==================== seg_scan_mux
==> seg_scan_mux/m2.png <==
(3 px per um) Cells faint in the background.
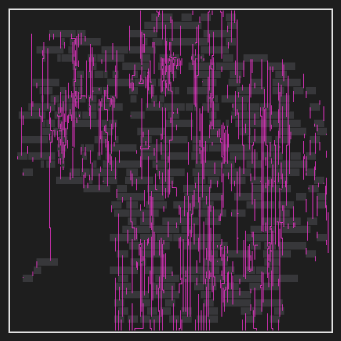

===== src/rtl/seg_scan_mux_pkg.sv =====
// Shared definitions for the seven-segment scan multiplexer: the dark segment
// value, scan FSM state encodings and the digit-select polarity helper.
package seg_scan_mux_pkg;

    // Panel-native "all segments off" for active-low segment drivers.
    localparam logic [7:0] SEG_OFF_DEFAULT = 8'hFF;

    // Widest digit count the select helper can decode.
    localparam int MAX_SEG = 32;
    localparam int SEL_W   = $clog2(MAX_SEG);

    typedef enum logic [1:0] {
        ST_IDLE  = 2'd0,
        ST_BLANK = 2'd1,
        ST_SHOW  = 2'd2
    } scan_state_t;

    // One-hot digit select, inverted when the panel anodes are active-low.
    function automatic logic [MAX_SEG-1:0] an_select(input logic [SEL_W-1:0] idx,
                                                     input logic active_low);
        logic [MAX_SEG-1:0] onehot;
        onehot      = '0;
        onehot[idx] = 1'b1;
        return active_low ? ~onehot : onehot;
    endfunction

endpackage


===== src/rtl/seg_slot_timer.sv =====
// Digit slot timer: counts clk cycles within one digit slot (blank + show)
// and flags the last blank cycle and the last cycle of the slot.
module seg_slot_timer #(
    parameter int DIV   = 50000,
    parameter int BLANK = 500
) (
    input  logic                    clk,
    input  logic                    rst,
    input  logic                    clear,
    input  logic                    run,
    output logic [$clog2(DIV)-1:0]  slot_cnt,
    output logic                    blank_end,
    output logic                    slot_end
);

    localparam int CNT_W = $clog2(DIV);
    localparam logic [CNT_W-1:0] BLANK_LAST = CNT_W'(BLANK - 1);
    localparam logic [CNT_W-1:0] SLOT_LAST  = CNT_W'(DIV - 1);

    // Strobes decode the current count; the FSM qualifies them with its state.
    assign blank_end = (slot_cnt == BLANK_LAST);
    assign slot_end  = (slot_cnt == SLOT_LAST);

    // Slot counter: wraps at DIV-1 so it never runs past the slot length.
    always_ff @(posedge clk or posedge rst) begin
        // NOTE: sequential state uses non-blocking assignments so every flop
        // samples pre-edge values regardless of statement order.
        if (rst) begin
            slot_cnt <= '0;
        end else if (clear) begin
            slot_cnt <= '0;
        end else if (run) begin
            slot_cnt <= slot_end ? '0 : slot_cnt + 1'b1;
        end
    end

endmodule


===== src/rtl/seg_scan_mux.sv =====
// Time-multiplexed common-anode seven-segment driver. Snapshots the parallel
// segment bus once per frame and scans it one digit at a time, with a blank
// dead time ahead of every digit to suppress ghosting.
module seg_scan_mux
    import seg_scan_mux_pkg::*;
#(
    parameter int         NUM_SEG       = 6,
    parameter int         DIV           = 50000,
    parameter int         BLANK         = 500,
    parameter logic [7:0] SEG_OFF       = SEG_OFF_DEFAULT,
    parameter bit         AN_ACTIVE_LOW = 1'b1
) (
    input  logic                   clk,
    input  logic                   rst,
    input  logic                   enable,
    input  logic [NUM_SEG*8-1:0]   seg_in,
    output logic [7:0]             seg_out,
    output logic [NUM_SEG-1:0]     an_out,
    output logic                   frame_done
);

    localparam int DIG_W = (NUM_SEG > 1) ? $clog2(NUM_SEG) : 1;
    localparam int CNT_W = $clog2(DIV);
    localparam logic [DIG_W-1:0]   DIG_LAST = DIG_W'(NUM_SEG - 1);
    localparam logic [NUM_SEG-1:0] AN_DARK  = AN_ACTIVE_LOW ? '1 : '0;

    scan_state_t                  state;
    logic [DIG_W-1:0]             dig;
    logic [NUM_SEG-1:0][7:0]      snapshot;
    logic [CNT_W-1:0]             slot_cnt;
    logic                         blank_end;
    logic                         slot_end;
    logic                         tmr_clear;
    logic                         tmr_run;
    logic [MAX_SEG-1:0]           an_sel_full;

    // The timer idles at zero outside a scan and whenever scanning is disabled.
    assign tmr_clear = !enable || (state == ST_IDLE);
    assign tmr_run   = (state != ST_IDLE);

    seg_slot_timer #(
        .DIV   (DIV),
        .BLANK (BLANK)
    ) u_slot_timer (
        .clk       (clk),
        .rst       (rst),
        .clear     (tmr_clear),
        .run       (tmr_run),
        .slot_cnt  (slot_cnt),
        .blank_end (blank_end),
        .slot_end  (slot_end)
    );

    // Decode the current digit into a panel-polarity select word.
    always_comb begin
        an_sel_full = an_select(SEL_W'(dig), AN_ACTIVE_LOW);
    end

    // Scan FSM with registered outputs; outputs reflect the previous state.
    always_ff @(posedge clk or posedge rst) begin
        if (rst) begin
            state      <= ST_IDLE;
            dig        <= '0;
            // NOTE: the snapshot is only NUM_SEG bytes of flops, so it is reset
            // to dark like everything else rather than left uninitialised.
            snapshot   <= {NUM_SEG{SEG_OFF}};
            seg_out    <= SEG_OFF;
            an_out     <= AN_DARK;
            frame_done <= 1'b0;
        end else begin
            seg_out    <= (state == ST_SHOW) ? snapshot[dig] : SEG_OFF;
            an_out     <= (state == ST_SHOW) ? an_sel_full[NUM_SEG-1:0] : AN_DARK;
            frame_done <= 1'b0;

            if (!enable) begin
                state <= ST_IDLE;
            end else begin
                case (state)
                    ST_IDLE: begin
                        snapshot <= seg_in;
                        dig      <= '0;
                        state    <= ST_BLANK;
                    end
                    ST_BLANK: begin
                        if (blank_end) begin
                            state <= ST_SHOW;
                        end
                    end
                    ST_SHOW: begin
                        if (slot_end) begin
                            state <= ST_BLANK;
                            if (dig == DIG_LAST) begin
                                dig        <= '0;
                                frame_done <= 1'b1;
                                snapshot   <= seg_in;
                            end else begin
                                dig <= dig + 1'b1;
                            end
                        end
                    end
                    default: begin
                        state <= ST_IDLE;
                    end
                endcase
            end
        end
    end

endmodule


===== config.mk =====
export PLATFORM = sky130hd
export DESIGN_NAME = seg_scan_mux
export DESIGN_NICKNAME = d
export VERILOG_FILES = /design/src/rtl/seg_scan_mux_pkg.sv /design/src/rtl/seg_slot_timer.sv /design/src/rtl/seg_scan_mux.sv
export SDC_FILE = /design/constraint.sdc
export NUM_CORES = 1
export LEC_CHECK = 0
export CORE_UTILIZATION = 35
export CTS_CLUSTER_DIAMETER = 80
export DETAILED_ROUTE_END_ITERATION = 8
export SETUP_SLACK_MARGIN = 0.2
export SLEW_MARGIN = 30
export SYNTH_ARGS = -nofsm -noshare
export SYNTH_HDL_FRONTEND = slang
export SYNTH_SLANG_ARGS = --single-unit

===== constraint.sdc =====
create_clock -name clk -period 2.4 [get_ports clk]
set_input_delay 0.48 -clock clk [delete_from_list [all_inputs] [get_ports clk]]
set_output_delay 0.48 -clock clk [all_outputs]
set_load 0.03 [all_outputs]

==================== inst_trace_buffer_flat
## src/rtl/inst_trace_buffer_pkg.sv

```systemverilog
// Shared types and widths for the instruction trace buffer.
// One entry is {seq, pc, inst}, 80 bits.
package trace_pkg;
  localparam int PC_W   = 32;
  localparam int INST_W = 32;
  localparam int SEQ_W  = 16;

  localparam logic [PC_W-1:0] RESET_PC_DEF = 32'h00400000;

  typedef struct packed {
    logic [SEQ_W-1:0]  seq;
    logic [PC_W-1:0]   pc;
    logic [INST_W-1:0] inst;
  } entry_t;
endpackage

```

## src/rtl/inst_trace_buffer_if.sv

```systemverilog
// Valid/ready drain port of the trace buffer.
// The producer drives head data; the consumer drives ready.
interface inst_trace_buffer_if;
  import trace_pkg::*;

  logic              trace_valid;
  logic              trace_ready;
  logic [PC_W-1:0]   trace_pc;
  logic [INST_W-1:0] trace_inst;
  logic [SEQ_W-1:0]  trace_seq;

  modport master (
    output trace_valid,
    output trace_pc,
    output trace_inst,
    output trace_seq,
    input  trace_ready
  );

  modport slave (
    input  trace_valid,
    input  trace_pc,
    input  trace_inst,
    input  trace_seq,
    output trace_ready
  );
endinterface

```

## src/rtl/inst_trace_buffer_fifo.sv

```systemverilog
// Generic synchronous show-ahead FIFO.
// Head reads as zero while empty; a push when full is dropped.
module trace_fifo #(
  parameter int WIDTH = 80,
  parameter int DEPTH = 16,
  localparam int AW   = $clog2(DEPTH)
) (
  input  logic             clk,
  input  logic             rst,
  input  logic             push,
  input  logic [WIDTH-1:0] wdata,
  input  logic             pop,
  output logic [WIDTH-1:0] rdata,
  output logic             full,
  output logic             empty,
  output logic [AW:0]      count
);
  logic [WIDTH-1:0] mem_q [DEPTH];
  logic [AW:0] wr_ptr_q, wr_ptr_d;
  logic [AW:0] rd_ptr_q, rd_ptr_d;
  logic        do_push;
  logic        do_pop;

  always_comb begin
    empty = (wr_ptr_q == rd_ptr_q);
    full  = (wr_ptr_q[AW] != rd_ptr_q[AW]) &&
            (wr_ptr_q[AW-1:0] == rd_ptr_q[AW-1:0]);
    count = wr_ptr_q - rd_ptr_q;
    // Full with a pop frees the head slot this edge.
    do_pop   = pop && !empty;
    do_push  = push && (!full || do_pop);
    wr_ptr_d = wr_ptr_q + (AW+1)'(do_push);
    rd_ptr_d = rd_ptr_q + (AW+1)'(do_pop);
    rdata    = empty ? '0 : mem_q[rd_ptr_q[AW-1:0]];
  end

  always_ff @(posedge clk) begin
    if (rst) begin
      wr_ptr_q <= '0;
      rd_ptr_q <= '0;
    end else begin
      wr_ptr_q <= wr_ptr_d;
      rd_ptr_q <= rd_ptr_d;
    end
  end

  always_ff @(posedge clk) begin
    if (do_push && !rst)
      mem_q[wr_ptr_q[AW-1:0]] <= wdata;
  end
endmodule

```

## src/rtl/inst_trace_buffer.sv

```systemverilog
// Captures (pc, inst) on each fetch strobe, stamps a sequence
// number and buffers entries for a valid/ready consumer.
module inst_trace_buffer
  import trace_pkg::*;
#(
  parameter int              DEPTH    = 16,
  parameter logic [PC_W-1:0] RESET_PC = RESET_PC_DEF,
  parameter bit              DEDUP    = 1'b1,
  localparam int             CW       = $clog2(DEPTH) + 1
) (
  input  logic                clk_in,
  input  logic                reset,
  input  logic                enable,
  input  logic                clear,
  input  logic                fetch_strobe,
  input  logic [PC_W-1:0]     pc_in,
  input  logic [INST_W-1:0]   inst_in,
  inst_trace_buffer_if.master trace,
  output logic [CW-1:0]       count,
  output logic                full,
  output logic [15:0]         overflow_cnt
);
  logic [SEQ_W-1:0] seq_q, seq_d;
  logic [PC_W-1:0]  last_pc_q, last_pc_d;
  logic [15:0]      ovf_q, ovf_d;
  logic             flush;
  logic             cap;
  logic             pop;
  logic             push_ok;
  logic             empty;
  entry_t           wr_entry;
  entry_t           head;

  always_comb begin
    flush    = reset || clear;
    cap      = fetch_strobe && enable &&
               !(DEDUP && (pc_in == last_pc_q));
    pop      = !empty && trace.trace_ready;
    push_ok  = cap && (!full || pop);
    wr_entry = '{seq: seq_q, pc: pc_in, inst: inst_in};
    seq_d     = cap ? seq_q + 1'b1 : seq_q;
    last_pc_d = cap ? pc_in : last_pc_q;
    ovf_d     = ovf_q;
    // Dropped captures still consume a seq, leaving a visible gap.
    if (cap && !push_ok && (ovf_q != 16'hFFFF))
      ovf_d = ovf_q + 16'd1;
  end

  always_ff @(posedge clk_in) begin
    if (flush) begin
      seq_q     <= '0;
      last_pc_q <= RESET_PC;
      ovf_q     <= '0;
    end else begin
      seq_q     <= seq_d;
      last_pc_q <= last_pc_d;
      ovf_q     <= ovf_d;
    end
  end

  trace_fifo #(
    .WIDTH ($bits(entry_t)),
    .DEPTH (DEPTH)
  ) u_fifo (
    .clk   (clk_in),
    .rst   (flush),
    .push  (push_ok),
    .wdata (wr_entry),
    .pop   (pop),
    .rdata (head),
    .full  (full),
    .empty (empty),
    .count (count)
  );

  assign trace.trace_valid = !empty;
  assign trace.trace_pc    = head.pc;
  assign trace.trace_inst  = head.inst;
  assign trace.trace_seq   = head.seq;
  assign overflow_cnt      = ovf_q;
endmodule

```

## src/flat_wrapper.sv

```systemverilog
// flat-port wrapper written by rule: the top's interface ports become plain ports
module inst_trace_buffer_flat import trace_pkg::*;
#(
  parameter int              DEPTH    = 16,
  parameter logic [PC_W-1:0] RESET_PC = RESET_PC_DEF,
  parameter bit              DEDUP    = 1'b1,
  localparam int             CW       = $clog2(DEPTH) + 1
)
  (clk_in, reset, enable, clear, fetch_strobe, pc_in, inst_in, count, full, overflow_cnt, trace_trace_valid, trace_trace_pc, trace_trace_inst, trace_trace_seq, trace_trace_ready);
  inst_trace_buffer_if trace_i ();
  input  logic clk_in;
  input  logic reset;
  input  logic enable;
  input  logic clear;
  input  logic fetch_strobe;
  input  logic [PC_W-1:0] pc_in;
  input  logic [INST_W-1:0] inst_in;
  output logic [CW-1:0] count;
  output logic full;
  output logic [15:0] overflow_cnt;
  output wire logic [$bits(trace_i.trace_valid)-1:0] trace_trace_valid;
  output wire logic [$bits(trace_i.trace_pc)-1:0] trace_trace_pc;
  output wire logic [$bits(trace_i.trace_inst)-1:0] trace_trace_inst;
  output wire logic [$bits(trace_i.trace_seq)-1:0] trace_trace_seq;
  input wire logic [$bits(trace_i.trace_ready)-1:0] trace_trace_ready;
  assign trace_trace_valid = trace_i.trace_valid;
  assign trace_trace_pc = trace_i.trace_pc;
  assign trace_trace_inst = trace_i.trace_inst;
  assign trace_trace_seq = trace_i.trace_seq;
  assign trace_i.trace_ready = trace_trace_ready;
  inst_trace_buffer #(.DEPTH(DEPTH), .RESET_PC(RESET_PC), .DEDUP(DEDUP)) u_core (.clk_in(clk_in), .reset(reset), .enable(enable), .clear(clear), .fetch_strobe(fetch_strobe), .pc_in(pc_in), .inst_in(inst_in), .trace(trace_i), .count(count), .full(full), .overflow_cnt(overflow_cnt));
endmodule
```

## config.mk

```make
export PLATFORM = sky130hd
export DESIGN_NAME = inst_trace_buffer_flat
export DESIGN_NICKNAME = d
export VERILOG_FILES = /design/src/rtl/inst_trace_buffer_pkg.sv /design/src/rtl/inst_trace_buffer_if.sv /design/src/rtl/inst_trace_buffer_fifo.sv /design/src/rtl/inst_trace_buffer.sv /design/src/flat_wrapper.sv
export SDC_FILE = /design/constraint.sdc
export NUM_CORES = 1
export LEC_CHECK = 0
export CAP_MARGIN = 10
export CORE_AREA = 2 2 365 367
export CTS_CLUSTER_DIAMETER = 150
export CTS_CLUSTER_SIZE = 24
export DETAILED_ROUTE_END_ITERATION = 7
export DIE_AREA = 0 0 367 369
export GPL_TIMING_DRIVEN = 0
export PLACE_DENSITY = 0.65
export SLEW_MARGIN = 10
export SYNTH_ARGS = -nofsm -noshare
export SYNTH_HDL_FRONTEND = slang
export SYNTH_SLANG_ARGS = --single-unit
```

## constraint.sdc

```tcl
create_clock -name clk_in -period 13.8 [get_ports clk_in]
set_input_delay 3.45 -clock clk_in [delete_from_list [all_inputs] [get_ports clk_in]]
set_output_delay 3.45 -clock clk_in [all_outputs]
set_load 0.01 [all_outputs]
```

==================== multi_cycle_control
<file path="config.mk">
export PLATFORM = sky130hd
export DESIGN_NAME = multi_cycle_control
export DESIGN_NICKNAME = d
export VERILOG_FILES = /design/src/rtl/ctl_pkg.sv /design/src/rtl/multi_cycle_control.sv
export SDC_FILE = /design/constraint.sdc
export NUM_CORES = 1
export LEC_CHECK = 0
export CORE_MARGIN = 2
export CORE_UTILIZATION = 42
export DETAILED_ROUTE_END_ITERATION = 10
export PLACE_DENSITY_LB_ADDON = 0.15
export SYNTH_ARGS = -nofsm -noshare
export SYNTH_HDL_FRONTEND = slang
export SYNTH_SLANG_ARGS = --single-unit
</file>
<file path="constraint.sdc">
create_clock -name clk -period 1.65 [get_ports clk]
set_input_delay 0.165 -clock clk [delete_from_list [all_inputs] [get_ports clk]]
set_output_delay 0.165 -clock clk [all_outputs]
set_load 0.005 [all_outputs]
</file>
<file path="src/rtl/ctl_pkg.sv">
// ctl_pkg: shared definitions for the multi-cycle MIPS main control.
// Holds opcode constants, ALU operation codes, the ALUsrcB / pcSource
// select encodings, the FSM state enum and a small opcode-legality helper.
`timescale 1ns/1ps
package ctl_pkg;

    // Opcodes of the supported MIPS subset
    localparam logic [5:0] OP_RTYPE = 6'b000000;
    localparam logic [5:0] OP_ORI   = 6'b001101;
    localparam logic [5:0] OP_LW    = 6'b100011;
    localparam logic [5:0] OP_SW    = 6'b101011;
    localparam logic [5:0] OP_BEQ   = 6'b000100;
    localparam logic [5:0] OP_J     = 6'b000010;

    // ALU operation codes (FUNCT hands decoding over to the funct field)
    localparam logic [2:0] ALUOP_ADD   = 3'd0;
    localparam logic [2:0] ALUOP_SUB   = 3'd1;
    localparam logic [2:0] ALUOP_OR    = 3'd2;
    localparam logic [2:0] ALUOP_FUNCT = 3'd4;

    // ALU B-operand select
    localparam logic [1:0] SRCB_REG    = 2'b00;
    localparam logic [1:0] SRCB_FOUR   = 2'b01;
    localparam logic [1:0] SRCB_IMM    = 2'b10;
    localparam logic [1:0] SRCB_IMM_SH = 2'b11;

    // Next-PC source select
    localparam logic [1:0] PCSRC_ALU    = 2'b00;
    localparam logic [1:0] PCSRC_ALUOUT = 2'b01;
    localparam logic [1:0] PCSRC_JUMP   = 2'b10;

    typedef enum logic [3:0] {
        ST_FETCH    = 4'd0,
        ST_DECODE   = 4'd1,
        ST_MEM_ADDR = 4'd2,
        ST_MEM_RD   = 4'd3,
        ST_MEM_WB   = 4'd4,
        ST_MEM_WR   = 4'd5,
        ST_EXE_R    = 4'd6,
        ST_WB_R     = 4'd7,
        ST_EXE_I    = 4'd8,
        ST_WB_I     = 4'd9,
        ST_BRANCH   = 4'd10,
        ST_JUMP     = 4'd11
    } state_t;

    // True when the opcode belongs to the supported subset
    function automatic logic is_legal_op(input logic [5:0] op);
        logic legal;
        case (op)
            OP_RTYPE, OP_ORI, OP_LW, OP_SW, OP_BEQ, OP_J: legal = 1'b1;
            default:                                      legal = 1'b0;
        endcase
        return legal;
    endfunction

endpackage

</file>
<file path="src/rtl/multi_cycle_control.sv">
// multi_cycle_control: main control FSM of the multi-cycle MIPS datapath.
// Sequences R-type, ori, lw, sw, beq and j through fetch / decode /
// execute / memory / writeback and drives the shared-datapath controls.
// Ports:
//   clk, rst_n     - rising-edge clock, asynchronous active-low reset
//   OP             - opcode field of the instruction register
//   zero           - ALU zero flag (consumed by the datapath, not here)
//   memReady       - memory completes the pending access this cycle
//   pcWrite .. ALUsrcA, ALUsrcB, pcSource, ALUop - Moore datapath controls
//   state          - current FSM state for debug
//   instret        - retired-instruction counter (wraps)
//   illegal        - sticky unknown-opcode flag, cleared only by reset
`timescale 1ns/1ps
module multi_cycle_control
    import ctl_pkg::*;
#(
    parameter int ALUOP_W           = 3,
    parameter int CNT_W             = 32,
    parameter int HAS_MEM_HANDSHAKE = 1
) (
    input  logic               clk,
    input  logic               rst_n,
    input  logic [5:0]         OP,
    input  logic               zero,
    input  logic               memReady,
    output logic               pcWrite,
    output logic               pcWriteCond,
    output logic               irWrite,
    output logic               iorD,
    output logic               memRead,
    output logic               memWrite,
    output logic               memToReg,
    output logic               regWrite,
    output logic               regDst,
    output logic               extop,
    output logic               ALUsrcA,
    output logic [1:0]         ALUsrcB,
    output logic [1:0]         pcSource,
    output logic [ALUOP_W-1:0] ALUop,
    output logic [3:0]         state,
    output logic [CNT_W-1:0]   instret,
    output logic               illegal
);

    state_t           state_r;
    state_t           next_state_s;
    logic [CNT_W-1:0] instret_r;
    logic             illegal_r;
    logic             retire_s;
    logic             set_illegal_s;
    logic             mem_ready_s;
    logic             pc_write_s;
    logic             ir_write_s;
    logic [2:0]       aluop_s;
    logic             unused_zero_s;

    // The branch decision is made in the datapath from zero and pcWriteCond
    assign unused_zero_s = zero;

    // Without a handshake the memory is assumed to answer in one cycle
    assign mem_ready_s = (HAS_MEM_HANDSHAKE != 0) ? memReady : 1'b1;

    // Next-state decode plus retire / illegal-opcode events
    always_comb begin
        next_state_s  = state_r;
        retire_s      = 1'b0;
        set_illegal_s = 1'b0;
        case (state_r)
            ST_FETCH: begin
                if (mem_ready_s) begin
                    next_state_s = ST_DECODE;
                end else begin
                    next_state_s = ST_FETCH;
                end
            end
            ST_DECODE: begin
                case (OP)
                    OP_RTYPE:      next_state_s = ST_EXE_R;
                    OP_ORI:        next_state_s = ST_EXE_I;
                    OP_LW, OP_SW:  next_state_s = ST_MEM_ADDR;
                    OP_BEQ:        next_state_s = ST_BRANCH;
                    OP_J:          next_state_s = ST_JUMP;
                    default: begin
                        // Unknown opcode: abandon without retiring
                        next_state_s  = ST_FETCH;
                        set_illegal_s = 1'b1;
                    end
                endcase
            end
            ST_MEM_ADDR: begin
                if (OP == OP_SW) begin
                    next_state_s = ST_MEM_WR;
                end else begin
                    next_state_s = ST_MEM_RD;
                end
            end
            ST_MEM_RD: begin
                if (mem_ready_s) begin
                    next_state_s = ST_MEM_WB;
                end else begin
                    next_state_s = ST_MEM_RD;
                end
            end
            ST_MEM_WB: begin
                next_state_s = ST_FETCH;
                retire_s     = 1'b1;
            end
            ST_MEM_WR: begin
                // A store retires only in the cycle its write completes
                if (mem_ready_s) begin
                    next_state_s = ST_FETCH;
                    retire_s     = 1'b1;
                end else begin
                    next_state_s = ST_MEM_WR;
                end
            end
            ST_EXE_R:  next_state_s = ST_WB_R;
            ST_WB_R: begin
                next_state_s = ST_FETCH;
                retire_s     = 1'b1;
            end
            ST_EXE_I:  next_state_s = ST_WB_I;
            ST_WB_I: begin
                next_state_s = ST_FETCH;
                retire_s     = 1'b1;
            end
            ST_BRANCH, ST_JUMP: begin
                next_state_s = ST_FETCH;
                retire_s     = 1'b1;
            end
            default:   next_state_s = ST_FETCH;
        endcase
    end

    // State register, retire counter and sticky illegal flag
    always_ff @(posedge clk or negedge rst_n) begin
        if (!rst_n) begin
            state_r   <= ST_FETCH;
            instret_r <= {CNT_W{1'b0}};
            illegal_r <= 1'b0;
        end else begin
            state_r <= next_state_s;
            if (retire_s) begin
                instret_r <= instret_r + CNT_W'(1);
            end else begin
                instret_r <= instret_r;
            end
            if (set_illegal_s) begin
                illegal_r <= 1'b1;
            end else begin
                illegal_r <= illegal_r;
            end
        end
    end

    // Moore output decode; everything not set by a state stays 0
    always_comb begin
        pc_write_s  = 1'b0;
        pcWriteCond = 1'b0;
        ir_write_s  = 1'b0;
        iorD        = 1'b0;
        memRead     = 1'b0;
        memWrite    = 1'b0;
        memToReg    = 1'b0;
        regWrite    = 1'b0;
        regDst      = 1'b0;
        extop       = 1'b0;
        ALUsrcA     = 1'b0;
        ALUsrcB     = SRCB_REG;
        pcSource    = PCSRC_ALU;
        aluop_s     = ALUOP_ADD;
        case (state_r)
            ST_FETCH: begin
                // PC+4 and the IR are captured only when the fetch completes
                memRead    = 1'b1;
                ALUsrcB    = SRCB_FOUR;
                aluop_s    = ALUOP_ADD;
                pc_write_s = mem_ready_s;
                ir_write_s = mem_ready_s;
            end
            ST_DECODE: begin
                // Speculative branch target into ALUOut
                ALUsrcB = SRCB_IMM_SH;
                extop   = 1'b1;
                aluop_s = ALUOP_ADD;
            end
            ST_MEM_ADDR: begin
                ALUsrcA = 1'b1;
                ALUsrcB = SRCB_IMM;
                extop   = 1'b1;
                aluop_s = ALUOP_ADD;
            end
            ST_MEM_RD: begin
                memRead = 1'b1;
                iorD    = 1'b1;
            end
            ST_MEM_WB: begin
                regWrite = 1'b1;
                memToReg = 1'b1;
                regDst   = 1'b0;
            end
            ST_MEM_WR: begin
                memWrite = 1'b1;
                iorD     = 1'b1;
            end
            ST_EXE_R: begin
                ALUsrcA = 1'b1;
                ALUsrcB = SRCB_REG;
                aluop_s = ALUOP_FUNCT;
            end
            ST_WB_R: begin
                regWrite = 1'b1;
                regDst   = 1'b1;
            end
            ST_EXE_I: begin
                // ori zero-extends its immediate
                ALUsrcA = 1'b1;
                ALUsrcB = SRCB_IMM;
                extop   = 1'b0;
                aluop_s = ALUOP_OR;
            end
            ST_WB_I: begin
                regWrite = 1'b1;
                regDst   = 1'b0;
            end
            ST_BRANCH: begin
                ALUsrcA     = 1'b1;
                ALUsrcB     = SRCB_REG;
                aluop_s     = ALUOP_SUB;
                pcWriteCond = 1'b1;
                pcSource    = PCSRC_ALUOUT;
            end
            ST_JUMP: begin
                pc_write_s = 1'b1;
                pcSource   = PCSRC_JUMP;
            end
            default: begin
                aluop_s = ALUOP_ADD;
            end
        endcase
    end

    // PC and IR writes must never fire while reset is held
    assign pcWrite = pc_write_s & rst_n;
    assign irWrite = ir_write_s & rst_n;
    assign ALUop   = ALUOP_W'(aluop_s);
    assign state   = state_r;
    assign instret = instret_r;
    assign illegal = illegal_r;

endmodule
</file>
==================== serial_add_ctrl
$ cat src/rtl/serial_add_ctrl.sv
// Bit-serial adder: one full-adder cell is reused for WIDTH cycles, LSB first,
// with valid/ready handshakes on the operand and result sides.
module serial_add_ctrl #(
   parameter int WIDTH = 8
) (
   input  logic             clk,
   input  logic             rst_n,
   input  logic             in_valid,
   output logic             in_ready,
   input  logic [WIDTH-1:0] a,
   input  logic [WIDTH-1:0] b,
   input  logic             cin,
   output logic             out_valid,
   input  logic             out_ready,
   output logic [WIDTH-1:0] sum,
   output logic             cout,
   output logic             ovf
);

   localparam int CW = (WIDTH > 1) ? $clog2(WIDTH) : 1;
   localparam logic [CW-1:0] LAST = CW'(WIDTH - 1);

   typedef enum logic [1:0] {
      IDLE = 2'd0,
      RUN  = 2'd1,
      DONE = 2'd2
   } state_t;

   state_t           state;
   state_t           state_nxt;
   logic [WIDTH-1:0] a_sr;
   logic [WIDTH-1:0] b_sr;
   logic [WIDTH-1:0] r_sr;
   logic             carry;
   logic [CW-1:0]    cnt;
   logic             fa_s;
   logic             fa_c;
   logic             last;

   // The shared full-adder cell
   assign fa_s = a_sr[0] ^ b_sr[0] ^ carry;
   assign fa_c = (a_sr[0] & b_sr[0]) | (b_sr[0] & carry) | (carry & a_sr[0]);
   assign last = (cnt == LAST);

   // Handshake outputs depend on state only, no input-to-output paths
   assign in_ready  = (state == IDLE);
   assign out_valid = (state == DONE);

   always_ff @(posedge clk or negedge rst_n) begin
      if (!rst_n) state <= IDLE;
      else        state <= state_nxt;
   end

   always_comb begin
      state_nxt = state;
      case (state)
         IDLE:    if (in_valid)  state_nxt = RUN;
         RUN:     if (last)      state_nxt = DONE;
         DONE:    if (out_ready) state_nxt = IDLE;
         default:                state_nxt = IDLE;
      endcase
   end

   always_ff @(posedge clk or negedge rst_n) begin
      if (!rst_n) begin
         a_sr  <= '0;
         b_sr  <= '0;
         r_sr  <= '0;
         carry <= 1'b0;
         cnt   <= '0;
         sum   <= '0;
         cout  <= 1'b0;
         ovf   <= 1'b0;
      end else begin
         case (state)
            IDLE: begin
               if (in_valid) begin
                  a_sr  <= a;
                  b_sr  <= b;
                  carry <= cin;
                  cnt   <= '0;
               end
            end
            RUN: begin
               a_sr  <= a_sr >> 1;
               b_sr  <= b_sr >> 1;
               r_sr  <= {fa_s, r_sr[WIDTH-1:1]};
               carry <= fa_c;
               // Counter holds on the final bit so it never wraps mid-operation
               if (last) begin
                  sum  <= {fa_s, r_sr[WIDTH-1:1]};
                  cout <= fa_c;
                  ovf  <= fa_c ^ carry;
               end else begin
                  cnt <= cnt + CW'(1);
               end
            end
            default: ;
         endcase
      end
   end

endmodule

$ cat config.mk
export PLATFORM = sky130hd
export DESIGN_NAME = serial_add_ctrl
export DESIGN_NICKNAME = d
export VERILOG_FILES = /design/src/rtl/serial_add_ctrl.sv
export SDC_FILE = /design/constraint.sdc
export NUM_CORES = 1
export LEC_CHECK = 0
export CAP_MARGIN = 0
export CORE_MARGIN = 4
export CORE_UTILIZATION = 55
export CTS_CLUSTER_SIZE = 8
export DETAILED_ROUTE_END_ITERATION = 10
export GPL_ROUTABILITY_DRIVEN = 0
export PLACE_DENSITY = 0.83
export SYNTH_ARGS = -nofsm -noshare
export SYNTH_HDL_FRONTEND = slang
export SYNTH_SLANG_ARGS = --single-unit
$ cat constraint.sdc
create_clock -name clk -period 3.2 [get_ports clk]
set_clock_uncertainty 0.2 [all_clocks]
set_input_delay 0.8 -clock clk [delete_from_list [all_inputs] [get_ports clk]]
set_output_delay 0.8 -clock clk [all_outputs]
set_load 0.01 [all_outputs]

==> layout pictures side by side <==
Cells coloured by class.
image #1
(4 px per um) Fill, decap, tap and diode cells in grey.
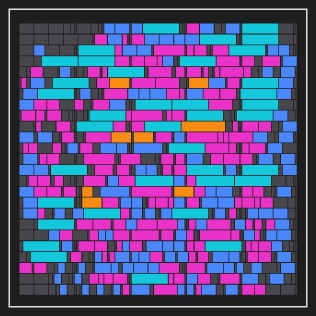
image #2
(1 px per um) Fill, decap, tap and diode cells in grey.
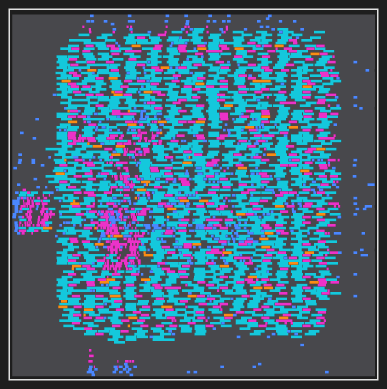
image #3
(3 px per um) Fill, decap, tap and diode cells in grey.
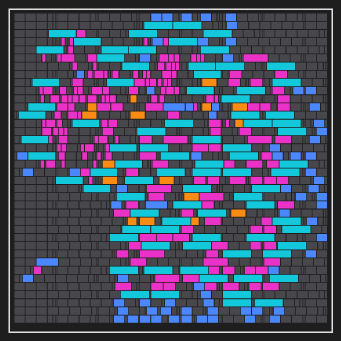
image #4
(6 px per um) Fill, decap, tap and diode cells in grey.
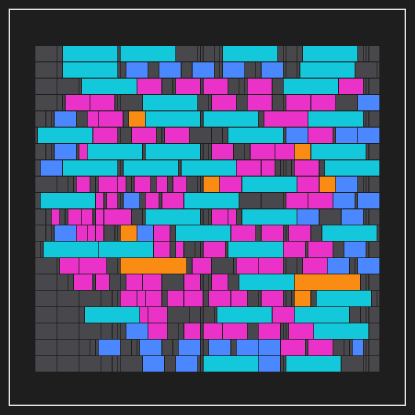
Image #1 comes from multi_cycle_control.
Image #3 comes from seg_scan_mux.
Image #4 comes from serial_add_ctrl.
Image #2 comes from inst_trace_buffer_flat.
The one with the smallest die is image #4.
The one with the most sequential cells is image #2.

Key to image #3:
[magenta] remaining logic cells | cells: 176
[orange] clock drivers and dummy loads | cells: 16
[cyan] sequential cells | cells: 84
[blue] remaining buffers and delay cells | cells: 73

==> inst_trace_buffer_flat/clock_wires.png <==
(1.5 px per um)
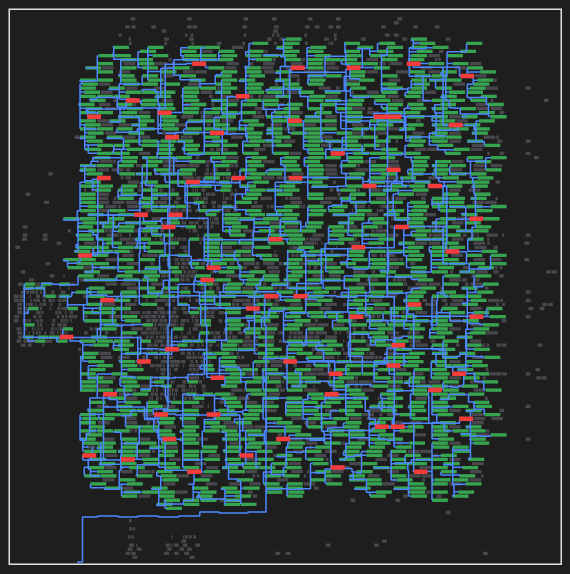
[green] flip-flops | count: 1354
[red] clock-net drivers | count: 66
[blue] clock wires | length: 13300 um
routed clock nets: 67

==> job_summary.md, inst_trace_buffer_flat <==
### Yosys + OpenROAD results

| Metric | Value |
|---|---|
| Cell area after synthesis | `0.0523 sq mm` |
| Core Footprint | `0.131 sq mm` |
| Global routing usage on met1 | `24.7%` |
| Most prevalent standard cell on the critical path | `buf_2` |
| Sequential cell area in the final layout | `0.0399 sq mm` |
| Overall Power | `6.80 mW` |
| Met3 Use GR | `3.42%` |
| Sequential portion of the cell area | `66.3%` |
| Logic share of the area | `19.7%` |
| Internal power summed over all cells | `5.47 mW` |
| Initial antenna violation count | `14` |
| Largest clock skew in the final design | `0.0261 ns` |
| Combinational logic power | `0.180 mW` |
| Result of the run | `completed` |
| Number of register bits inferred by synthesis | `1354` |
| Aoi share | `0.688%` |
| Area of the die | `0.135 sq mm` |
| Overall die height | `369 um` |
| Buffering overhead | `7.26%` |
| Largest Pwr Group | `registers` |
| Final-layout worst hold slack | `0.519 ns` |
| Clock latency reported for the late side of the worst-skew pair | `0.66 ns` |
| Delay of the slowest cell on the worst path | `0.70 ns` |
| Fraction of area in clock buffers and inverters | `3.03%` |
| Non-clock buffer count in the final layout | `543` |
| Most crowded layer after global routing | `met2` |
| Endpoint kind of the worst setup timing path | `output pin` |
| Area of the multi-input gates | `0.0118 sq mm` |
| Deepest level of the CTS H-tree | `3` |
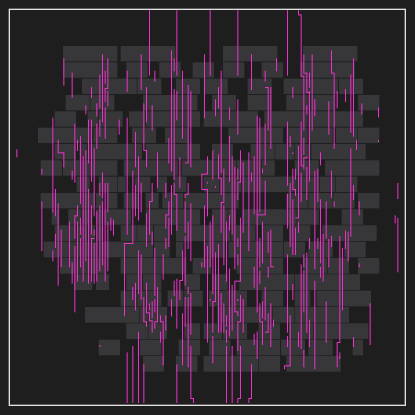
(serial_add_ctrl/m2.png)
(6 px per um) Cells faint in the background.
nets with wire on the layer: 178
share of all routed wire: 50%
longest straight run: 32.6 um
main direction: vertical

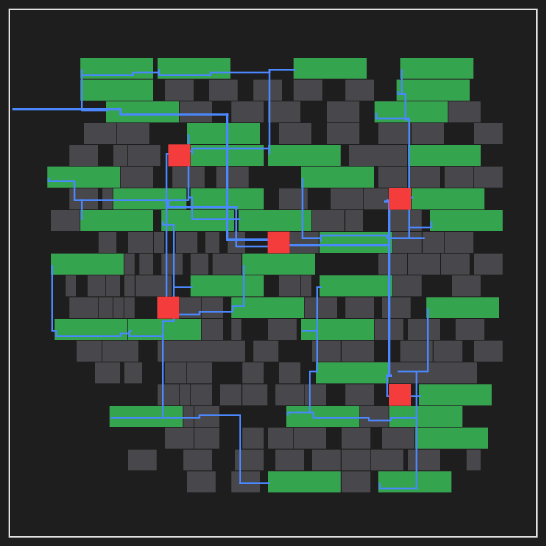
(serial_add_ctrl/clock_wires.png)
(8 px per um)
[blue] clock wires | length: 451 um
[red] clock-net drivers | count: 5
[green] flip-flops | count: 39
flops lie: spread over the die

==> job_summary.md, serial_add_ctrl <==
### Yosys + OpenROAD results

| Metric | Value |
|---|---|
| CP max stage cell | `dfrtp_1` |
| Cell area after synthesis | `0.00184 sq mm` |
| Buffering overhead | `14.7%` |
| Global routing usage on met1 | `25.1%` |
| XOR-XNOR Cells, Area Fraction | `0.477%` |
| CP cell instances | `nand2b_1 -> inv_1 -> clkdlybuf4s50_1` |
| Share of the yosys chip area belonging to registers | `53.2%` |
| Part of the total power dissipated in combinational logic | `38.4%` |
| Highest-count cells in the layout ignoring fill and taps | `dfrtp_1, clkdlybuf4s50_1, mux2_2` |
| Vias post-DR | `1236` |
| Final instance count without filler cells | `214` |
| Simple-Gate Fraction of Synth Area | `15.3%` |
| Combinational logic power | `0.814 mW` |
| Kind of critical path | `reg2out` |
| End-of-flow core utilization | `71.9%` |
| Largest cell class by area | `registers` |
| Fraction of final layout cells with drive strength greater than 1 | `24.1%` |
| Final routed DRC violation total | `0` |
| Number of register bits inferred by synthesis | `39` |
| Result of the run | `completed` |
| Count of routing violations after the opening detailed-route iteration | `68` |
| Crit path from | `state[0]` |
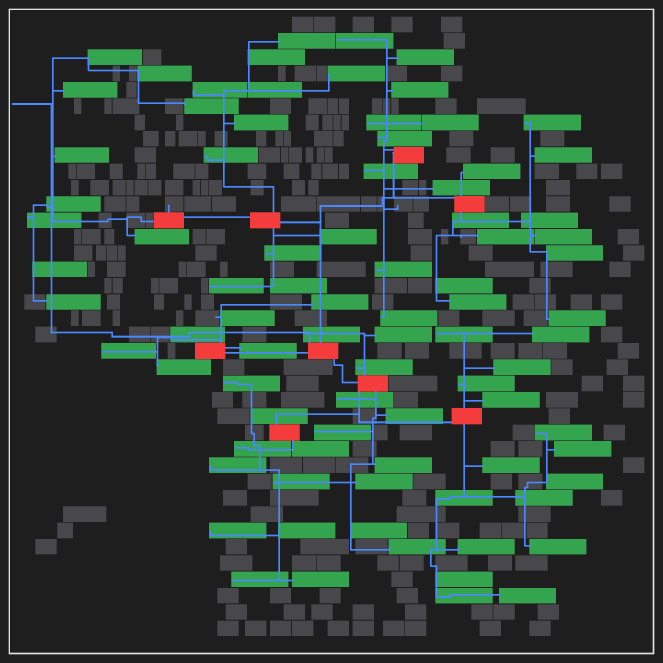
(seg_scan_mux/clock_wires.png)
(6 px per um)
[green] flip-flops | count: 84
[blue] clock wires | length: 1010 um
[red] clock-net drivers | count: 9
flops lie: spread over the die
routed clock nets: 10

Notes on seg_scan_mux/m2.png above:
share of all routed wire: 49%
wire length on this layer: 3780 um
nets with wire on the layer: 355
longest straight run: 41.5 um

==> job_summary.md, seg_scan_mux <==
### Yosys + OpenROAD results

| Metric | Value |
|---|---|
| Clock network fraction of design power | `31.0%` |
| Maximum root-to-sink buffer count | `2` |
| Setup total negative slack | `0 ns` |
| Final routed DRC violation total | `1` |
| LEAKAGE | `1.88 nW` |
| Count of buffer and inverter cells on the critical path | `1` |
| Number of cell instances on the worst register-to-register path | `6` |
| Fraction of the cycle the final worst path needs | `86.6%` |
| Highest-count cells in the layout ignoring fill and taps | `clkdlybuf4s50_1, dfstp_2, mux2_2` |
| Largest cell class by area | `registers` |
| Area overhead of the layout relative to synthesis | `26.0%` |
| Number of detailed-routing iterations run before antenna repair | `6` |
| Wire per inst | `15.8 um` |
| Wire length of the first global-routing pass | `12900 um` |
| Result of the run | `finished, violations left` |
| Horizontal extent of the die | `107 um` |
| Violations in the final reports | `design-rule violations` |
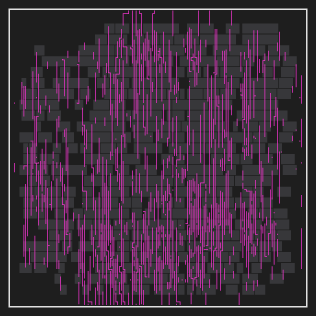
(multi_cycle_control/m2.png)
(4 px per um) Cells faint in the background.
share of all routed wire: 50%
main direction: vertical

==> job_summary.md, multi_cycle_control <==
### Yosys + OpenROAD results

| Metric | Value |
|---|---|
| Result of the run | `finished, violations left` |
| Violations in the final reports | `negative setup slack` |
| Horizontal extent of the die | `74.0 um` |
| Final worst slack | `-0.245 ns` |
| GRT Residual Overflow | `0` |
| # Cells Yosys | `207` |
| Global routing usage on met1 | `28.3%` |
| Largest clock skew in the final design | `0.0106 ns` |
| Number of failing setup endpoints in the final timing report | `47` |
| Uppermost metal layer occupied by signal nets | `met4` |
| Cell area after synthesis | `0.00206 sq mm` |
| Endpoint kind of the worst setup timing path | `flop` |
| Part of the total power dissipated in combinational logic | `46.8%` |
| Power dissipated in the clock network | `0.825 mW` |
| Met1 Routed Length | `2580 um` |
| Aoi share | `7.90%` |
| Met3 Use GR | `5.83%` |
| Tightest Pin Transition | `0.472 ns` |

==================== mux4_rr_arbiter
==> mux4_rr_arbiter/clock_wires.png <==
(12 px per um)
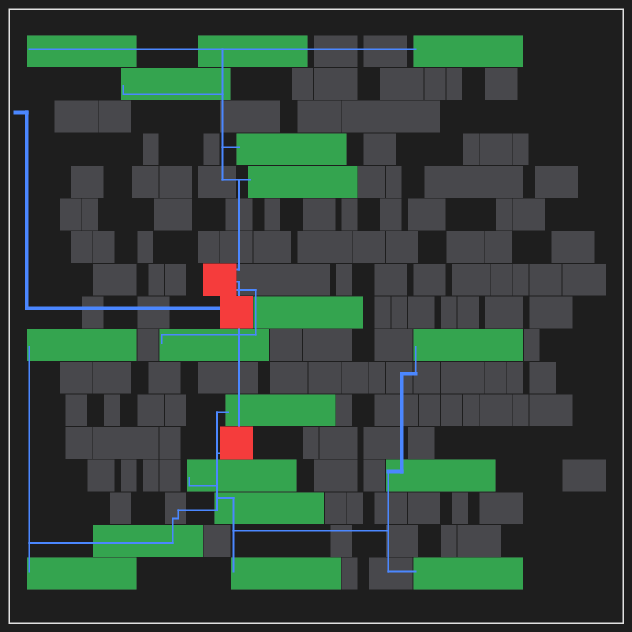

==> config.mk <==
export PLATFORM = sky130hd
export DESIGN_NAME = mux4_rr_arbiter
export DESIGN_NICKNAME = d
export VERILOG_FILES = /design/src/rtl/mux4_rr_arbiter_pkg.sv /design/src/rtl/mux_4_1.sv /design/src/rtl/mux4_rr_arbiter.sv
export SDC_FILE = /design/constraint.sdc
export NUM_CORES = 1
export LEC_CHECK = 0
export ABC_AREA = 0
export CAP_MARGIN = 0
export CORE_UTILIZATION = 45
export CTS_CLUSTER_DIAMETER = 30
export DETAILED_ROUTE_END_ITERATION = 10
export HOLD_SLACK_MARGIN = 0.08
export MAX_ROUTING_LAYER = met4
export PLACE_DENSITY = 0.69
export SYNTH_ARGS = -nofsm -noshare
export SYNTH_HDL_FRONTEND = slang
export SYNTH_SLANG_ARGS = --single-unit
==> constraint.sdc <==
create_clock -name clk -period 2.1 [get_ports clk]
set_input_delay 0.42 -clock clk [delete_from_list [all_inputs] [get_ports clk]]
set_output_delay 0.42 -clock clk [all_outputs]
set_load 0.02 [all_outputs]
==> src/rtl/mux4_rr_arbiter_pkg.sv <==
// -----------------------------------------------------------------------------
// mux4_rr_arbiter_pkg
//   Shared definitions for the four-requester round-robin arbiter that owns
//   the select of the 4:1 single-bit mux.
//   Contents: arbiter FSM state encoding, requester count, select width.
// -----------------------------------------------------------------------------
package mux4_rr_arbiter_pkg;

   typedef enum logic {
      IDLE  = 1'b0,
      GRANT = 1'b1
   } arb_state_t;

   localparam int N_REQ = 4;
   localparam int SEL_W = 2;

endpackage

==> src/rtl/mux_4_1.sv <==
// -----------------------------------------------------------------------------
// mux_4_1
//   Existing 4:1 single-bit multiplexer, used unchanged by the arbiter.
//   Ports:
//     data [3:0] : data inputs, one bit per source
//     sel  [1:0] : source index
//     Y          : data[sel]
// -----------------------------------------------------------------------------
module mux_4_1 (
   input  logic [3:0] data,
   input  logic [1:0] sel,
   output logic       Y
);

   assign Y = data[sel];

endmodule

==> src/rtl/mux4_rr_arbiter.sv <==
// -----------------------------------------------------------------------------
// mux4_rr_arbiter
//   Round-robin arbiter sharing mux_4_1 between four requesters. A grant lasts
//   until its requester drops req or MAX_HOLD cycles have elapsed; on release
//   the next winner is picked at the same edge starting after the released
//   requester, so there is no idle bubble under load.
//   Ports:
//     clk   : system clock, rising edge
//     rst_n : asynchronous active-low reset
//     req   : request per requester (req[i] -> requester i)
//     data  : data bit per requester, routed through mux_4_1
//     gnt   : registered one-hot grant, zero when idle
//     sel   : registered index of granted requester, drives mux_4_1 sel
//     busy  : registered, high while a grant is active
//     y     : data[sel] when busy, else 0
// -----------------------------------------------------------------------------
module mux4_rr_arbiter
   import mux4_rr_arbiter_pkg::*;
#(
   parameter int MAX_HOLD = 4,
   parameter int CNT_W    = 8
) (
   input  logic             clk,
   input  logic             rst_n,
   input  logic [N_REQ-1:0] req,
   input  logic [N_REQ-1:0] data,
   output logic [N_REQ-1:0] gnt,
   output logic [SEL_W-1:0] sel,
   output logic             busy,
   output logic             y
);

   arb_state_t       state;
   logic [SEL_W-1:0] ptr;
   logic [CNT_W-1:0] hold_cnt;

   logic [SEL_W-1:0] search_base;
   logic [SEL_W:0]   win;
   logic             win_found;
   logic [SEL_W-1:0] win_idx;
   logic             release_now;
   logic             mux_y;

   // Returns {found, index} of the first asserted request in circular order
   // starting at base. Scanning offsets from high to low lets the smallest
   // offset overwrite the others, giving it priority.
   function automatic logic [SEL_W:0] find_winner(input logic [N_REQ-1:0] r,
                                                   input logic [SEL_W-1:0] base);
      logic [SEL_W:0]   result;
      logic [SEL_W-1:0] idx;
      result = '0;
      for (int k = N_REQ - 1; k >= 0; k--) begin
         idx = base + SEL_W'(k);
         if (r[idx]) begin
            result = {1'b1, idx};
         end
      end
      return result;
   endfunction

   // In GRANT the only search that matters is the one at release, which
   // starts just after the current owner; that equals the pointer value the
   // release will write, so the new pointer is used before it is registered.
   assign search_base = (state == GRANT) ? sel + SEL_W'(1) : ptr;
   assign win         = find_winner(req, search_base);
   assign win_found   = win[SEL_W];
   assign win_idx     = win[SEL_W-1:0];
   assign release_now = (state == GRANT) &&
                        (!req[sel] || (hold_cnt == CNT_W'(MAX_HOLD - 1)));

   always_ff @(posedge clk or negedge rst_n) begin
      if (!rst_n) begin
         state    <= IDLE;
         ptr      <= '0;
         hold_cnt <= '0;
         gnt      <= '0;
         sel      <= '0;
         busy     <= 1'b0;
      end else begin
         case (state)
            IDLE: begin
               if (win_found) begin
                  gnt      <= N_REQ'(1) << win_idx;
                  sel      <= win_idx;
                  busy     <= 1'b1;
                  hold_cnt <= '0;
                  state    <= GRANT;
               end
            end
            GRANT: begin
               if (release_now) begin
                  ptr      <= sel + SEL_W'(1);
                  hold_cnt <= '0;
                  if (win_found) begin
                     gnt <= N_REQ'(1) << win_idx;
                     sel <= win_idx;
                  end else begin
                     gnt   <= '0;
                     busy  <= 1'b0;
                     state <= IDLE;
                  end
               end else begin
                  hold_cnt <= hold_cnt + CNT_W'(1);
               end
            end
            default: state <= IDLE;
         endcase
      end
   end

   mux_4_1 u_mux (
      .data (data),
      .sel  (sel),
      .Y    (mux_y)
   );

   assign y = busy & mux_y;

endmodule

==================== riscv_ex5_stage_flat
[src/rtl/riscv_pkg.sv]
// Shared RV64I pipeline definitions: memory opcodes, access sizes and EX5 FSM states.
package riscv_pkg;

  localparam logic [6:0] OPC_LOAD  = 7'b0000011;
  localparam logic [6:0] OPC_STORE = 7'b0100011;

  typedef enum logic [1:0] {MEM_B, MEM_H, MEM_W, MEM_D} mem_size_e;

  typedef enum logic {EX5_IDLE, EX5_ISSUE} ex5_state_e;

  function automatic mem_size_e f3_to_size(input logic [2:0] funct3);
    return mem_size_e'(funct3[1:0]);
  endfunction

endpackage

[src/rtl/riscv_ex5_stage_if.sv]
// Data-memory request channel between EX5 (master) and the data memory (slave).
interface riscv_ex5_stage_if;
  logic        dmem_req_valid;
  logic        dmem_req_ready;
  logic        dmem_req_we;
  logic [63:0] dmem_req_addr;
  logic [63:0] dmem_req_wdata;
  logic [7:0]  dmem_req_wstrb;

  modport master (
    output dmem_req_valid, dmem_req_we, dmem_req_addr, dmem_req_wdata, dmem_req_wstrb,
    input  dmem_req_ready
  );

  modport slave (
    input  dmem_req_valid, dmem_req_we, dmem_req_addr, dmem_req_wdata, dmem_req_wstrb,
    output dmem_req_ready
  );
endinterface

[src/rtl/riscv_ex5_mem_align.sv]
// Combinational store lane alignment: byte strobes, shifted store data and misalign flag.
module riscv_ex5_mem_align
  import riscv_pkg::*;
(
  input  logic [2:0]  funct3,
  input  logic [63:0] addr,
  input  logic [63:0] rs2_data,
  input  logic        mem_op,
  output logic [7:0]  wstrb,
  output logic [63:0] wdata,
  output logic        misalign
);

  mem_size_e   size;
  logic [2:0]  off;
  logic [3:0]  size_bytes;
  logic [2:0]  align_mask;
  logic [15:0] mask_wide;

  assign size       = f3_to_size(funct3);
  assign off        = addr[2:0];
  assign size_bytes = 4'd1 << size;
  assign align_mask = 3'(size_bytes - 4'd1);

  // Build the mask wide so a doubleword at a nonzero offset truncates at the word edge.
  assign mask_wide  = ((16'd1 << size_bytes) - 16'd1) << off;
  assign wstrb      = mask_wide[7:0];
  assign wdata      = rs2_data << {off, 3'b000};
  assign misalign   = mem_op & ((off & align_mask) != 3'd0);

endmodule

[src/rtl/riscv_ex5_stage.sv]
// RV64I EX5 stage: memory-op decode, store alignment and data-memory request issue.
// Optional: define RISCV_EX5_MISALIGN_TRAP_EN to suppress issue of misaligned accesses.
module riscv_ex5_stage
  import riscv_pkg::*;
#(
  parameter int STALL_CNT_W = 32
) (
  input  logic                   clk,
  input  logic                   rst_n,
  input  logic [63:0]            ex4_pc,
  input  logic [31:0]            ex4_inst,
  input  logic [63:0]            ex4_alu_result,
  input  logic [63:0]            ex4_rs2_data,
  input  logic [4:0]             ex4_rd_addr,
  input  logic [2:0]             ex4_funct3,
  input  logic                   ex4_valid,
  input  logic                   ex5_flush,
  riscv_ex5_stage_if.master      dmem,
  output logic [63:0]            ex5_pc,
  output logic [31:0]            ex5_inst,
  output logic [63:0]            ex5_alu_result,
  output logic [4:0]             ex5_rd_addr,
  output logic [2:0]             ex5_funct3,
  output logic                   ex5_is_load,
  output logic                   ex5_is_store,
  output logic                   ex5_valid,
  output logic                   ex5_misalign,
  output logic                   ex5_stall,
  output logic [STALL_CNT_W-1:0] ex5_stall_cycles
);

  logic        is_load_d;
  logic        is_store_d;
  logic        mem_op_d;
  logic [7:0]  wstrb_d;
  logic [63:0] wdata_d;
  logic        misalign_d;
  logic        issue_ok;
  logic        issuable;
  logic        capture;
  logic        req_valid;
  logic        req_we_q;
  logic [7:0]  req_wstrb_q;
  logic [63:0] req_wdata_q;
  ex5_state_e  state_q;
  ex5_state_e  state_d;

  assign is_load_d  = (ex4_inst[6:0] == OPC_LOAD);
  assign is_store_d = (ex4_inst[6:0] == OPC_STORE);
  assign mem_op_d   = is_load_d | is_store_d;

  riscv_ex5_mem_align u_align (
    .funct3   (ex4_funct3),
    .addr     (ex4_alu_result),
    .rs2_data (ex4_rs2_data),
    .mem_op   (mem_op_d),
    .wstrb    (wstrb_d),
    .wdata    (wdata_d),
    .misalign (misalign_d)
  );

`ifdef RISCV_EX5_MISALIGN_TRAP_EN
  assign issue_ok = ~misalign_d;
`else
  assign issue_ok = 1'b1;
`endif

  assign issuable  = ex4_valid & ~ex5_flush & mem_op_d & issue_ok;
  assign ex5_stall = req_valid & ~dmem.dmem_req_ready;
  assign capture   = ~ex5_stall;

  always_ff @(posedge clk or negedge rst_n) begin
    if (!rst_n) state_q <= EX5_IDLE;
    else        state_q <= state_d;
  end

  always_comb begin
    state_d   = state_q;
    req_valid = 1'b0;
    case (state_q)
      EX5_IDLE: begin
        if (capture && issuable) state_d = EX5_ISSUE;
      end
      EX5_ISSUE: begin
        req_valid = 1'b1;
        if (dmem.dmem_req_ready) state_d = issuable ? EX5_ISSUE : EX5_IDLE;
      end
      default: state_d = EX5_IDLE;
    endcase
  end

  // EX4 -> EX5 boundary: control state (reset) and payload (no reset), both frozen by stall.
  always_ff @(posedge clk or negedge rst_n) begin
    if (!rst_n) begin
      ex5_valid    <= 1'b0;
      ex5_is_load  <= 1'b0;
      ex5_is_store <= 1'b0;
      ex5_misalign <= 1'b0;
    end else if (capture) begin
      ex5_valid    <= ex4_valid & ~ex5_flush;
      ex5_is_load  <= is_load_d;
      ex5_is_store <= is_store_d;
      ex5_misalign <= misalign_d;
    end
  end

  always_ff @(posedge clk) begin
    if (capture) begin
      ex5_pc         <= ex4_pc;
      ex5_inst       <= ex4_inst;
      ex5_alu_result <= ex4_alu_result;
      ex5_rd_addr    <= ex4_rd_addr;
      ex5_funct3     <= ex4_funct3;
      req_we_q       <= is_store_d;
      req_wstrb_q    <= wstrb_d;
      req_wdata_q    <= wdata_d;
    end
  end

  always_ff @(posedge clk or negedge rst_n) begin
    if (!rst_n)                             ex5_stall_cycles <= '0;
    else if (ex5_stall && !(&ex5_stall_cycles)) ex5_stall_cycles <= ex5_stall_cycles + 1'b1;
  end

  assign dmem.dmem_req_valid = req_valid;
  assign dmem.dmem_req_we    = req_we_q;
  assign dmem.dmem_req_addr  = ex5_alu_result;
  assign dmem.dmem_req_wdata = req_wdata_q;
  assign dmem.dmem_req_wstrb = req_wstrb_q;

endmodule

[src/flat_wrapper.sv]
// flat-port wrapper written by rule: the top's interface ports become plain ports
module riscv_ex5_stage_flat import riscv_pkg::*;
#(
  parameter int STALL_CNT_W = 32
)
  (clk, rst_n, ex4_pc, ex4_inst, ex4_alu_result, ex4_rs2_data, ex4_rd_addr, ex4_funct3, ex4_valid, ex5_flush, ex5_pc, ex5_inst, ex5_alu_result, ex5_rd_addr, ex5_funct3, ex5_is_load, ex5_is_store, ex5_valid, ex5_misalign, ex5_stall, ex5_stall_cycles, dmem_dmem_req_valid, dmem_dmem_req_we, dmem_dmem_req_addr, dmem_dmem_req_wdata, dmem_dmem_req_wstrb, dmem_dmem_req_ready);
  riscv_ex5_stage_if dmem_i ();
  input  logic clk;
  input  logic rst_n;
  input  logic [63:0] ex4_pc;
  input  logic [31:0] ex4_inst;
  input  logic [63:0] ex4_alu_result;
  input  logic [63:0] ex4_rs2_data;
  input  logic [4:0] ex4_rd_addr;
  input  logic [2:0] ex4_funct3;
  input  logic ex4_valid;
  input  logic ex5_flush;
  output logic [63:0] ex5_pc;
  output logic [31:0] ex5_inst;
  output logic [63:0] ex5_alu_result;
  output logic [4:0] ex5_rd_addr;
  output logic [2:0] ex5_funct3;
  output logic ex5_is_load;
  output logic ex5_is_store;
  output logic ex5_valid;
  output logic ex5_misalign;
  output logic ex5_stall;
  output logic [STALL_CNT_W-1:0] ex5_stall_cycles;
  output wire logic [$bits(dmem_i.dmem_req_valid)-1:0] dmem_dmem_req_valid;
  output wire logic [$bits(dmem_i.dmem_req_we)-1:0] dmem_dmem_req_we;
  output wire logic [$bits(dmem_i.dmem_req_addr)-1:0] dmem_dmem_req_addr;
  output wire logic [$bits(dmem_i.dmem_req_wdata)-1:0] dmem_dmem_req_wdata;
  output wire logic [$bits(dmem_i.dmem_req_wstrb)-1:0] dmem_dmem_req_wstrb;
  input wire logic [$bits(dmem_i.dmem_req_ready)-1:0] dmem_dmem_req_ready;
  assign dmem_dmem_req_valid = dmem_i.dmem_req_valid;
  assign dmem_dmem_req_we = dmem_i.dmem_req_we;
  assign dmem_dmem_req_addr = dmem_i.dmem_req_addr;
  assign dmem_dmem_req_wdata = dmem_i.dmem_req_wdata;
  assign dmem_dmem_req_wstrb = dmem_i.dmem_req_wstrb;
  assign dmem_i.dmem_req_ready = dmem_dmem_req_ready;
  riscv_ex5_stage #(.STALL_CNT_W(STALL_CNT_W)) u_core (.clk(clk), .rst_n(rst_n), .ex4_pc(ex4_pc), .ex4_inst(ex4_inst), .ex4_alu_result(ex4_alu_result), .ex4_rs2_data(ex4_rs2_data), .ex4_rd_addr(ex4_rd_addr), .ex4_funct3(ex4_funct3), .ex4_valid(ex4_valid), .ex5_flush(ex5_flush), .dmem(dmem_i), .ex5_pc(ex5_pc), .ex5_inst(ex5_inst), .ex5_alu_result(ex5_alu_result), .ex5_rd_addr(ex5_rd_addr), .ex5_funct3(ex5_funct3), .ex5_is_load(ex5_is_load), .ex5_is_store(ex5_is_store), .ex5_valid(ex5_valid), .ex5_misalign(ex5_misalign), .ex5_stall(ex5_stall), .ex5_stall_cycles(ex5_stall_cycles));
endmodule
[config.mk]
export PLATFORM = sky130hd
export DESIGN_NAME = riscv_ex5_stage_flat
export DESIGN_NICKNAME = d
export VERILOG_FILES = /design/src/rtl/riscv_pkg.sv /design/src/rtl/riscv_ex5_stage_if.sv /design/src/rtl/riscv_ex5_mem_align.sv /design/src/rtl/riscv_ex5_stage.sv /design/src/flat_wrapper.sv
export SDC_FILE = /design/constraint.sdc
export NUM_CORES = 1
export LEC_CHECK = 0
export CAP_MARGIN = 20
export CORE_AREA = 2 2 223 225
export DETAILED_ROUTE_END_ITERATION = 12
export DIE_AREA = 0 0 225 227
export PLACE_DENSITY_LB_ADDON = 0.15
export RECOVER_POWER = 25
export SYNTH_ARGS = -nofsm -noshare
export SYNTH_HDL_FRONTEND = slang
export SYNTH_SLANG_ARGS = --single-unit
[constraint.sdc]
create_clock -name clk -period 11.9 [get_ports clk]
set_input_delay 2.38 -clock clk [delete_from_list [all_inputs] [get_ports clk]]
set_output_delay 2.38 -clock clk [all_outputs]
set_load 0.01 [all_outputs]
==================== mm_stream_fifo_source_flat
--- src/rtl/mm_stream_fifo_source_if.sv ---
// Avalon-MM slave + Avalon-ST source signal bundle for mm_stream_fifo_source.
// SOP/EOP exist only when MM_ST_SRC_PKT_EN is defined.
interface mm_stream_fifo_source_if #(
    parameter int DATA_W = 32
);
    logic [1:0]        avs_s0_address;
    logic [DATA_W-1:0] avs_s0_writedata;
    logic              avs_s0_write;
    logic              avs_s0_read;
    logic [31:0]       avs_s0_readdata;
    logic              avs_s0_waitrequest;
    logic [DATA_W-1:0] aso_out0_data;
    logic              aso_out0_valid;
    logic              aso_out0_ready;
`ifdef MM_ST_SRC_PKT_EN
    logic              aso_out0_startofpacket;
    logic              aso_out0_endofpacket;

    modport master (
        output avs_s0_address, avs_s0_writedata, avs_s0_write, avs_s0_read, aso_out0_ready,
        input  avs_s0_readdata, avs_s0_waitrequest, aso_out0_data, aso_out0_valid,
        input  aso_out0_startofpacket, aso_out0_endofpacket
    );

    modport slave (
        input  avs_s0_address, avs_s0_writedata, avs_s0_write, avs_s0_read, aso_out0_ready,
        output avs_s0_readdata, avs_s0_waitrequest, aso_out0_data, aso_out0_valid,
        output aso_out0_startofpacket, aso_out0_endofpacket
    );
`else
    modport master (
        output avs_s0_address, avs_s0_writedata, avs_s0_write, avs_s0_read, aso_out0_ready,
        input  avs_s0_readdata, avs_s0_waitrequest, aso_out0_data, aso_out0_valid
    );

    modport slave (
        input  avs_s0_address, avs_s0_writedata, avs_s0_write, avs_s0_read, aso_out0_ready,
        output avs_s0_readdata, avs_s0_waitrequest, aso_out0_data, aso_out0_valid
    );
`endif
endinterface

--- src/rtl/mm_stream_fifo_source.sv ---
// Avalon-MM slave to Avalon-ST source bridge with a show-ahead FIFO.
// Define MM_ST_SRC_PKT_EN to store an eop bit per word and drive SOP/EOP framing.
module mm_stream_fifo_source #(
    parameter int DATA_W = 32,
    parameter int DEPTH  = 8
) (
    input  logic                  csi_clk,
    input  logic                  rsi_reset_n,
    mm_stream_fifo_source_if.slave bus
);
    localparam int PTR_W = $clog2(DEPTH);
    localparam int LVL_W = $clog2(DEPTH) + 1;
`ifdef MM_ST_SRC_PKT_EN
    localparam int ENTRY_W = DATA_W + 1;
`else
    localparam int ENTRY_W = DATA_W;
`endif

    logic [ENTRY_W-1:0] mem [DEPTH];
    logic [PTR_W-1:0]   rd_ptr;
    logic [PTR_W-1:0]   wr_ptr;
    logic [LVL_W-1:0]   lvl;
    logic               overflow_sticky;
    logic               full;
    logic               data_addr;
    logic               push;
    logic               pop;
    logic               status_rd;
    logic [ENTRY_W-1:0] wr_entry;

    // Stall depends only on level and the write strobe, never on ready.
    assign full                   = (lvl == LVL_W'(DEPTH));
    assign data_addr              = (bus.avs_s0_address == 2'd0) || (bus.avs_s0_address == 2'd2);
    assign bus.avs_s0_waitrequest = full && bus.avs_s0_write;
    assign push                   = bus.avs_s0_write && !bus.avs_s0_waitrequest && data_addr;
    assign pop                    = bus.aso_out0_valid && bus.aso_out0_ready;
    assign status_rd              = bus.avs_s0_read && (bus.avs_s0_address == 2'd1);

    assign bus.aso_out0_valid = (lvl != '0);
    assign bus.aso_out0_data  = bus.aso_out0_valid ? mem[rd_ptr][DATA_W-1:0] : '0;

`ifdef MM_ST_SRC_PKT_EN
    assign wr_entry = {(bus.avs_s0_address == 2'd2), bus.avs_s0_writedata};
`else
    assign wr_entry = bus.avs_s0_writedata;
`endif

    // Storage is not reset; the output mux above hides stale contents.
    always_ff @(posedge csi_clk) begin
        if (push) begin
            mem[wr_ptr] <= wr_entry;
        end
    end

    always_ff @(posedge csi_clk or negedge rsi_reset_n) begin
        if (!rsi_reset_n) begin
            rd_ptr <= '0;
            wr_ptr <= '0;
            lvl    <= '0;
        end else begin
            if (push) begin
                wr_ptr <= wr_ptr + PTR_W'(1);
            end
            if (pop) begin
                rd_ptr <= rd_ptr + PTR_W'(1);
            end
            case ({push, pop})
                2'b10:   lvl <= lvl + LVL_W'(1);
                2'b01:   lvl <= lvl - LVL_W'(1);
                default: lvl <= lvl;
            endcase
        end
    end

    // A new overflow in the same cycle as a STATUS read must not be lost.
    always_ff @(posedge csi_clk or negedge rsi_reset_n) begin
        if (!rsi_reset_n) begin
            bus.avs_s0_readdata <= '0;
            overflow_sticky     <= 1'b0;
        end else begin
            bus.avs_s0_readdata <= status_rd ? {overflow_sticky, 15'b0, 16'(lvl)} : 32'b0;
            if (full && bus.avs_s0_write && data_addr) begin
                overflow_sticky <= 1'b1;
            end else if (status_rd) begin
                overflow_sticky <= 1'b0;
            end
        end
    end

`ifdef MM_ST_SRC_PKT_EN
    logic sop_pending;
    logic head_eop;

    assign head_eop = mem[rd_ptr][DATA_W];

    // The word after an eop word starts a new packet.
    always_ff @(posedge csi_clk or negedge rsi_reset_n) begin
        if (!rsi_reset_n) begin
            sop_pending <= 1'b1;
        end else if (pop) begin
            sop_pending <= head_eop;
        end
    end

    assign bus.aso_out0_startofpacket = sop_pending && bus.aso_out0_valid;
    assign bus.aso_out0_endofpacket   = head_eop && bus.aso_out0_valid;
`endif

endmodule

--- src/flat_wrapper.sv ---
// flat-port wrapper written by rule: the top's interface ports become plain ports
module mm_stream_fifo_source_flat 
#(
    parameter int DATA_W = 32,
    parameter int DEPTH  = 8
)
  (csi_clk, rsi_reset_n, bus_avs_s0_address, bus_avs_s0_writedata, bus_avs_s0_write, bus_avs_s0_read, bus_aso_out0_ready, bus_avs_s0_readdata, bus_avs_s0_waitrequest, bus_aso_out0_data, bus_aso_out0_valid);
  mm_stream_fifo_source_if #(.DATA_W(DATA_W)) bus_i ();
  input  logic csi_clk;
  input  logic rsi_reset_n;
  input wire logic [$bits(bus_i.avs_s0_address)-1:0] bus_avs_s0_address;
  input wire logic [$bits(bus_i.avs_s0_writedata)-1:0] bus_avs_s0_writedata;
  input wire logic [$bits(bus_i.avs_s0_write)-1:0] bus_avs_s0_write;
  input wire logic [$bits(bus_i.avs_s0_read)-1:0] bus_avs_s0_read;
  input wire logic [$bits(bus_i.aso_out0_ready)-1:0] bus_aso_out0_ready;
  output wire logic [$bits(bus_i.avs_s0_readdata)-1:0] bus_avs_s0_readdata;
  output wire logic [$bits(bus_i.avs_s0_waitrequest)-1:0] bus_avs_s0_waitrequest;
  output wire logic [$bits(bus_i.aso_out0_data)-1:0] bus_aso_out0_data;
  output wire logic [$bits(bus_i.aso_out0_valid)-1:0] bus_aso_out0_valid;
  assign bus_i.avs_s0_address = bus_avs_s0_address;
  assign bus_i.avs_s0_writedata = bus_avs_s0_writedata;
  assign bus_i.avs_s0_write = bus_avs_s0_write;
  assign bus_i.avs_s0_read = bus_avs_s0_read;
  assign bus_i.aso_out0_ready = bus_aso_out0_ready;
  assign bus_avs_s0_readdata = bus_i.avs_s0_readdata;
  assign bus_avs_s0_waitrequest = bus_i.avs_s0_waitrequest;
  assign bus_aso_out0_data = bus_i.aso_out0_data;
  assign bus_aso_out0_valid = bus_i.aso_out0_valid;
  mm_stream_fifo_source #(.DATA_W(DATA_W), .DEPTH(DEPTH)) u_core (.csi_clk(csi_clk), .rsi_reset_n(rsi_reset_n), .bus(bus_i));
endmodule
--- config.mk ---
export PLATFORM = sky130hd
export DESIGN_NAME = mm_stream_fifo_source_flat
export DESIGN_NICKNAME = d
export VERILOG_FILES = /design/src/rtl/mm_stream_fifo_source_if.sv /design/src/rtl/mm_stream_fifo_source.sv /design/src/flat_wrapper.sv
export SDC_FILE = /design/constraint.sdc
export NUM_CORES = 1
export LEC_CHECK = 0
export CORE_MARGIN = 2
export CORE_UTILIZATION = 57
export CTS_CLUSTER_DIAMETER = 60
export DETAILED_ROUTE_END_ITERATION = 6
export PLACE_DENSITY_LB_ADDON = 0.2
export SLEW_MARGIN = 10
export SYNTH_ARGS = -nofsm -noshare
export SYNTH_HDL_FRONTEND = slang
export SYNTH_SLANG_ARGS = --single-unit
export TNS_END_PERCENT = 5
--- constraint.sdc ---
create_clock -name csi_clk -period 4.83 [get_ports csi_clk]
set_clock_uncertainty 0.15 [all_clocks]
set_input_delay 0.966 -clock csi_clk [delete_from_list [all_inputs] [get_ports csi_clk]]
set_output_delay 0.966 -clock csi_clk [all_outputs]
set_load 0.03 [all_outputs]
==================== weight_memory_loader
===== src/rtl/weight_memory_loader.sv =====
`default_nettype none
// ============================================================================
//  Module      : weight_memory_loader
//  Description : Write-side controller for a per-neuron weight memory. A start
//                command with a weight count fills addresses 0..len-1 in order
//                from a valid/ready stream through a registered write port.
//  Revision    : 1.0  initial release
// ============================================================================
module weight_memory_loader #(
    parameter int numWeight    = 128,
    parameter int addressWidth = 7,
    parameter int dataWidth    = 8
) (
    input  logic                    clk,
    input  logic                    rst,
    input  logic                    start,
    input  logic [addressWidth:0]   len,
    input  logic                    abort,
    input  logic                    s_valid,
    input  logic [dataWidth-1:0]    s_data,
    output logic                    s_ready,
    output logic                    wen,
    output logic [addressWidth-1:0] wadd,
    output logic [dataWidth-1:0]    win,
    output logic                    busy,
    output logic                    done,
    output logic                    err
);

    typedef enum logic [1:0] {
        S_IDLE = 2'd0,
        S_LOAD = 2'd1,
        S_DONE = 2'd2
    } state_t;

    localparam logic [addressWidth:0] c_num_weight = (addressWidth+1)'(numWeight);

    state_t                  state_q;
    logic [addressWidth:0]   cnt_q;
    logic [addressWidth:0]   cnt_d;
    logic [addressWidth:0]   len_q;
    logic                    wen_q;
    logic [addressWidth-1:0] wadd_q;
    logic [dataWidth-1:0]    win_q;
    logic                    busy_q;
    logic                    done_q;
    logic                    err_q;

    logic w_len_ok;
    logic w_hs;
    logic w_last;

    // A zero-length or oversized request is rejected rather than clamped.
    assign w_len_ok = (len != '0) && (len <= c_num_weight);

    // Ready only while loading; an abort masks the beat presented that cycle.
    assign s_ready = (state_q == S_LOAD) && !abort;
    assign w_hs    = s_valid && s_ready;
    assign cnt_d   = cnt_q + 1'b1;
    assign w_last  = (cnt_d == len_q);

    // Control FSM with write port, busy, done and sticky error all registered.
    always_ff @(posedge clk or posedge rst) begin
        if (rst) begin
            state_q <= S_IDLE;
            cnt_q   <= '0;
            len_q   <= '0;
            wen_q   <= 1'b0;
            wadd_q  <= '0;
            win_q   <= '0;
            busy_q  <= 1'b0;
            done_q  <= 1'b0;
            err_q   <= 1'b0;
        end else begin
            wen_q  <= 1'b0;
            done_q <= 1'b0;
            case (state_q)
                S_IDLE: begin
                    if (start) begin
                        if (w_len_ok) begin
                            state_q <= S_LOAD;
                            busy_q  <= 1'b1;
                            cnt_q   <= '0;
                            len_q   <= len;
                            err_q   <= 1'b0;
                        end else begin
                            err_q   <= 1'b1;
                        end
                    end
                end
                S_LOAD: begin
                    if (abort) begin
                        state_q <= S_IDLE;
                        busy_q  <= 1'b0;
                        err_q   <= 1'b1;
                    end else if (w_hs) begin
                        wen_q  <= 1'b1;
                        wadd_q <= cnt_q[addressWidth-1:0];
                        win_q  <= s_data;
                        cnt_q  <= cnt_d;
                        if (w_last) begin
                            state_q <= S_DONE;
                            done_q  <= 1'b1;
                        end
                    end
                end
                S_DONE: begin
                    state_q <= S_IDLE;
                    busy_q  <= 1'b0;
                end
                default: begin
                    state_q <= S_IDLE;
                    busy_q  <= 1'b0;
                end
            endcase
        end
    end

    assign wen  = wen_q;
    assign wadd = wadd_q;
    assign win  = win_q;
    assign busy = busy_q;
    assign done = done_q;
    assign err  = err_q;

endmodule
`default_nettype wire


===== config.mk =====
export PLATFORM = sky130hd
export DESIGN_NAME = weight_memory_loader
export DESIGN_NICKNAME = d
export VERILOG_FILES = /design/src/rtl/weight_memory_loader.sv
export SDC_FILE = /design/constraint.sdc
export NUM_CORES = 1
export LEC_CHECK = 0
export CAP_MARGIN = 10
export CORE_ASPECT_RATIO = 0.75
export CORE_MARGIN = 3
export CORE_UTILIZATION = 49
export DETAILED_ROUTE_END_ITERATION = 16
export HOLD_SLACK_MARGIN = 0.02
export PLACE_DENSITY_LB_ADDON = 0.1
export SYNTH_ARGS = -nofsm -noshare
export SYNTH_HDL_FRONTEND = slang
export SYNTH_SLANG_ARGS = --single-unit

===== constraint.sdc =====
create_clock -name clk -period 1.8 [get_ports clk]
set_input_delay 0.54 -clock clk [delete_from_list [all_inputs] [get_ports clk]]
set_output_delay 0.54 -clock clk [all_outputs]
set_load 0.05 [all_outputs]


==> layout pictures side by side <==
The metal 2 layer.
picture 1
(1.5 px per um) Cells faint in the background.
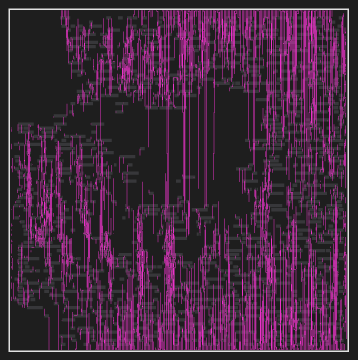
picture 2
(3 px per um) Cells faint in the background.
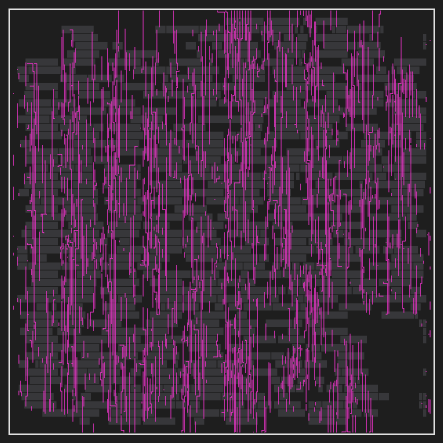
picture 3
(4 px per um) Cells faint in the background.
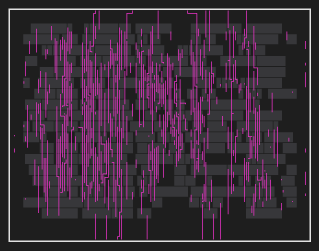
picture 4
(8 px per um) Cells faint in the background.
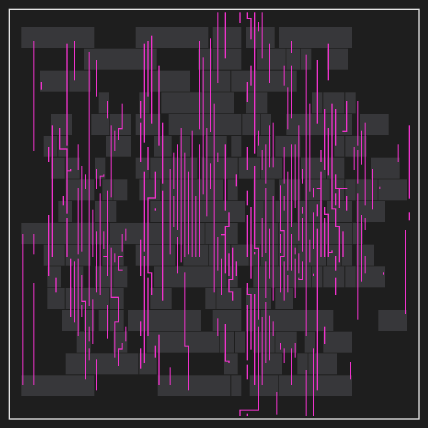
picture 2: mm_stream_fifo_source_flat
picture 3: weight_memory_loader
picture 1: riscv_ex5_stage_flat
picture 4: mux4_rr_arbiter

Key to picture 3:
main direction: vertical
share of all routed wire: 48%
wire length on this layer: 2060 um

==> weight_memory_loader/clock_nets.png <==
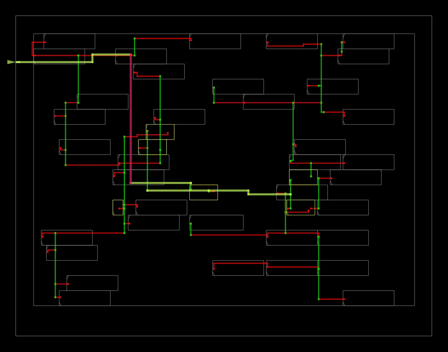
clock buffer count from CTS: 5
number of clock buffers in the layout: 5
flip-flops: 37

==> job_summary.md, weight_memory_loader <==
### Yosys + OpenROAD results

| Metric | Value |
|---|---|
| Result of the run | `finished, violations left` |
| Violations in the final reports | `negative setup slack` |
| Number of failing setup endpoints in the final timing report | `19` |
| Count of buffer and inverter cells on the critical path | `2` |
| Total length of routed met3 wires | `214 um` |
| Number of clock sinks | `37` |
| Number of tap cells added at floorplan | `40` |
| Row count | `18` |
| Top_reg_cell synth | `dfrtp_1` |
| Total tool warning count | `29` |
| Final worst slack | `-0.200 ns` |
| Maximum frequency from static timing analysis | `500 MHz` |
| Capture instance of the worst register-to-register path | `state_q[0]` |
| Post-synth tally of flip-flops with integrated enable | `0` |
| Delay of the slowest cell on the worst path | `0.54 ns` |
| Number of max-cap violations | `0` |
| Most prevalent standard cell on the critical path | `buf_6` |
| Number of nets at the end of the flow | `261` |
| Met3 Use GR | `5.03%` |
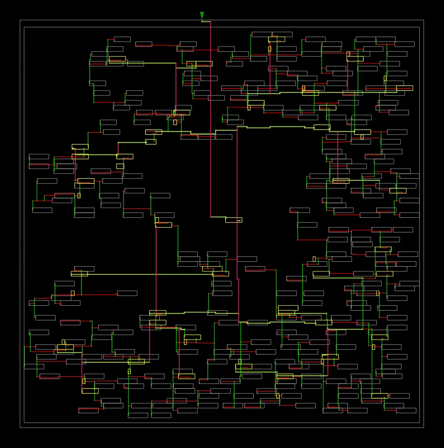
(riscv_ex5_stage_flat/clock_nets.png)
number of clock sinks: 278
power dissipated in the clock network: 1.07 mW
flip-flops: 278

==> job_summary.md, riscv_ex5_stage_flat <==
### Yosys + OpenROAD results

| Metric | Value |
|---|---|
| Row count | `81` |
| Post-CTS setup buffer count | `0` |
| Result of the run | `finished, violations left` |
| Largest cell class by area | `registers` |
| Area of the die | `0.0511 sq mm` |
| Clock transition at the register clock pins on the worst setup and hold paths after CTS | `0.06 ns` |
| Worst flop-to-flop path startpoint | `u_core.state_q` |
| Deepest level of the CTS H-tree | `2` |
| Count of routing violations after the opening detailed-route iteration | `385` |
| Delay of the slowest cell on the worst path | `1.78 ns` |
| Final worst slack | `3.68 ns` |
| GPL Wtd Cong | `0.827` |
| Reg2reg setup slack | `7.64 ns` |
| Violations in the final reports | `max-capacitance violations, max-slew violations` |
| Floorplan Nets | `1033` |
| I/O pins | `580` |
| Number of cell instances on the worst register-to-register path | `3` |
| CP max stage cell | `nand2b_1` |
| Number of max-cap violations | `5` |
| Number of failing setup endpoints in the final timing report | `0` |
| Number of clock buffers in the layout | `51` |
| Logic depth of the worst setup path including buffers | `4` |
| Max-slew violation count | `284` |
| Destination of the worst hold path | `u_core.ex5_is_store` |
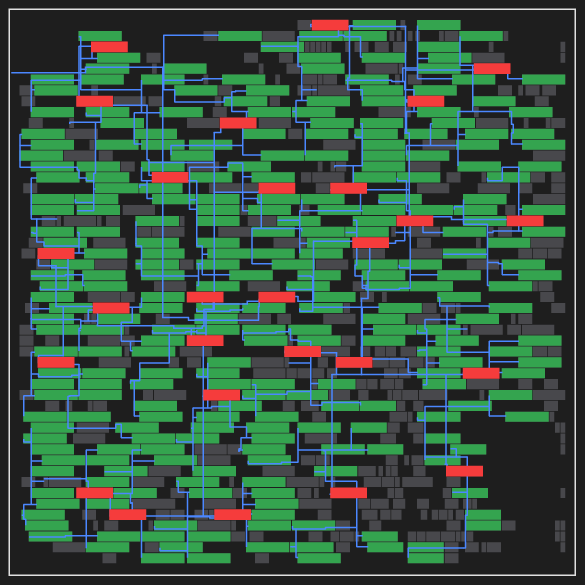
(mm_stream_fifo_source_flat/clock_wires.png)
(4 px per um)
[blue] clock wires | length: 2860 um
[green] flip-flops | count: 272
[red] clock-net drivers | count: 27
flops lie: spread over the die

==> job_summary.md, mm_stream_fifo_source_flat <==
### Yosys + OpenROAD results

| Metric | Value |
|---|---|
| Max-slew violation count | `0` |
| Delay of the slowest cell on the worst path | `0.73 ns` |
| Via density per instance | `5.73` |
| Worst hold start | `u_core.wr_ptr[0]` |
| Hold Fails Final Rpt | `0` |
| LEAKAGE | `4.24 nW` |
| Top_reg_cell synth | `edfxtp_1` |
| Result of the run | `completed` |
| Met1 Routed Length | `8060 um` |
| Buffering overhead | `7.66%` |
| Clock network fraction of design power | `25.1%` |
| Highest-count cells in the layout ignoring fill and taps | `edfxtp_1, clkdlybuf4s50_1, mux4_2` |
| Number of clock sinks | `272` |
| Share of the yosys chip area belonging to registers | `75.5%` |
| Overall die height | `141 um` |
| Clock buffer count from CTS | `27` |
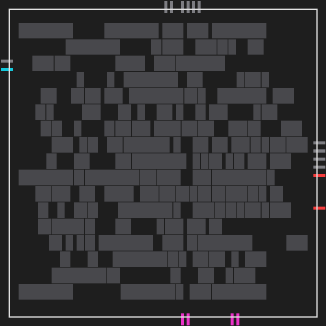
(mux4_rr_arbiter/pinout.png)
(6 px per um) Pins as bars across the die edge, other pins in grey.
[red] sel | pins: 2 | direction: output | edge: right
[cyan] rst_n | pins: 1 | direction: input | edge: left
[magenta] gnt | pins: 4 | direction: output | edge: bottom

## Picture notes: mux4_rr_arbiter/clock_wires.png
[red] clock-net drivers | count: 3
[blue] clock wires | length: 226 um
[green] flip-flops | count: 18
routed clock nets: 4

==> job_summary.md, mux4_rr_arbiter <==
### Yosys + OpenROAD results

| Metric | Value |
|---|---|
| Result of the run | `completed` |
| Worst flop-to-flop path startpoint | `hold_cnt[0]` |
| Part of the total power dissipated in combinational logic | `55.9%` |
| Wire per inst | `13.8 um` |
| Sequential-cell power consumption | `0.515 mW` |
| LEAKAGE | `0.653 nW` |
| Simple-Gate Fraction of Synth Area | `23.1%` |
| Commonest cells in the netlist | `nand2_1, dfrtp_1, nor2_1` |
| Max Fanout on Critical Path | `1` |
| Uppermost metal layer occupied by signal nets | `met4` |
| Total length of routed met3 wires | `52 um` |
| Power dissipated in the clock network | `0.214 mW` |
| Post-synth tally of flip-flops with integrated enable | `0` |
| XOR-XNOR Cells, Area Fraction | `2.43%` |
| Count of buffer and inverter cells on the critical path | `2` |
| Maximum root-to-sink buffer count | `2` |
| Met1 Routed Length | `1100 um` |
| Pin count of the biggest net entering global routing | `19` |
| Combinational logic power | `0.924 mW` |
| Non-clock buffer count in the final layout | `35` |
| Initial antenna violation count | `0` |
| Synth area leader | `dfrtp_1` |
| Reg2reg setup slack | `0.12 ns` |
| Number of nets with antenna violations after routing | `0` |
| Aoi share | `20.7%` |
| Clock buffer count from CTS | `3` |
| Number of global-route vias before repair | `916` |
| Sequential cell area in the final layout | `450 sq um` |
| Area of the multi-input gates | `594 sq um` |


==> notes/layouts.md <==
Pictures saved along the way, in no particular order.

Ports around the boundary.
Plate I
(4 px per um) Pins as bars across the die edge, other pins in grey.
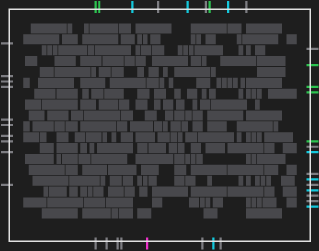
Plate II
(2 px per um) Pins as bars across the die edge, other pins in grey.
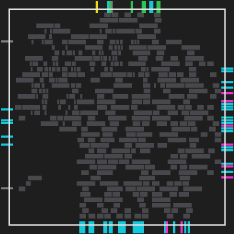
Plate III
(1 px per um) Pins as bars across the die edge, other pins in grey.
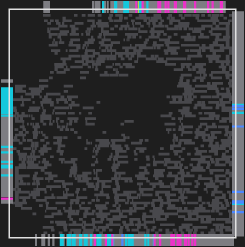
Plate IV
(4 px per um) Pins as bars across the die edge, other pins in grey.
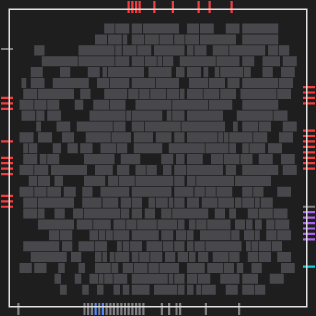
Plate V
(2 px per um) Pins as bars across the die edge, other pins in grey.
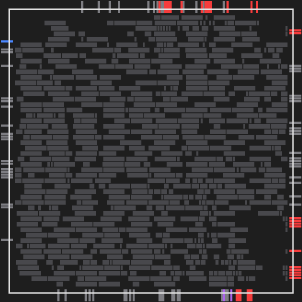
Plate VI
(4 px per um) Pins as bars across the die edge, other pins in grey.
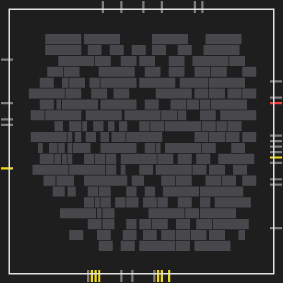
- Plate II = seg_scan_mux
- Plate I = weight_memory_loader
- Plate III = riscv_ex5_stage_flat
- Plate V = mm_stream_fifo_source_flat
- Plate IV = multi_cycle_control
- Plate VI = serial_add_ctrl


==> layout pictures side by side <==
Clock routing.
(a)
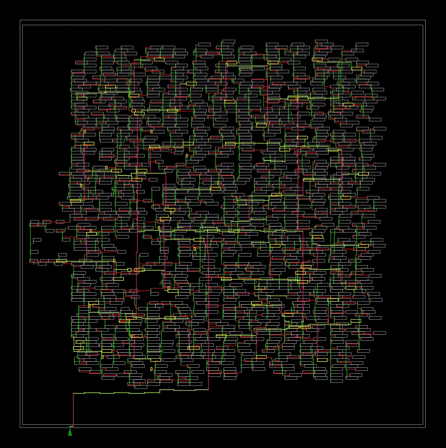
(b)
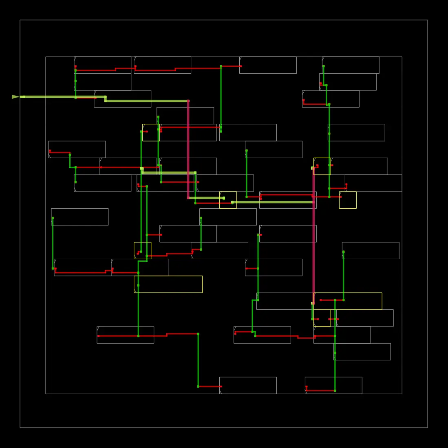
(c)
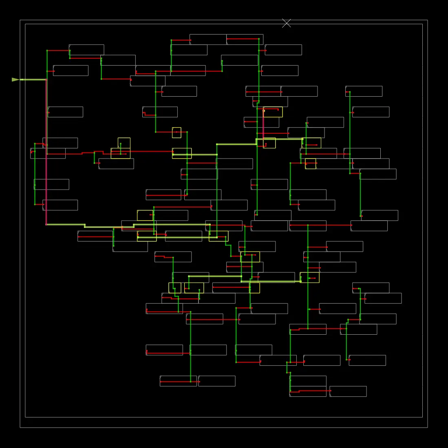
(d)
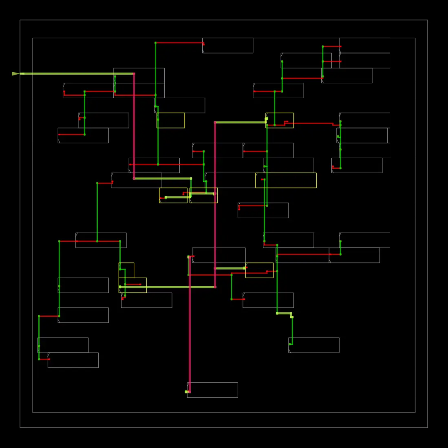
(e)
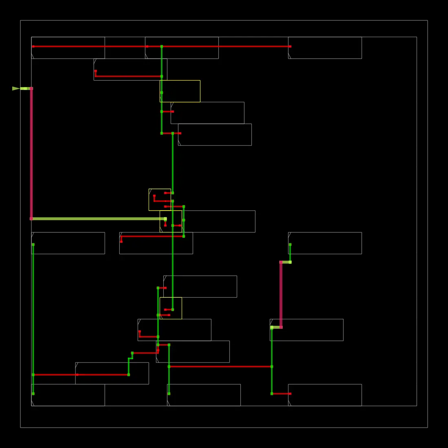
(f)
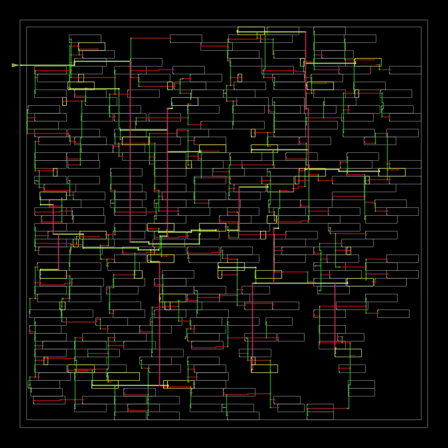
Of these, fewest sequential cells: (e)
Of these, most sequential cells: (a)
- (b) = serial_add_ctrl
- (c) = seg_scan_mux
- (e) = mux4_rr_arbiter
- (d) = multi_cycle_control
- (a) = inst_trace_buffer_flat
- (f) = mm_stream_fifo_source_flat

Power is estimated from default activity; no workload was simulated.
